# ---- design 1 ----
==> design_1/clocks.png <==
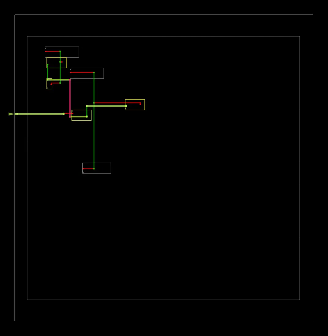

===== src/rtl/cpu7_ifu_imem_slv.sv =====
// Instruction-memory responder between the IFU fetch path and a variable-latency RAM port.
// Optional misaligned-fetch (ADEF) handling is enabled by defining CPU7_IMEM_ADEF_EN.
module cpu7_ifu_imem_slv #(
   parameter int          GRLEN    = 64,
   parameter logic [31:0] UNC_BASE = 32'h1c00_0000,
   parameter logic [31:0] UNC_MASK = 32'hff00_0000
) (
   input  logic             clk,
   input  logic             rst_l,
   input  logic             inst_req,
   input  logic [31:0]      inst_addr,
   input  logic             inst_cancel,
   output logic             inst_addr_ok,
   output logic             inst_valid_f,
   output logic [GRLEN-1:0] inst_rdata_f,
   output logic [1:0]       inst_count,
   output logic             inst_ex,
   output logic [5:0]       inst_exccode,
   output logic             inst_uncache,
   output logic             ram_req,
   output logic [31:0]      ram_addr,
   input  logic             ram_gnt,
   input  logic             ram_rvalid,
   input  logic [31:0]      ram_rdata,
   output logic [1:0]       o_dbg_state
);

   // Handshake: a fetch is taken in any cycle where inst_req and inst_addr_ok are both 1;
   // the RAM read is taken where ram_req and ram_gnt are both 1; ram_rvalid is one pulse per grant.
   typedef enum logic [1:0] {
      S_IDLE = 2'd0,
      S_BUSY = 2'd1,
      S_DROP = 2'd2,
      S_EXC  = 2'd3
   } state_t;

   state_t           r_state;
   state_t           w_next;
   logic             r_uncache;
   logic             w_ret;
   logic             w_free;
   logic             w_adef;
   logic             w_accept;
   logic [GRLEN-1:0] w_rdata;

`ifdef CPU7_IMEM_ADEF_EN
   assign w_adef = (inst_addr[1:0] != 2'b00);
`else
   logic w_unused_addr_lsb;
   assign w_adef            = 1'b0;
   assign w_unused_addr_lsb = ^inst_addr[1:0];
`endif

   assign w_ret    = ((r_state == S_BUSY) || (r_state == S_DROP)) && ram_rvalid;
   assign w_free   = (r_state == S_IDLE) || (r_state == S_EXC) || w_ret;
   assign w_accept = inst_req && w_free && (w_adef || ram_gnt);

   assign ram_req      = inst_req && w_free && !w_adef;
   assign ram_addr     = {inst_addr[31:2], 2'b00};
   assign inst_addr_ok = w_accept;
   assign inst_uncache = r_uncache;
   assign o_dbg_state  = r_state;

   always_comb begin
      w_rdata       = '0;
      w_rdata[31:0] = ram_rdata;
   end

   // Response path is purely combinational from the RAM return and the cancel strobe.
   always_comb begin
      inst_valid_f = 1'b0;
      inst_rdata_f = '0;
      inst_ex      = 1'b0;
      inst_exccode = 6'h00;
      case (r_state)
         S_BUSY: begin
            inst_valid_f = ram_rvalid && !inst_cancel;
            inst_rdata_f = w_rdata;
         end
`ifdef CPU7_IMEM_ADEF_EN
         S_EXC: begin
            inst_valid_f = !inst_cancel;
            inst_ex      = 1'b1;
            inst_exccode = 6'h08;
         end
`endif
         default: ;
      endcase
      inst_count = inst_valid_f ? 2'd1 : 2'd0;
   end

   always_comb begin
      w_next = r_state;
      if (w_accept) begin
         w_next = w_adef ? S_EXC : S_BUSY;
      end else begin
         case (r_state)
            S_BUSY:  w_next = ram_rvalid ? S_IDLE : (inst_cancel ? S_DROP : S_BUSY);
            S_DROP:  w_next = ram_rvalid ? S_IDLE : S_DROP;
            S_EXC:   w_next = S_IDLE;
            default: w_next = S_IDLE;
         endcase
      end
   end

   always_ff @(posedge clk) begin
      if (!rst_l) begin
         r_state   <= S_IDLE;
         r_uncache <= 1'b0;
      end else begin
         r_state <= w_next;
         if (w_accept) begin
            r_uncache <= ((inst_addr & UNC_MASK) == UNC_BASE);
         end
      end
   end

endmodule

===== config.mk =====
export PLATFORM = sky130hd
export DESIGN_NAME = cpu7_ifu_imem_slv
export DESIGN_NICKNAME = d
export VERILOG_FILES = /design/src/rtl/cpu7_ifu_imem_slv.sv
export SDC_FILE = /design/constraint.sdc
export NUM_CORES = 1
export LEC_CHECK = 0
export ABC_AREA = 1
export CAP_MARGIN = 5
export CORE_AREA = 3 3 74 76
export CTS_CLUSTER_SIZE = 28
export DETAILED_ROUTE_END_ITERATION = 7
export DIE_AREA = 0 0 77 79
export PLACE_DENSITY = 0.89
export SETUP_SLACK_MARGIN = 0.2
export SLEW_MARGIN = 40
export SYNTH_ARGS = -nofsm -noshare
export SYNTH_HDL_FRONTEND = slang
export SYNTH_SLANG_ARGS = --single-unit

===== constraint.sdc =====
create_clock -name clk -period 1.5 [get_ports clk]
set_clock_uncertainty 0.2 [all_clocks]
set_input_delay 0.225 -clock clk [delete_from_list [all_inputs] [get_ports clk]]
set_output_delay 0.225 -clock clk [all_outputs]
set_load 0.005 [all_outputs]

# ---- design 2 ----
## src/rtl/instruction_fetch_if.sv

```systemverilog
// Instruction memory fetch channel: a request with an address, answered by an ack
// carrying the instruction word on the same edge.
interface instruction_fetch_if #(
   parameter int PC_W    = 8,
   parameter int INSTR_W = 15
);
   logic               req;
   logic [PC_W-1:0]    addr;
   logic               ack;
   logic [INSTR_W-1:0] data;

   modport master (output req, addr, input ack, data);
   modport slave  (input req, addr, output ack, data);
endinterface

```

## src/rtl/instruction_fetch.sv

```systemverilog
// Fetch stage: holds the PC, fetches words over the req/ack channel and presents
// opcode/k8 to the control unit until execute reports completion.
module instruction_fetch #(
   parameter int         PC_W     = 8,
   parameter int         INSTR_W  = 15,
   parameter logic [6:0] NOP_OPC  = 7'h7F,
   parameter logic [6:0] HALT_OPC = 7'h7E
) (
   input  logic                clk,
   input  logic                rst_n,
   instruction_fetch_if.master imem,
   input  logic                exec_done,
   input  logic                l_pc,
   input  logic [PC_W-1:0]     jump_addr,
   output logic [6:0]          opcode,
   output logic [7:0]          k8,
   output logic                instr_valid,
   output logic [PC_W-1:0]     pc,
   output logic                halted
);

   typedef enum logic [1:0] {FETCH, ISSUE, HALT} state_t;

   state_t             state_q, state_d;
   logic [PC_W-1:0]    pc_q, pc_d;
   logic [INSTR_W-1:0] ir_q, ir_d;
   logic               req_q, req_d;
   logic               valid_q, valid_d;
   logic               halted_q, halted_d;

   always_comb begin
      state_d  = state_q;
      pc_d     = pc_q;
      ir_d     = ir_q;
      req_d    = req_q;
      valid_d  = valid_q;
      halted_d = halted_q;
      case (state_q)
         FETCH: begin
            req_d = 1'b1;
            // An ack only counts once our request is actually on the bus.
            if (req_q && imem.ack) begin
               ir_d  = imem.data;
               req_d = 1'b0;
               if (imem.data[INSTR_W-1 -: 7] == HALT_OPC) begin
                  state_d  = HALT;
                  halted_d = 1'b1;
               end else begin
                  state_d = ISSUE;
                  valid_d = 1'b1;
               end
            end
         end
         ISSUE: begin
            if (exec_done) begin
               pc_d    = l_pc ? jump_addr : pc_q + PC_W'(1);
               valid_d = 1'b0;
               req_d   = 1'b1;
               state_d = FETCH;
            end
         end
         HALT: begin
            req_d   = 1'b0;
            valid_d = 1'b0;
         end
         default: state_d = FETCH;
      endcase
   end

   always_ff @(posedge clk or negedge rst_n) begin
      if (!rst_n) begin
         state_q  <= FETCH;
         pc_q     <= '0;
         ir_q     <= '0;
         req_q    <= 1'b0;
         valid_q  <= 1'b0;
         halted_q <= 1'b0;
      end else begin
         state_q  <= state_d;
         pc_q     <= pc_d;
         ir_q     <= ir_d;
         req_q    <= req_d;
         valid_q  <= valid_d;
         halted_q <= halted_d;
      end
   end

   // Outside ISSUE the control unit sees an unmapped opcode and a zero literal.
   assign opcode      = valid_q ? ir_q[INSTR_W-1 -: 7] : NOP_OPC;
   assign k8          = valid_q ? ir_q[7:0] : 8'h00;
   assign instr_valid = valid_q;
   assign pc          = pc_q;
   assign halted      = halted_q;
   assign imem.req    = req_q;
   assign imem.addr   = pc_q;

endmodule

```

## src/flat_wrapper.sv

```systemverilog
// flat-port wrapper written by rule: the top's interface ports become plain ports
module instruction_fetch_flat 
#(
   parameter int         PC_W     = 8,
   parameter int         INSTR_W  = 15,
   parameter logic [6:0] NOP_OPC  = 7'h7F,
   parameter logic [6:0] HALT_OPC = 7'h7E
)
  (clk, rst_n, exec_done, l_pc, jump_addr, opcode, k8, instr_valid, pc, halted, imem_req, imem_addr, imem_ack, imem_data);
  instruction_fetch_if #(.PC_W(PC_W), .INSTR_W(INSTR_W)) imem_i ();
  input  logic clk;
  input  logic rst_n;
  input  logic exec_done;
  input  logic l_pc;
  input  logic [PC_W-1:0] jump_addr;
  output logic [6:0] opcode;
  output logic [7:0] k8;
  output logic instr_valid;
  output logic [PC_W-1:0] pc;
  output logic halted;
  output wire logic [$bits(imem_i.req)-1:0] imem_req;
  output wire logic [$bits(imem_i.addr)-1:0] imem_addr;
  input wire logic [$bits(imem_i.ack)-1:0] imem_ack;
  input wire logic [$bits(imem_i.data)-1:0] imem_data;
  assign imem_req = imem_i.req;
  assign imem_addr = imem_i.addr;
  assign imem_i.ack = imem_ack;
  assign imem_i.data = imem_data;
  instruction_fetch #(.PC_W(PC_W), .INSTR_W(INSTR_W), .NOP_OPC(NOP_OPC), .HALT_OPC(HALT_OPC)) u_core (.clk(clk), .rst_n(rst_n), .imem(imem_i), .exec_done(exec_done), .l_pc(l_pc), .jump_addr(jump_addr), .opcode(opcode), .k8(k8), .instr_valid(instr_valid), .pc(pc), .halted(halted));
endmodule
```

## config.mk

```make
export PLATFORM = sky130hd
export DESIGN_NAME = instruction_fetch_flat
export DESIGN_NICKNAME = d
export VERILOG_FILES = /design/src/rtl/instruction_fetch_if.sv /design/src/rtl/instruction_fetch.sv /design/src/flat_wrapper.sv
export SDC_FILE = /design/constraint.sdc
export NUM_CORES = 1
export LEC_CHECK = 0
export ABC_AREA = 1
export CAP_MARGIN = 20
export CORE_ASPECT_RATIO = 0.75
export CORE_MARGIN = 4
export CORE_UTILIZATION = 30
export CTS_CLUSTER_DIAMETER = 60
export CTS_CLUSTER_SIZE = 8
export DETAILED_ROUTE_END_ITERATION = 7
export PLACE_DENSITY = 0.7
export RECOVER_POWER = 50
export SKIP_LAST_GASP = 1
export SLEW_MARGIN = 5
export SYNTH_ARGS = -nofsm -noshare
export SYNTH_HDL_FRONTEND = slang
export SYNTH_SLANG_ARGS = --single-unit
```

## constraint.sdc

```tcl
create_clock -name clk -period 1.75 [get_ports clk]
set_input_delay 0.175 -clock clk [delete_from_list [all_inputs] [get_ports clk]]
set_output_delay 0.175 -clock clk [all_outputs]
set_load 0.02 [all_outputs]
```


==> screenshots <==
Placed cells, one colour a class.
(4 px per um) Fill, decap, tap and diode cells in grey.
Plate I
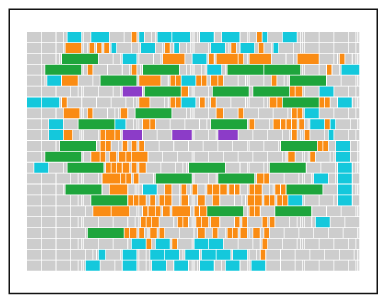
Plate II
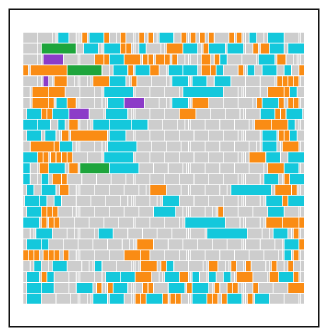
| from | picture |
|---|---|
| design 2 | Plate I |
| design 1 | Plate II |
Of these, most sequential cells: Plate I

Key to Plate I:
| colour | class | cells | share of their area |
|---|---|---|---|
| purple | clock drivers and dummy loads | 4 | 2.6% |
| cyan | remaining buffers and delay cells | 63 | 28% |
| green | sequential cells | 28 | 33% |
| orange | combinational and other logic | 157 | 37% |

==> design_2/cell_density.png <==
(3 px per um) The die is cut into 9 by 7 equal tiles; black is low, pale yellow is high, 0 to 100% covered.
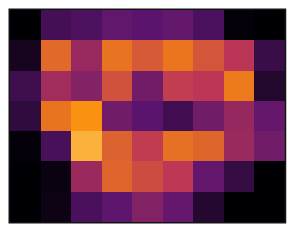
tiles over 75% full: 3.2%
mean over tiles: 33%
nearly empty tiles: 14%
fullest tile: 83%
utilization of the core after routing: 0.445
area of the core region: 0.00498 mm2
starting utilization of the core area: 0.316

==> run summary, design 2 <==
Notes on the physical implementation.

- The flow ran to the end, and the final reports show no timing, DRC or antenna violations.
- The layout has 63 buffers outside the clock class.
- Per the CTS log, the buffer count on the longest clock path is 2.
- The synthesized instance count is 199, for reference.
- A synthesized cell averages 7.90 um2.
- The fraction of area in registers is 0.316, for reference.
- The CTS tree is yes, for reference.
- The global routing report lists combined usage of all routing layers as 0.114.
- The post-synthesis share of cell area spent on and-or and or-and gates is 0.0955, for reference.
- Summing all non-filler instances in the final layout gives an area of 0.00221 mm2.
- Per the layout area report, the combinational fraction of cell area is 0.300.
- The top routing layer in use is met4, for reference.
- The register bank with the most flops is u_core.ir_q, for reference.
- The dominant kind of combinational cell is simple AND/OR/NAND/NOR gates, for reference.
- The largest net degree at the start of global routing is 29, for reference.
- Measured along the y axis, the die boundary spans 70.7 um.
- The delay of the slowest critical-path stage is 0.60 ns, for reference.
- Per the post-route antenna check, the number of violating nets is 0.
- The clock buffers instantiated in the layout total 4.
- Walking the critical path from launch to capture passes 3 cell instances.
- The combinational cell area excluding buffers and inverters is 664 um2, for reference.
- The count of yosys warnings during synthesis is 0, for reference.
- For this run, combinational gates with multiple inputs come to 127.
- The count of flip-flops with a built-in enable after synthesis is 0, for reference.
- Per the area breakdown, the dominant cell category is flip-flops and latches.
- Max fanout on the critical path was recorded as 17.
- The launching element type of the critical path is a register, for reference.
==> design_1/detail.png <==
Region (26, 27) to (51, 52) um. Cells in grey, sequential cells in the stronger grey; small squares are vias.
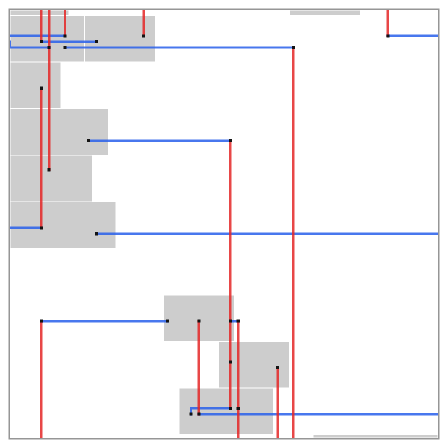
| colour | layer |
|---|---|
| red | metal 2 |
| blue | metal 1 |
most frequent: buf_12 (3), buf_6 (3), buf_8 (2)
cells with their middle in the window: 9
sequential cells in the window: 0

## Picture notes: design_1/clocks.png
sink count of the clock tree: 3
clock buffers created by TritonCTS: 3
flop count: 3
later-pin clock latency in the skew report: 0.22 ns

==> run summary, design 1 <==
Notes on the physical implementation.

- Entering global routing, the biggest net connects 7 pins.
- The placer congestion estimate is 0.690, for reference.
- Summed over all failing endpoints, the final setup total negative slack is -8.52 ns.
- The post-DP HPWL is 2.77 mm, for reference.
- The count of inverters not on the clock network in the layout is 45, for reference.
- The post-synthesis share of cell area spent on and-or and or-and gates is 0.00943, for reference.
- The final reports fail on negative setup slack.
- Per the post-run analysis, buffers plus inverters along the critical path come to 6.
- At the worst endpoint, the arrival time is 1.37 ns.
- The flip-flop and latch power is 0.0830 mW, for reference.
- The buffer depth of the longest clock path is 2, for reference.
- The run finished, with violations left.
- The post-detailed-routing wire length is 3.77 mm, for reference.
- The final timing report gives a worst setup slack of -0.290 ns.
- The delay of the slowest critical-path stage is 0.35 ns, for reference.
- The placement stage leaves a total instance area of 0.00173 mm2.
- The switching power summed over all nets is 0.235 mW, for reference.
- The number of hold buffers added after CTS was 0.
- In this run the count of I/O pins placed on the die edge is 181.
- Summing over every cut layer, the via total after detailed routing is 1152.
- The count of nets left with antenna violations after detail routing is 0, for reference.
- The well-tap cell count is 67, for reference.
- The startpoint of the worst-slack reg-to-reg timing path is o_dbg_state[1], for reference.
- The synthesis stats list as the most numerous cell sky130_fd_sc_hd__buf_4.
- The last timing report of the flow puts the setup violation total at 37.
- The number of cells on the worst hold path is 0, for reference.
- STA classifies the critical path endpoint as a primary output.
- In this run the horizontal extent of the chip is 77 um.
- Of the synthesized area, sequential elements account for 0.0566.

# ---- design 3 ----
## src/rtl/mac_neuron_vec.sv

```systemverilog
// mac_neuron_vec: single-neuron multiply-accumulate with bias, optional ReLU and
// saturation to the output width.
//
// One evaluation consumes LEN signed x*w terms:
//   IDLE  --start-->  ACCUM (acc = bias)  --LEN terms-->  OUTPUT (1 cycle)  -->  IDLE
// y/ovf/done_out are loaded on the OUTPUT->IDLE edge; done_out pulses for one cycle.
//
// Ports
//   clk       : clock, rising edge
//   rst       : asynchronous active-low reset
//   start     : begin an evaluation (accepted only in IDLE)
//   bias      : signed OUT_W bias, sampled with start
//   relu_en   : ReLU select, sampled with start
//   in_valid  : x/w pair valid
//   x, w      : signed DATA_W activation / weight
//   in_ready  : a term is accepted this cycle when in_valid is high
//   busy      : evaluation in progress
//   acc       : signed ACC_W raw accumulator
//   y         : signed OUT_W activated, saturated result
//   ovf       : y was saturated on the last evaluation
//   done_out  : one-cycle pulse when y is valid
module mac_neuron_vec #(
   parameter int DATA_W = 8,
   parameter int ACC_W  = 24,
   parameter int OUT_W  = 16,
   parameter int LEN    = 3
) (
   input  logic                     clk,
   input  logic                     rst,
   input  logic                     start,
   input  logic signed [OUT_W-1:0]  bias,
   input  logic                     relu_en,
   input  logic                     in_valid,
   input  logic signed [DATA_W-1:0] x,
   input  logic signed [DATA_W-1:0] w,
   output logic                     in_ready,
   output logic                     busy,
   output logic signed [ACC_W-1:0]  acc,
   output logic signed [OUT_W-1:0]  y,
   output logic                     ovf,
   output logic                     done_out
);

   localparam int CNT_W = $clog2(LEN + 1);
   localparam logic [CNT_W-1:0] LAST_TERM = CNT_W'(LEN - 1);

   // Output range expressed at accumulator width for the clamp compare.
   localparam logic signed [ACC_W-1:0] SAT_MAX = {{(ACC_W-OUT_W+1){1'b0}}, {(OUT_W-1){1'b1}}};
   localparam logic signed [ACC_W-1:0] SAT_MIN = ~SAT_MAX;

   typedef enum logic [1:0] {StIdle, StAccum, StOutput} state_e;

   state_e                    r_state;
   logic [CNT_W-1:0]          r_count;
   logic                      r_relu;
   logic signed [ACC_W-1:0]   r_acc;
   logic signed [OUT_W-1:0]   r_y;
   logic                      r_ovf;
   logic                      r_done;

   logic signed [2*DATA_W-1:0] w_prod;
   logic signed [ACC_W-1:0]    w_prod_ext;
   logic signed [ACC_W-1:0]    w_bias_ext;
   logic                       w_accept;
   logic signed [OUT_W-1:0]    w_y_next;
   logic                       w_ovf_next;

   // Operands are sign-extended before the multiply so the full product is kept.
   assign w_prod     = (2*DATA_W)'(x) * (2*DATA_W)'(w);
   assign w_prod_ext = ACC_W'(w_prod);
   assign w_bias_ext = ACC_W'(bias);
   assign w_accept   = in_valid && (r_state == StAccum);

   // Activation and saturation of the finished sum.
   always_comb begin
      w_y_next   = r_acc[OUT_W-1:0];
      w_ovf_next = 1'b0;
      if (r_relu && r_acc[ACC_W-1]) begin
         w_y_next = '0;
      end else if (r_acc > SAT_MAX) begin
         w_y_next   = SAT_MAX[OUT_W-1:0];
         w_ovf_next = 1'b1;
      end else if (r_acc < SAT_MIN) begin
         w_y_next   = SAT_MIN[OUT_W-1:0];
         w_ovf_next = 1'b1;
      end
   end

   always_ff @(posedge clk or negedge rst) begin
      if (!rst) begin
         r_state <= StIdle;
         r_count <= '0;
         r_relu  <= 1'b0;
         r_acc   <= '0;
         r_y     <= '0;
         r_ovf   <= 1'b0;
         r_done  <= 1'b0;
      end else begin
         r_done <= 1'b0;
         case (r_state)
            StIdle: begin
               if (start) begin
                  r_state <= StAccum;
                  r_acc   <= w_bias_ext;
                  r_count <= '0;
                  r_relu  <= relu_en;
               end
            end
            StAccum: begin
               if (w_accept) begin
                  r_acc   <= r_acc + w_prod_ext;
                  r_count <= r_count + CNT_W'(1);
                  if (r_count == LAST_TERM) begin
                     r_state <= StOutput;
                  end
               end
            end
            StOutput: begin
               r_state <= StIdle;
               r_y     <= w_y_next;
               r_ovf   <= w_ovf_next;
               r_done  <= 1'b1;
            end
            default: r_state <= StIdle;
         endcase
      end
   end

   assign in_ready = (r_state == StAccum);
   assign busy     = (r_state != StIdle);
   assign acc      = r_acc;
   assign y        = r_y;
   assign ovf      = r_ovf;
   assign done_out = r_done;

endmodule
```

## config.mk

```make
export PLATFORM = sky130hd
export DESIGN_NAME = mac_neuron_vec
export DESIGN_NICKNAME = d
export VERILOG_FILES = /design/src/rtl/mac_neuron_vec.sv
export SDC_FILE = /design/constraint.sdc
export NUM_CORES = 1
export LEC_CHECK = 0
export ABC_CLOCK_PERIOD_IN_PS = 5010
export CORE_MARGIN = 2
export CORE_UTILIZATION = 40
export CTS_BUF_LIST = sky130_fd_sc_hd__clkbuf_16
export DETAILED_ROUTE_END_ITERATION = 10
export GPL_ROUTABILITY_DRIVEN = 0
export MAX_ROUTING_LAYER = met4
export PLACE_DENSITY = 0.73
export SLEW_MARGIN = 20
export SYNTH_ARGS = -nofsm -noshare
export SYNTH_HDL_FRONTEND = slang
export SYNTH_SLANG_ARGS = --single-unit
```

## constraint.sdc

```tcl
create_clock -name clk -period 5.01 [get_ports clk]
set_input_delay 1.002 -clock clk [delete_from_list [all_inputs] [get_ports clk]]
set_output_delay 1.002 -clock clk [all_outputs]
set_load 0.1 [all_outputs]
```

# ---- design 4 ----
## src/rtl/draw_pkg.sv

```systemverilog
// draw_pkg: shared screen geometry, colour codes, coordinate widths and scheduler state enum
package draw_pkg;
  localparam int SCREEN_W_DEF = 160;
  localparam int SCREEN_H_DEF = 120;
  localparam int X_W = 8;
  localparam int Y_W = 7;
  localparam int C_W = 3;
  localparam logic [C_W-1:0] COL_WHITE = 3'b111;
  localparam logic [C_W-1:0] COL_BLACK = 3'b000;
  typedef enum logic [1:0] {FILL, IDLE, TILE, SCORE} state_t;
endpackage

```

## src/rtl/screen_fill.sv

```systemverilog
// screen_fill: raster counter (start in; busy/done/x/y/colour out), x fastest, one pixel per cycle, busy out of reset
module screen_fill
  import draw_pkg::*;
#(
  parameter int             W      = SCREEN_W_DEF,
  parameter int             H      = SCREEN_H_DEF,
  parameter logic [C_W-1:0] COLOUR = COL_WHITE
) (
  input  logic           clk,
  input  logic           resetn,
  input  logic           start,
  output logic           busy,
  output logic           done,
  output logic [X_W-1:0] x,
  output logic [Y_W-1:0] y,
  output logic [C_W-1:0] colour
);
  logic           busy_q, busy_d;
  logic [X_W-1:0] x_q, x_d;
  logic [Y_W-1:0] y_q, y_d;
  logic           x_end, last;
  always_comb begin
    x_end  = x_q == X_W'(W - 1);
    last   = busy_q && x_end && y_q == Y_W'(H - 1);
    busy_d = start ? 1'b1 : last ? 1'b0 : busy_q;
    x_d    = start || (busy_q && x_end) ? '0 : busy_q ? x_q + 1'b1 : x_q;
    y_d    = start || last ? '0 : busy_q && x_end ? y_q + 1'b1 : y_q;
  end
  always_ff @(posedge clk) begin
    if (!resetn) begin
      busy_q <= 1'b1;
      x_q    <= '0;
      y_q    <= '0;
    end else begin
      busy_q <= busy_d;
      x_q    <= x_d;
      y_q    <= y_d;
    end
  end
  assign busy   = busy_q;
  assign done   = last;
  assign x      = x_q;
  assign y      = y_q;
  assign colour = COLOUR;
endmodule

```

## src/rtl/draw_scheduler.sv

```systemverilog
// draw_scheduler: arbitrates tile/score clients and background fill onto a registered VGA pixel port (req/done/pixel in; gnt, vga_*, status out)
module draw_scheduler
  import draw_pkg::*;
#(
  parameter int             SCREEN_W  = SCREEN_W_DEF,
  parameter int             SCREEN_H  = SCREEN_H_DEF,
  parameter logic [C_W-1:0] BG_COLOUR = COL_WHITE,
  parameter int             TIMEOUT   = 16384
) (
  input  logic           clk,
  input  logic           resetn,
  input  logic           frame_tick,
  input  logic           clear_req,
  input  logic           tile_req,
  input  logic           score_req,
  input  logic [X_W-1:0] tile_x,
  input  logic [Y_W-1:0] tile_y,
  input  logic [C_W-1:0] tile_colour,
  input  logic           tile_plot,
  input  logic [X_W-1:0] score_x,
  input  logic [Y_W-1:0] score_y,
  input  logic [C_W-1:0] score_colour,
  input  logic           score_plot,
  input  logic           tile_done,
  input  logic           score_done,
  output logic           tile_gnt,
  output logic           score_gnt,
  output logic [X_W-1:0] vga_x,
  output logic [Y_W-1:0] vga_y,
  output logic [C_W-1:0] vga_colour,
  output logic           vga_plot,
  output logic           init_done,
  output logic           busy,
  output logic           overrun,
  output logic           timeout_err
);
  localparam int CNT_W = $clog2(TIMEOUT + 1);
  state_t         state_q, state_d;
  logic [CNT_W-1:0] cnt_q, cnt_d;
  logic           pend_q, pend_d, init_q, init_d, ovr_q, ovr_d, tmo_q, tmo_d;
  logic [X_W-1:0] vga_x_q, vga_x_d;
  logic [Y_W-1:0] vga_y_q, vga_y_d;
  logic [C_W-1:0] vga_c_q, vga_c_d;
  logic           vga_p_q, vga_p_d;
  logic           fill_start, fill_busy, fill_done;
  logic [X_W-1:0] fill_x;
  logic [Y_W-1:0] fill_y;
  logic [C_W-1:0] fill_c;
  logic           clr, timed, client, done_in;
  logic [X_W-1:0] cx;
  logic [Y_W-1:0] cy;
  logic [C_W-1:0] cc;
  logic           cp;
  screen_fill #(.W(SCREEN_W), .H(SCREEN_H), .COLOUR(BG_COLOUR)) u_fill (
    .clk    (clk),
    .resetn (resetn),
    .start  (fill_start),
    .busy   (fill_busy),
    .done   (fill_done),
    .x      (fill_x),
    .y      (fill_y),
    .colour (fill_c)
  );
  always_comb begin
    clr        = pend_q || clear_req;
    timed      = cnt_q == CNT_W'(TIMEOUT - 1);
    client     = state_q == TILE || state_q == SCORE;
    done_in    = state_q == TILE ? tile_done : state_q == SCORE ? score_done : 1'b0;
    state_d    = state_q;
    fill_start = 1'b0;
    pend_d     = pend_q || clear_req;
    case (state_q)
      FILL:  state_d = fill_done ? IDLE : FILL;
      IDLE: begin
        if (clr) begin
          state_d    = FILL;
          fill_start = 1'b1;
          pend_d     = 1'b0;
        end else if (frame_tick) begin
          state_d = tile_req ? TILE : score_req ? SCORE : IDLE;
        end
      end
      TILE:  state_d = tile_done || timed ? (score_req ? SCORE : IDLE) : TILE;
      SCORE: state_d = score_done || timed ? IDLE : SCORE;
    endcase
    ovr_d  = ovr_q || (frame_tick && (state_q != IDLE || clr));
    tmo_d  = tmo_q || (client && timed && !done_in);
    init_d = init_q || state_d == IDLE;
    cnt_d  = client && state_d == state_q ? cnt_q + 1'b1 : '0;
    cx     = state_q == SCORE ? score_x : tile_x;
    cy     = state_q == SCORE ? score_y : tile_y;
    cc     = state_q == SCORE ? score_colour : tile_colour;
    cp     = state_q == SCORE ? score_plot : tile_plot;
    vga_p_d = state_q == FILL ? fill_busy :
              client && state_d == state_q && cp && 32'(cx) < SCREEN_W && 32'(cy) < SCREEN_H;
    vga_x_d = state_q == FILL ? fill_x : client ? cx : vga_x_q;
    vga_y_d = state_q == FILL ? fill_y : client ? cy : vga_y_q;
    vga_c_d = state_q == FILL ? fill_c : client ? cc : vga_c_q;
  end
  always_ff @(posedge clk) begin
    if (!resetn) begin
      state_q <= FILL;
      cnt_q   <= '0;
      pend_q  <= 1'b0;
      init_q  <= 1'b0;
      ovr_q   <= 1'b0;
      tmo_q   <= 1'b0;
      vga_x_q <= '0;
      vga_y_q <= '0;
      vga_c_q <= '0;
      vga_p_q <= 1'b0;
    end else begin
      state_q <= state_d;
      cnt_q   <= cnt_d;
      pend_q  <= pend_d;
      init_q  <= init_d;
      ovr_q   <= ovr_d;
      tmo_q   <= tmo_d;
      vga_x_q <= vga_x_d;
      vga_y_q <= vga_y_d;
      vga_c_q <= vga_c_d;
      vga_p_q <= vga_p_d;
    end
  end
  assign tile_gnt    = state_q == TILE;
  assign score_gnt   = state_q == SCORE;
  assign busy        = state_q != IDLE;
  assign init_done   = init_q;
  assign overrun     = ovr_q;
  assign timeout_err = tmo_q;
  assign vga_x       = vga_x_q;
  assign vga_y       = vga_y_q;
  assign vga_colour  = vga_c_q;
  assign vga_plot    = vga_p_q;
endmodule

```

## config.mk

```make
export PLATFORM = sky130hd
export DESIGN_NAME = draw_scheduler
export DESIGN_NICKNAME = d
export VERILOG_FILES = /design/src/rtl/draw_pkg.sv /design/src/rtl/screen_fill.sv /design/src/rtl/draw_scheduler.sv
export SDC_FILE = /design/constraint.sdc
export NUM_CORES = 1
export LEC_CHECK = 0
export CORE_MARGIN = 2
export CORE_UTILIZATION = 43
export CTS_CLUSTER_DIAMETER = 120
export DETAILED_ROUTE_END_ITERATION = 16
export PLACE_DENSITY_LB_ADDON = 0.2
export REMOVE_ABC_BUFFERS = 1
export SETUP_SLACK_MARGIN = 0.02
export SLEW_MARGIN = 20
export SYNTH_ARGS = -nofsm -noshare
export SYNTH_HDL_FRONTEND = slang
export SYNTH_SLANG_ARGS = --single-unit
```

## constraint.sdc

```tcl
create_clock -name clk -period 1.76 [get_ports clk]
set_input_delay 0.264 -clock clk [delete_from_list [all_inputs] [get_ports clk]]
set_output_delay 0.264 -clock clk [all_outputs]
set_load 0.01 [all_outputs]
```

# ---- design 5 ----
File: config.mk
export PLATFORM = sky130hd
export DESIGN_NAME = mem_access_unit
export DESIGN_NICKNAME = d
export VERILOG_FILES = /design/src/rtl/mau_pkg.sv /design/src/rtl/mem_access_unit_load_extend.sv /design/src/rtl/mem_access_unit.sv
export SDC_FILE = /design/constraint.sdc
export NUM_CORES = 1
export LEC_CHECK = 0
export CAP_MARGIN = 20
export CORE_MARGIN = 8
export CORE_UTILIZATION = 43
export DETAILED_ROUTE_END_ITERATION = 10
export PLACE_DENSITY = 0.78
export SYNTH_ARGS = -nofsm -noshare
export SYNTH_HDL_FRONTEND = slang
export SYNTH_SLANG_ARGS = --single-unit
File: constraint.sdc
create_clock -name clk -period 2.4 [get_ports clk]
set_clock_uncertainty 0.1 [all_clocks]
set_input_delay 0.72 -clock clk [delete_from_list [all_inputs] [get_ports clk]]
set_output_delay 0.72 -clock clk [all_outputs]
set_load 0.005 [all_outputs]
File: src/rtl/mau_pkg.sv
// ----------------------------------------------------------------------------
// mau_pkg
//   Shared definitions for the memory access unit.
//   - SZ_B/SZ_H/SZ_W/SZ_D : access size encodings (1, 2, 4, 8 bytes)
//   - state_e             : load/store FSM states
//   - lane_mask()         : byte-lane enable pattern for an access of a given
//                           size at a given byte offset within an NB-byte word
// ----------------------------------------------------------------------------
package mau_pkg;

    localparam logic [1:0] SZ_B = 2'b00;
    localparam logic [1:0] SZ_H = 2'b01;
    localparam logic [1:0] SZ_W = 2'b10;
    localparam logic [1:0] SZ_D = 2'b11;

    typedef enum logic [1:0] {
        ST_IDLE  = 2'b00,
        ST_ISSUE = 2'b01,
        ST_WAIT  = 2'b10,
        ST_RESP  = 2'b11
    } state_e;

    // ((1 << bytes) - 1) << off, clipped to the nb lanes that exist.
    function automatic logic [7:0] lane_mask(input logic [1:0] size,
                                             input logic [2:0] off,
                                             input int unsigned nb);
        logic [7:0] m;
        m = (size == SZ_D) ? 8'hFF : 8'((9'd1 << (4'd1 << size)) - 9'd1);
        m = m << off;
        if (nb < 8) begin
            m = m & 8'((9'd1 << nb) - 9'd1);
        end
        return m;
    endfunction

endpackage

File: src/rtl/mem_access_unit_load_extend.sv
// ----------------------------------------------------------------------------
// load_extend
//   Combinational load alignment: shifts the RAM word right so the addressed
//   bytes land at bit 0, then sign- or zero-extends from the access width.
//   Ports:
//     rdata_i  raw RAM word
//     off_i    byte offset of the access inside the word
//     size_i   access size encoding (SZ_B..SZ_D)
//     uns_i    1 = zero-extend, 0 = sign-extend
//     data_o   right-aligned, extended load value
// ----------------------------------------------------------------------------
module load_extend
    import mau_pkg::*;
#(
    parameter int DATA_BITS = 32
) (
    input  logic [DATA_BITS-1:0]           rdata_i,
    input  logic [$clog2(DATA_BITS/8)-1:0] off_i,
    input  logic [1:0]                     size_i,
    input  logic                           uns_i,
    output logic [DATA_BITS-1:0]           data_o
);

    logic [DATA_BITS-1:0] shifted;
    logic [DATA_BITS-1:0] mask;
    logic [DATA_BITS-1:0] msb;
    logic                 sign;

    always_comb begin
        shifted = rdata_i >> {off_i, 3'b000};
        case (size_i)
            SZ_B:    mask = DATA_BITS'(8'hFF);
            SZ_H:    mask = DATA_BITS'(16'hFFFF);
            SZ_W:    mask = DATA_BITS'(32'hFFFF_FFFF);
            default: mask = {DATA_BITS{1'b1}};
        endcase
        // Top bit of the field selects the sign; everything above it is filled.
        msb    = mask & ~(mask >> 1);
        sign   = |(shifted & msb);
        data_o = (shifted & mask) | ((sign && !uns_i) ? ~mask : {DATA_BITS{1'b0}});
    end

endmodule

File: src/rtl/mem_access_unit.sv
// ----------------------------------------------------------------------------
// mem_access_unit
//   Registered load/store path between the EX/MEM stage and a synchronous
//   data RAM. One request in flight; misaligned or oversized accesses are
//   answered with an error without touching the RAM.
//   Ports:
//     clk, rst_n            clock, synchronous active-low reset
//     req_valid/req_ready   request handshake (ready only in IDLE)
//     req_we/size/unsigned  store flag, size code, load zero-extend flag
//     req_addr/req_wdata    byte address, right-aligned store data
//     ram_en/we/addr/sel    RAM strobe, write enable, word address, lanes
//     ram_wdata/ram_rdata   lane-shifted store data, raw read data
//     rsp_valid/rsp_ready   response handshake
//     rsp_rdata/rsp_err     extended load data, error flag
// ----------------------------------------------------------------------------
module mem_access_unit
    import mau_pkg::*;
#(
    parameter int ADDR_BITS  = 32,
    parameter int DATA_BITS  = 32,
    parameter int RD_LATENCY = 1
) (
    input  logic                   clk,
    input  logic                   rst_n,
    input  logic                   req_valid,
    output logic                   req_ready,
    input  logic                   req_we,
    input  logic [1:0]             req_size,
    input  logic                   req_unsigned,
    input  logic [31:0]            req_addr,
    input  logic [DATA_BITS-1:0]   req_wdata,
    output logic                   ram_en,
    output logic                   ram_we,
    output logic [ADDR_BITS-1:0]   ram_addr,
    output logic [DATA_BITS/8-1:0] ram_sel,
    output logic [DATA_BITS-1:0]   ram_wdata,
    input  logic [DATA_BITS-1:0]   ram_rdata,
    output logic                   rsp_valid,
    input  logic                   rsp_ready,
    output logic [DATA_BITS-1:0]   rsp_rdata,
    output logic                   rsp_err
);

    localparam int NB    = DATA_BITS / 8;
    localparam int OFF_W = $clog2(NB);
    localparam int CNT_W = $clog2(RD_LATENCY + 1);

    state_e               state_q, state_d;
    logic [CNT_W-1:0]     cnt_q, cnt_d;
    logic                 we_q, we_d;
    logic [1:0]           size_q, size_d;
    logic                 uns_q, uns_d;
    logic [OFF_W-1:0]     off_q, off_d;

    logic                 ram_en_q, ram_en_d;
    logic                 ram_we_q, ram_we_d;
    logic [ADDR_BITS-1:0] ram_addr_q, ram_addr_d;
    logic [NB-1:0]        ram_sel_q, ram_sel_d;
    logic [DATA_BITS-1:0] ram_wdata_q, ram_wdata_d;
    logic                 rsp_valid_q, rsp_valid_d;
    logic [DATA_BITS-1:0] rsp_rdata_q, rsp_rdata_d;
    logic                 rsp_err_q, rsp_err_d;

    logic [OFF_W-1:0]     req_off;
    logic [3:0]           nbytes;
    logic                 size_bad;
    logic                 misaligned;
    logic [31:0]          word_addr;
    logic [DATA_BITS-1:0] ext_data;

    load_extend #(
        .DATA_BITS (DATA_BITS)
    ) u_load_extend (
        .rdata_i (ram_rdata),
        .off_i   (off_q),
        .size_i  (size_q),
        .uns_i   (uns_q),
        .data_o  (ext_data)
    );

    // Request decode
    always_comb begin
        req_off    = req_addr[OFF_W-1:0];
        nbytes     = 4'd1 << req_size;
        size_bad   = (nbytes > 4'(NB));
        misaligned = |(req_off & OFF_W'(nbytes - 4'd1));
        word_addr  = req_addr >> OFF_W;
    end

    assign req_ready = (state_q == ST_IDLE);

    always_comb begin
        state_d     = state_q;
        cnt_d       = cnt_q;
        we_d        = we_q;
        size_d      = size_q;
        uns_d       = uns_q;
        off_d       = off_q;
        ram_addr_d  = ram_addr_q;
        ram_sel_d   = ram_sel_q;
        ram_wdata_d = ram_wdata_q;
        rsp_rdata_d = rsp_rdata_q;
        rsp_err_d   = rsp_err_q;

        case (state_q)
            ST_IDLE: begin
                if (req_valid && req_ready) begin
                    we_d        = req_we;
                    size_d      = req_size;
                    uns_d       = req_unsigned;
                    off_d       = req_off;
                    rsp_rdata_d = '0;
                    rsp_err_d   = size_bad || misaligned;
                    if (size_bad || misaligned) begin
                        state_d = ST_RESP;
                    end else begin
                        state_d     = ST_ISSUE;
                        ram_addr_d  = ADDR_BITS'(word_addr);
                        ram_sel_d   = NB'(lane_mask(req_size, 3'(req_off), NB));
                        ram_wdata_d = req_wdata << {req_off, 3'b000};
                    end
                end
            end
            ST_ISSUE: begin
                if (we_q) begin
                    state_d = ST_RESP;
                end else begin
                    state_d = ST_WAIT;
                    cnt_d   = CNT_W'(RD_LATENCY - 1);
                end
            end
            ST_WAIT: begin
                // The RAM word is valid on the last WAIT cycle only.
                if (cnt_q == '0) begin
                    rsp_rdata_d = ext_data;
                    state_d     = ST_RESP;
                end else begin
                    cnt_d = cnt_q - 1'b1;
                end
            end
            ST_RESP: begin
                if (rsp_ready) begin
                    state_d = ST_IDLE;
                end
            end
            default: state_d = ST_IDLE;
        endcase

        // Strobes are derived from the next state so they register in step with it.
        ram_en_d    = (state_d == ST_ISSUE);
        ram_we_d    = (state_d == ST_ISSUE) && we_d;
        rsp_valid_d = (state_d == ST_RESP);
    end

    always_ff @(posedge clk) begin
        if (!rst_n) begin
            state_q     <= ST_IDLE;
            cnt_q       <= '0;
            we_q        <= 1'b0;
            size_q      <= SZ_B;
            uns_q       <= 1'b0;
            off_q       <= '0;
            ram_en_q    <= 1'b0;
            ram_we_q    <= 1'b0;
            ram_addr_q  <= '0;
            ram_sel_q   <= '0;
            ram_wdata_q <= '0;
            rsp_valid_q <= 1'b0;
            rsp_rdata_q <= '0;
            rsp_err_q   <= 1'b0;
        end else begin
            state_q     <= state_d;
            cnt_q       <= cnt_d;
            we_q        <= we_d;
            size_q      <= size_d;
            uns_q       <= uns_d;
            off_q       <= off_d;
            ram_en_q    <= ram_en_d;
            ram_we_q    <= ram_we_d;
            ram_addr_q  <= ram_addr_d;
            ram_sel_q   <= ram_sel_d;
            ram_wdata_q <= ram_wdata_d;
            rsp_valid_q <= rsp_valid_d;
            rsp_rdata_q <= rsp_rdata_d;
            rsp_err_q   <= rsp_err_d;
        end
    end

    assign ram_en    = ram_en_q;
    assign ram_we    = ram_we_q;
    assign ram_addr  = ram_addr_q;
    assign ram_sel   = ram_sel_q;
    assign ram_wdata = ram_wdata_q;
    assign rsp_valid = rsp_valid_q;
    assign rsp_rdata = rsp_rdata_q;
    assign rsp_err   = rsp_err_q;

endmodule


==> gallery <==
Layout detail.
shot_01.png
Region (49, 49) to (74, 74) um. Cells in grey, sequential cells in the stronger grey; small squares are vias.
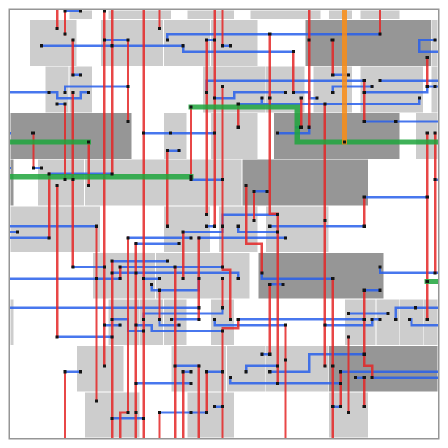
shot_02.png
Region (51, 51) to (76, 76) um. Cells in grey, sequential cells in the stronger grey; small squares are vias.
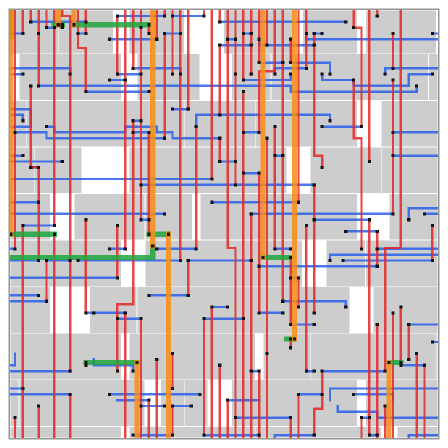
shot_03.png
Region (28, 28) to (53, 53) um. Cells in grey, sequential cells in the stronger grey; small squares are vias.
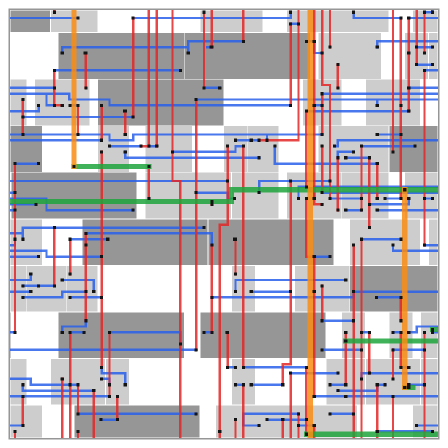
shot_03.png is design 4.
shot_02.png is design 3.
shot_01.png is design 5.

Key to shot_03.png:
| colour | layer |
|---|---|
| orange | metal 4 |
| red | metal 2 |
| green | metal 3 |
| blue | metal 1 |
most frequent: dfxtp_1 (10), nor2_1 (6), buf_4 (4)
netlist names of flops here include: cnt_q (4), u_fill.x (3)
cells with their middle in the window: 44
sequential cells in the window: 10

==> design_4/clocks.png <==
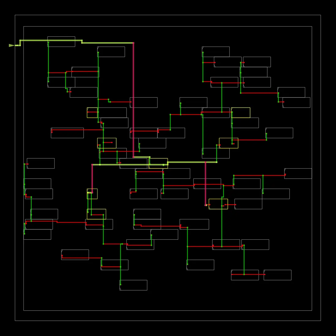
flop count: 56
later-pin clock latency in the skew report: 0.31 ns
sink count of the clock tree: 56
clock buffer count in the final layout: 6

==> run summary, design 4 <==
Notes on the physical implementation.

- The flow ran to the end, and the final reports show no timing, DRC or antenna violations.
- After synthesis the cells add up to 0.00261 mm2.
- The leading register cell type out of synthesis is sky130_fd_sc_hd__dfxtp_1, for reference.
- Counting cells, the worst reg-to-reg path comes to 4.
- The minimum setup slack in the final design is 0.0923 ns, for reference.
- STA lists the startpoint of the worst hold path as cnt_q[14].
- The launching element type of the critical path is a register, for reference.
- The signed area change from the synthesized netlist to the final layout is 41.1%, for reference.
- The most area-hungry cell type in the Yosys netlist is sky130_fd_sc_hd__dfxtp_1, for reference.
- The post-detailed-routing wire length is 6.04 mm, for reference.
- The data arrival time reported for the critical path is 1.92 ns.
- After detailed placement, the design holds a cell count of 418.
- Counting flops with an async set or reset pin after synthesis yields a share of 0.
- Clock tree synthesis selected as its root buffer the cell sky130_fd_sc_hd__clkbuf_8.
- The number of buffers other than clock buffers in the final layout is 96, for reference.
- The cell type taking the most area is combinational gates, for reference.
- The number of clock buffers inserted by TritonCTS is 5, for reference.
- The category of the critical setup timing path is reg2reg, for reference.
==> design_5/clocks.png <==
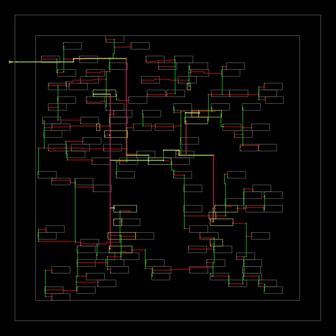
clock buffer count in the final layout: 12
flop count: 110
clock buffers created by TritonCTS: 9

==> run summary, design 5 <==
Notes on the physical implementation.

- The run finished with clean final reports.
- The well-tap cell count is 143, for reference.
- Of the synthesized area, sequential elements account for 0.451.
- The count of yosys warnings during synthesis is 0, for reference.
- Once the clock tree was built, the setup fixing pass inserted 0 buffers.
- The worst-skew pair later-pin latency is 0.34 ns, for reference.
- The dominant kind of combinational cell is AND-OR/OR-AND gates, for reference.
- The routing usage on met2 is 0.362, for reference.
- Signal routing reaches up to met4.
- The cell-mix breakdown from Yosys lists the adder-cell area share as 0.
- The maximum fanout along the worst path is 15, for reference.
- The cell type taking the most area is combinational gates, for reference.
- The starting utilization of the core area is 0.435, for reference.
- The cell total after placement is 835, for reference.
- Dividing the detail-routed via count by the number of cells gives 5.38.
- The pre-antenna-repair detailed-routing pass consisted of 4 iterations.
- Traced cell by cell, the critical path runs through clkdlybuf4s50_1 -> mux2_2 -> a2bb2oi_1 -> a211oi_4 -> buf_12 -> a221o_1.
- Prior to clock tree synthesis, the placed netlist has a worst setup slack of -0.282 ns.
- In the synthesized netlist, the cells that appear most often are sky130_fd_sc_hd__dfxtp_1 (110), sky130_fd_sc_hd__nand2_1 (90), sky130_fd_sc_hd__a21boi_0 (41).
- The violation count after the first detailed-route iteration is 318, for reference.
- The number of buffer and inverter instances along the worst setup path is 2, for reference.
- Setup repair after global routing left no endpoint under its margin.
- Synthesis produced a netlist whose cell count is 493.
- The number of storage elements in the synthesis netlist is 110, for reference.
- The most area-hungry cell type in the Yosys netlist is sky130_fd_sc_hd__dfxtp_1, for reference.
- In the layout the commonest cells are sky130_fd_sc_hd__clkdlybuf4s50_1 (205), sky130_fd_sc_hd__dfxtp_1 (110), sky130_fd_sc_hd__nand2_1 (90).
- The distinct cell type count of the synthesized netlist is 45, for reference.
==> design_3/clocks.png <==
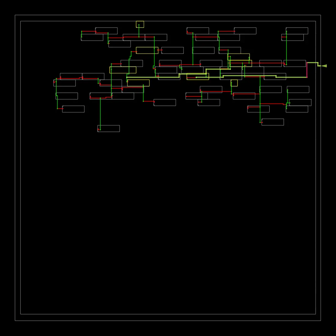
clock buffer count in the final layout: 5
sink count of the clock tree: 47
Final Skew: 0.00876 ns
clock buffers created by TritonCTS: 5

==> run summary, design 3 <==
Notes on the physical implementation.

- The vias after detailed routing is 5101, for reference.
- The minimum setup slack in the final design is -0.264 ns, for reference.
- The checks that failed: negative setup slack.
- The synthesis run shows the most used standard cells to be sky130_fd_sc_hd__fa_1 (104), sky130_fd_sc_hd__inv_1 (103), sky130_fd_sc_hd__nand2_1 (83).
- The first routing iteration left 258 violations.
- The worst hold path terminates at y[2].
- The number of storage elements in the synthesis netlist is 47, for reference.
- The number of cells on the worst hold path is 2, for reference.
- The run finished, with violations left.
- By area the synthesized netlist is led by sky130_fd_sc_hd__fa_1 (34%), sky130_fd_sc_hd__dfrtp_1 (19%), sky130_fd_sc_hd__ha_1 (11%).
- Non-clock buffers in the final layout number 170.
- The number of setup violations in the final report is 6, for reference.
- The detailed router put a total of 6.55 mm of wire on met1.
- CTS built an H-tree with a depth of 2.
- The via count of the first global-routing pass came to 5470.
- The largest individual stage delay along the critical path comes from the cell sky130_fd_sc_hd__fa_2.
- Entering global routing, the biggest net connects 48 pins.
- The critical path maximum fanout is 8.
- The number of sequential storage elements is 47, for reference.
- The combinational fraction of the cell area is 0.597, for reference.
- Routing resource usage on met2 recorded by global route was 0.366.
- Row generation in the floorplan step produced 45 rows.
- The post-synthesis share of cell area spent on and-or and or-and gates is 0.115, for reference.
- Walking the worst path, the cells encountered are buf_12 -> and2_4 -> fa_2 -> clkinv_4 -> buf_4 -> fa_1 -> inv_2 -> fa_1 -> fa_1 -> ha_4 -> ha_4 -> a21oi_4 -> o21ai_4 -> a31oi_4 -> o211a_4 -> nor2_1 -> or4_1 -> a31oi_1.
- The category of the critical setup timing path is in2reg, for reference.

# ---- design 6 ----
==> design_6/clocks.png <==
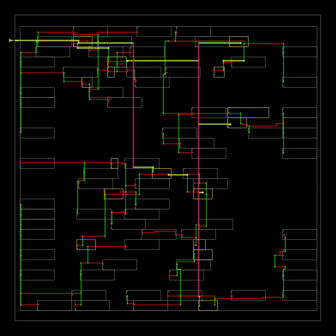

$ cat src/rtl/imem_loader_pkg.sv
// Shared types and constants for the instruction-memory boot loader.
package imem_loader_pkg;

    typedef enum logic [2:0] {
        IDLE,
        LEN_LO,
        LEN_HI,
        DATA,
        WRITE,
        DONE,
        ERR
    } loader_state_t;

    localparam int unsigned LEN_BYTES      = 2;
    localparam int unsigned BYTES_PER_WORD = 4;
    localparam int unsigned LANE_BITS      = $clog2(BYTES_PER_WORD);

endpackage

$ cat src/rtl/imem_loader_byte_packer.sv
// Assembles little-endian bytes into a 32-bit word: lane counter plus lane register.
module byte_packer
    import imem_loader_pkg::*;
(
    input  logic        clk,
    input  logic        reset,
    input  logic        clear,
    input  logic        push,
    input  logic [7:0]  byte_in,
    output logic [31:0] word_out,
    output logic        word_full
);

    logic [LANE_BITS-1:0] r_lane;
    logic [31:0]          r_word;

    always_ff @(posedge clk or posedge reset) begin
        if (reset) begin
            r_lane <= '0;
            r_word <= '0;
        end else if (clear) begin
            r_lane <= '0;
            r_word <= '0;
        end else if (push) begin
            r_word[{r_lane, 3'b000} +: 8] <= byte_in;
            r_lane                        <= r_lane + 1'b1;
        end
    end

    // Asserted combinationally with the push that completes the word.
    assign word_full = push && (r_lane == LANE_BITS'(BYTES_PER_WORD - 1));
    assign word_out  = r_word;

endmodule

$ cat src/rtl/imem_loader.sv
// Boot loader: length-prefixed byte stream -> 32-bit instruction-memory writes, holding the core meanwhile.
module imem_loader
    import imem_loader_pkg::*;
#(
    parameter int unsigned ADDR_WIDTH = 8
) (
    input  logic                  clk,
    input  logic                  reset,
    input  logic                  load_start,
    input  logic                  byte_valid,
    input  logic [7:0]            byte_data,
    output logic                  byte_ready,
    output logic                  imem_we,
    output logic [ADDR_WIDTH-1:0] imem_addr,
    output logic [31:0]           imem_wdata,
    output logic                  core_hold,
    output logic                  busy,
    output logic                  done,
    output logic                  error
);

    localparam logic [16:0] CAPACITY = 17'(2 ** ADDR_WIDTH);

    loader_state_t         r_state;
    logic [15:0]           r_len;
    logic [ADDR_WIDTH-1:0] r_addr;
    logic                  r_ready;
    logic                  r_we;
    logic                  r_hold;
    logic                  r_busy;
    logic                  r_done;
    logic                  r_error;

    logic        w_xfer;
    logic [15:0] w_len;
    logic        w_last;
    logic        w_clear;
    logic        w_push;
    logic        w_word_full;
    logic [31:0] w_word;

    assign w_xfer  = byte_valid & r_ready;
    assign w_len   = {byte_data, r_len[7:0]};
    assign w_last  = (17'(r_addr) + 17'd1) == {1'b0, r_len};
    assign w_clear = (r_state == LEN_HI) && w_xfer;
    assign w_push  = (r_state == DATA) && w_xfer;

    byte_packer u_packer (
        .clk       (clk),
        .reset     (reset),
        .clear     (w_clear),
        .push      (w_push),
        .byte_in   (byte_data),
        .word_out  (w_word),
        .word_full (w_word_full)
    );

    always_ff @(posedge clk or posedge reset) begin
        if (reset) begin
            r_state <= IDLE;
            r_len   <= '0;
            r_addr  <= '0;
            r_ready <= 1'b0;
            r_we    <= 1'b0;
            r_hold  <= 1'b0;
            r_busy  <= 1'b0;
            r_done  <= 1'b0;
            r_error <= 1'b0;
        end else begin
            r_we   <= 1'b0;
            r_done <= 1'b0;
            case (r_state)
                IDLE, ERR: begin
                    if (load_start) begin
                        r_state <= LEN_LO;
                        r_ready <= 1'b1;
                        r_busy  <= 1'b1;
                        r_hold  <= 1'b1;
                        r_error <= 1'b0;
                    end
                end
                LEN_LO: begin
                    if (w_xfer) begin
                        r_len[7:0] <= byte_data;
                        r_state    <= LEN_HI;
                    end
                end
                LEN_HI: begin
                    if (w_xfer) begin
                        r_len[15:8] <= byte_data;
                        if (w_len == 16'd0) begin
                            r_state <= DONE;
                            r_ready <= 1'b0;
                            r_busy  <= 1'b0;
                            r_hold  <= 1'b0;
                            r_done  <= 1'b1;
                        end else if ({1'b0, w_len} > CAPACITY) begin
                            r_state <= ERR;
                            r_ready <= 1'b0;
                            r_busy  <= 1'b0;
                            r_error <= 1'b1;
                        end else begin
                            r_state <= DATA;
                            r_addr  <= '0;
                        end
                    end
                end
                DATA: begin
                    if (w_push && w_word_full) begin
                        r_state <= WRITE;
                        r_ready <= 1'b0;
                        r_we    <= 1'b1;
                    end
                end
                WRITE: begin
                    // Address only advances when another word follows, so it never wraps.
                    if (w_last) begin
                        r_state <= DONE;
                        r_busy  <= 1'b0;
                        r_hold  <= 1'b0;
                        r_done  <= 1'b1;
                    end else begin
                        r_state <= DATA;
                        r_addr  <= r_addr + 1'b1;
                        r_ready <= 1'b1;
                    end
                end
                DONE: begin
                    r_state <= IDLE;
                end
                default: begin
                    r_state <= IDLE;
                end
            endcase
        end
    end

    assign byte_ready = r_ready;
    assign imem_we    = r_we;
    assign imem_addr  = r_addr;
    assign imem_wdata = w_word;
    assign core_hold  = r_hold;
    assign busy       = r_busy;
    assign done       = r_done;
    assign error      = r_error;

endmodule

$ cat config.mk
export PLATFORM = sky130hd
export DESIGN_NAME = imem_loader
export DESIGN_NICKNAME = d
export VERILOG_FILES = /design/src/rtl/imem_loader_pkg.sv /design/src/rtl/imem_loader_byte_packer.sv /design/src/rtl/imem_loader.sv
export SDC_FILE = /design/constraint.sdc
export NUM_CORES = 1
export LEC_CHECK = 0
export ABC_AREA = 1
export CORE_UTILIZATION = 55
export DETAILED_ROUTE_END_ITERATION = 6
export DONT_BUFFER_PORTS = 1
export PLACE_DENSITY_LB_ADDON = 0.05
export SLEW_MARGIN = 20
export SYNTH_ARGS = -nofsm -noshare
export SYNTH_HDL_FRONTEND = slang
export SYNTH_HIERARCHICAL = 1
export SYNTH_SLANG_ARGS = --single-unit
$ cat constraint.sdc
create_clock -name clk -period 2.5 [get_ports clk]
set_input_delay 0.375 -clock clk [delete_from_list [all_inputs] [get_ports clk]]
set_output_delay 0.375 -clock clk [all_outputs]
set_load 0.005 [all_outputs]
# ---- design 7 ----
## config.mk

```make
export PLATFORM = sky130hd
export DESIGN_NAME = mem_arbiter
export DESIGN_NICKNAME = d
export VERILOG_FILES = /design/src/rtl/mem_arbiter.sv
export SDC_FILE = /design/constraint.sdc
export NUM_CORES = 1
export LEC_CHECK = 0
export ABC_AREA = 1
export CAP_MARGIN = 20
export CORE_UTILIZATION = 60
export DETAILED_ROUTE_END_ITERATION = 10
export DONT_BUFFER_PORTS = 1
export PLACE_DENSITY_LB_ADDON = 0.3
export SLEW_MARGIN = 25
export SYNTH_ARGS = -nofsm -noshare
export SYNTH_HDL_FRONTEND = slang
export SYNTH_SLANG_ARGS = --single-unit
export TNS_END_PERCENT = 50
```

## constraint.sdc

```tcl
create_clock -name Clock -period 1.9 [get_ports Clock]
set_input_delay 0.57 -clock Clock [delete_from_list [all_inputs] [get_ports Clock]]
set_output_delay 0.57 -clock Clock [all_outputs]
set_load 0.1 [all_outputs]
```

## src/rtl/mem_arbiter.sv

```systemverilog
// Two-port arbiter/sequencer in front of a single-port synchronous RAM.
// Define ARB_FIXED_PRIORITY_EN for fixed priority (port 0 wins ties); default is round-robin.
module mem_arbiter #(
  parameter int DATA_WIDTH = 8,
  parameter int ADDR_WIDTH = 8
) (
  input  logic                  Clock,
  input  logic                  Reset,
  input  logic                  Req0,
  input  logic                  Req1,
  input  logic                  Rw0,
  input  logic                  Rw1,
  input  logic [ADDR_WIDTH-1:0] Addr0,
  input  logic [ADDR_WIDTH-1:0] Addr1,
  input  logic [DATA_WIDTH-1:0] WData0,
  input  logic [DATA_WIDTH-1:0] WData1,
  output logic                  Gnt0,
  output logic                  Gnt1,
  output logic                  Done0,
  output logic                  Done1,
  output logic [DATA_WIDTH-1:0] RData0,
  output logic [DATA_WIDTH-1:0] RData1,
  output logic                  MemEnable,
  output logic                  MemReadWrite,
  output logic [ADDR_WIDTH-1:0] MemAddress,
  output logic [DATA_WIDTH-1:0] MemDataIn,
  input  logic [DATA_WIDTH-1:0] MemDataOut
);

  // state   | meaning
  // IDLE    | no owner; arbitrate pending requests
  // ACCESS  | MemEnable high; RAM acts at the closing edge
  // CAPTURE | read data on MemDataOut, register into winner's RData
  // RESP    | winner's Done high; grant released at exit edge
  typedef enum logic [1:0] {
    S_IDLE    = 2'd0,
    S_ACCESS  = 2'd1,
    S_CAPTURE = 2'd2,
    S_RESP    = 2'd3
  } state_t;

  state_t r_state;
  logic   r_winner;
  logic   r_last_grant;
  logic   w_any;
  logic   w_pick;

  assign w_any = Req0 | Req1;

  always_comb begin
    w_pick = Req1;
    if (Req0 && Req1) begin
`ifdef ARB_FIXED_PRIORITY_EN
      w_pick = 1'b0;
`else
      w_pick = ~r_last_grant;
`endif
    end
  end

  always_ff @(posedge Clock) begin
    if (Reset) begin
      r_state      <= S_IDLE;
      r_winner     <= 1'b0;
      r_last_grant <= 1'b1;
      Gnt0         <= 1'b0;
      Gnt1         <= 1'b0;
      Done0        <= 1'b0;
      Done1        <= 1'b0;
      RData0       <= '0;
      RData1       <= '0;
      MemEnable    <= 1'b0;
      MemReadWrite <= 1'b0;
      MemAddress   <= '0;
      MemDataIn    <= '0;
    end else begin
      case (r_state)
        S_IDLE: begin
          if (w_any) begin
            r_winner     <= w_pick;
            MemEnable    <= 1'b1;
            MemReadWrite <= w_pick ? Rw1 : Rw0;
            MemAddress   <= w_pick ? Addr1 : Addr0;
            MemDataIn    <= w_pick ? WData1 : WData0;
            Gnt0         <= ~w_pick;
            Gnt1         <= w_pick;
            r_state      <= S_ACCESS;
          end
        end
        S_ACCESS: begin
          MemEnable <= 1'b0;
          if (MemReadWrite) begin
            r_state <= S_CAPTURE;
          end else begin
            Done0   <= ~r_winner;
            Done1   <= r_winner;
            r_state <= S_RESP;
          end
        end
        S_CAPTURE: begin
          if (r_winner) RData1 <= MemDataOut;
          else          RData0 <= MemDataOut;
          Done0   <= ~r_winner;
          Done1   <= r_winner;
          r_state <= S_RESP;
        end
        S_RESP: begin
          Done0        <= 1'b0;
          Done1        <= 1'b0;
          Gnt0         <= 1'b0;
          Gnt1         <= 1'b0;
          r_last_grant <= r_winner;
          r_state      <= S_IDLE;
        end
        default: r_state <= S_IDLE;
      endcase
    end
  end

endmodule

```


==> notes/layouts.md <==
Pictures saved along the way, in no particular order.

Local utilization.
image #1
(4 px per um) The die is cut into 12 by 12 equal tiles; black is low, pale yellow is high, 0 to 100% covered.
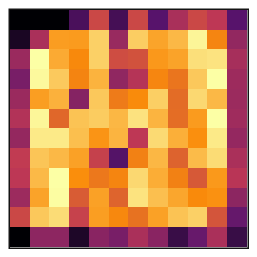
image #2
(3 px per um) The die is cut into 8 by 8 equal tiles; black is low, pale yellow is high, 0 to 100% covered.
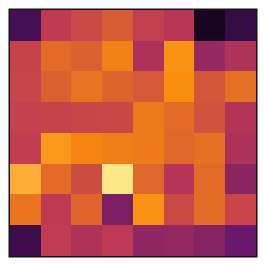
Design 7 is image #1.
Design 6 is image #2.

==> design_7/clk_routes.png <==
(10 px per um)
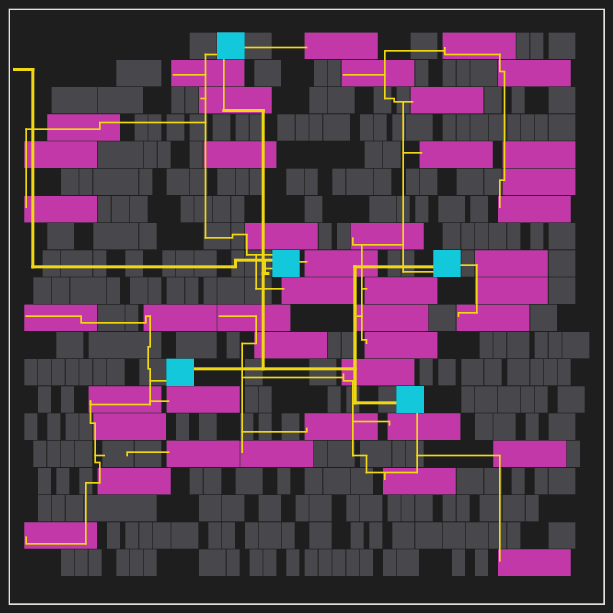
[magenta] flip-flops | count: 42
[cyan] clock drivers | count: 5
[yellow] clock wires | length: 447 um
routed clock nets: 6
later-pin clock latency in the skew report: 0.36 ns

==> design_7/detail.png <==
Region (17, 17) to (42, 42) um. Cells in grey, sequential cells in the stronger grey; small squares are vias.
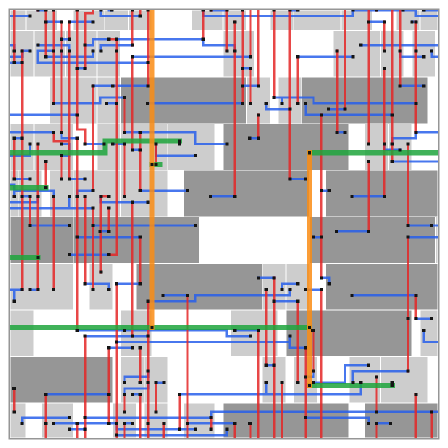
| colour | layer |
|---|---|
| green | metal 3 |
| red | metal 2 |
| blue | metal 1 |
| orange | metal 4 |
cells with their middle in the window: 56
most frequent: dfxtp_1 (14), nor2_1 (14), nand2_1 (7)
netlist names of flops here include: RData1 (4), MemAddress (3), MemDataIn (3)
sequential cells in the window: 14

==> run summary, design 7 <==
Notes on the physical implementation.

- The flow ran to the end, and the final reports show no timing, DRC or antenna violations.
- Once detail routing completed, the nets flagged for antenna violations numbered 0.
- The dominant kind of combinational cell is simple AND/OR/NAND/NOR gates, for reference.
- The main area contributors are sky130_fd_sc_hd__dfxtp_1 (43%), sky130_fd_sc_hd__nor2_1 (14%), sky130_fd_sc_hd__nand2_1 (7.4%).
- The startpoint of the worst-slack reg-to-reg timing path is r_state[0], for reference.
- For this run the detailed placement stage logged an HPWL of 3.01 mm.
- Sorting the synthesized cells by how often they occur yields sky130_fd_sc_hd__nor2_1 (75), sky130_fd_sc_hd__dfxtp_1 (42), sky130_fd_sc_hd__nand2_1 (39).
- The count of antenna diodes in the layout is 0, for reference.
- The total number of placement rows is 20, for reference.
- The fraction of layout cells with a size suffix above 1 is 0.240, for reference.
- The share of the core area taken by cells at floorplan is 0.641.
- The cell sequence reported for the critical path is inv_1 -> ha_1 -> inv_2 -> nor2_8 -> buf_12 -> nand2_1 -> nor2_1 -> nor2_1.
- The wire length on met2 is 2.01 mm, for reference.
- The number of setup violations in the final report is 0, for reference.
- The share of the core filled with cells is 0.759, for reference.
- Dividing the synthesized area by the synthesized cell count gives 7.10 um2.
- The launching element type of the critical path is a register, for reference.
- The fraction of area in registers is 0.360, for reference.
- The placer congestion estimate is 0.753, for reference.
- The overall die area is 0.00352 mm2, for reference.
- The horizontal die size is 59.3 um, for reference.
- The report puts the hold buffer count at CTS at 0.
- The timing report lists the critical path depth as 8 cells.
- The via count of the first global-routing pass is 1559, for reference.
- Of the total synthesized cell area, the portion taken by XOR and XNOR cells is 0.
- Summed over all layers, the global routing overflow is 0.
- The worst hold-check slack is 0.259 ns, for reference.
- For reference, the critical path is launched at r_state[0].
==> design_6/detail.png <==
Region (28, 28) to (53, 53) um. Cells in grey, sequential cells in the stronger grey; small squares are vias.
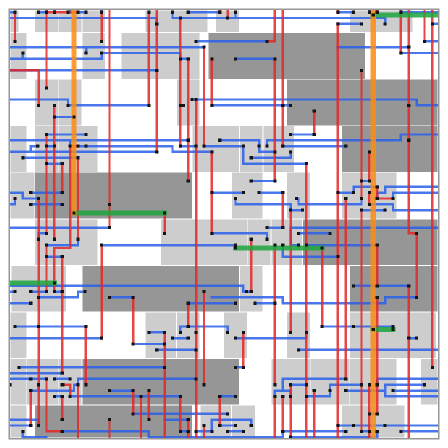
| colour | layer |
|---|---|
| red | metal 2 |
| blue | metal 1 |
| green | metal 3 |
| orange | metal 4 |
netlist names of flops here include: r_len (8), u_packer/r_lane (1)
cells with their middle in the window: 48
sequential cells in the window: 9
most frequent: nand2_1 (12), o21ai_0 (9), dfrtp_1 (9)

About design_6/clocks.png:
Final Skew: 0.00987 ns
flop count: 67

==> run summary, design 6 <==
Notes on the physical implementation.

- The fraction of area in registers is 0.440, for reference.
- The length of the first detailed-routing pass in iterations is 4, for reference.
- The flow measured a signed area growth from synthesis to layout of 8.32%.
- The combinational cell area excluding buffers and inverters is 0.00156 mm2, for reference.
- The leading register cell type out of synthesis is sky130_fd_sc_hd__dfrtp_1, for reference.
- The finished cells cover 0.00381 mm2.
- Synthesis produced a netlist whose cell count is 462.
- The share of final layout cell area taken by non-clock buffers is 0.0105, for reference.
- Entering global routing, the biggest net connects 35 pins.
- The type of the most critical hold path is in2async, for reference.
- Before any placement, the netlist area is recorded as 0.00352 mm2.
- Per the final timing report, the hold violations number 0.
- The highest-count logic cell in the final layout is sky130_fd_sc_hd__nand2_1, for reference.
- Per the detail_route report, vias per standard cell equal 5.20.
- Setup repair after global routing left no endpoint under its margin.
- When the netlist entered floorplanning its net count stood at 480.
- The flow ran to the end, and the final reports show no timing, DRC or antenna violations.
- The share of the Yosys chip area taken by registers is 0.477.
- The area occupied by registers is 0.00168 mm2, for reference.
- The combinational fraction of the cell area is 0.410, for reference.
- The well-tap cell count is 75, for reference.
- The post-synthesis share of cell area spent on and-or and or-and gates is 0.0765, for reference.
- The count of antenna diodes in the layout is 0, for reference.


==> screenshots <==
Placed cells, one colour a class.
picture 1
(4 px per um) Fill, decap, tap and diode cells in grey.
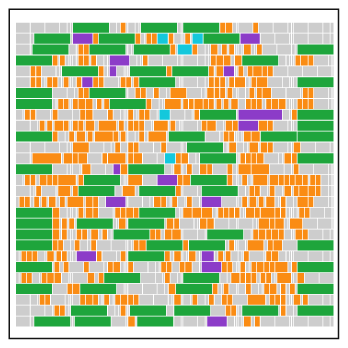
picture 2
(4 px per um) Fill, decap, tap and diode cells in grey.
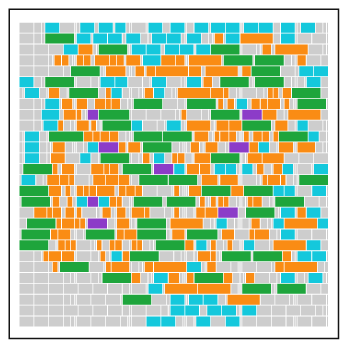
picture 3
(3 px per um) Fill, decap, tap and diode cells in grey.
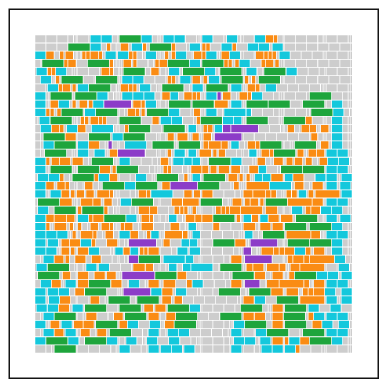
picture 4
(3 px per um) Fill, decap, tap and diode cells in grey.
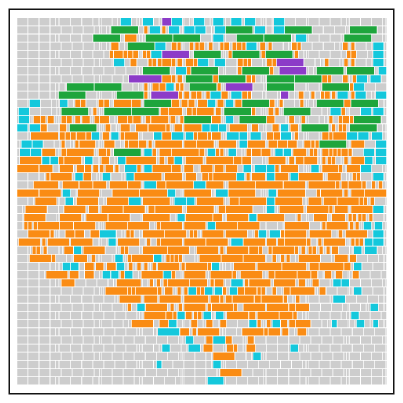
picture 5
(6 px per um) Fill, decap, tap and diode cells in grey.
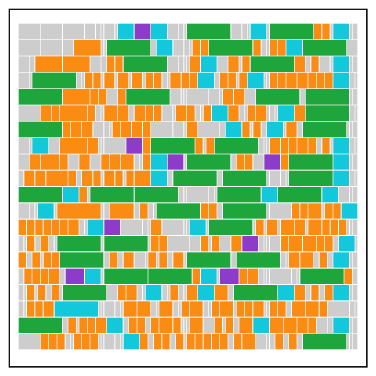
- most cells: picture 4
picture 4 -> design 3
picture 2 -> design 4
picture 5 -> design 7
picture 1 -> design 6
picture 3 -> design 5


==> screenshots <==
Local utilization.
(a)
(2 px per um) The die is cut into 12 by 12 equal tiles; black is low, pale yellow is high, 0 to 100% covered.
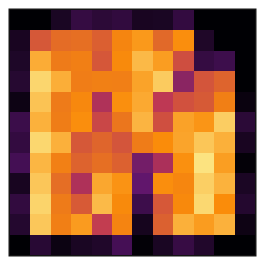
(b)
(4 px per um) The die is cut into 8 by 8 equal tiles; black is low, pale yellow is high, 0 to 100% covered.
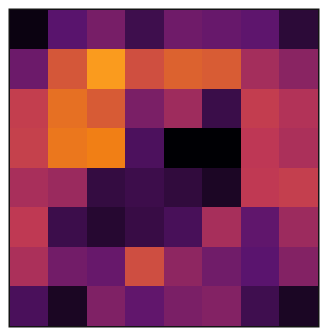
(c)
(2 px per um) The die is cut into 13 by 13 equal tiles; black is low, pale yellow is high, 0 to 100% covered.
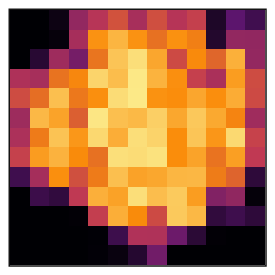
(d)
(3 px per um) The die is cut into 8 by 8 equal tiles; black is low, pale yellow is high, 0 to 100% covered.
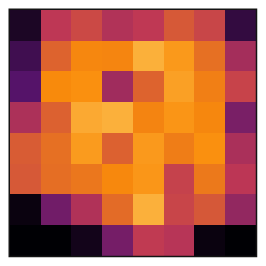
For design 1, see (b).
For design 5, see (a).
For design 3, see (c).
For design 4, see (d).

No activity file was given, so power comes from the tool's default toggle rates.
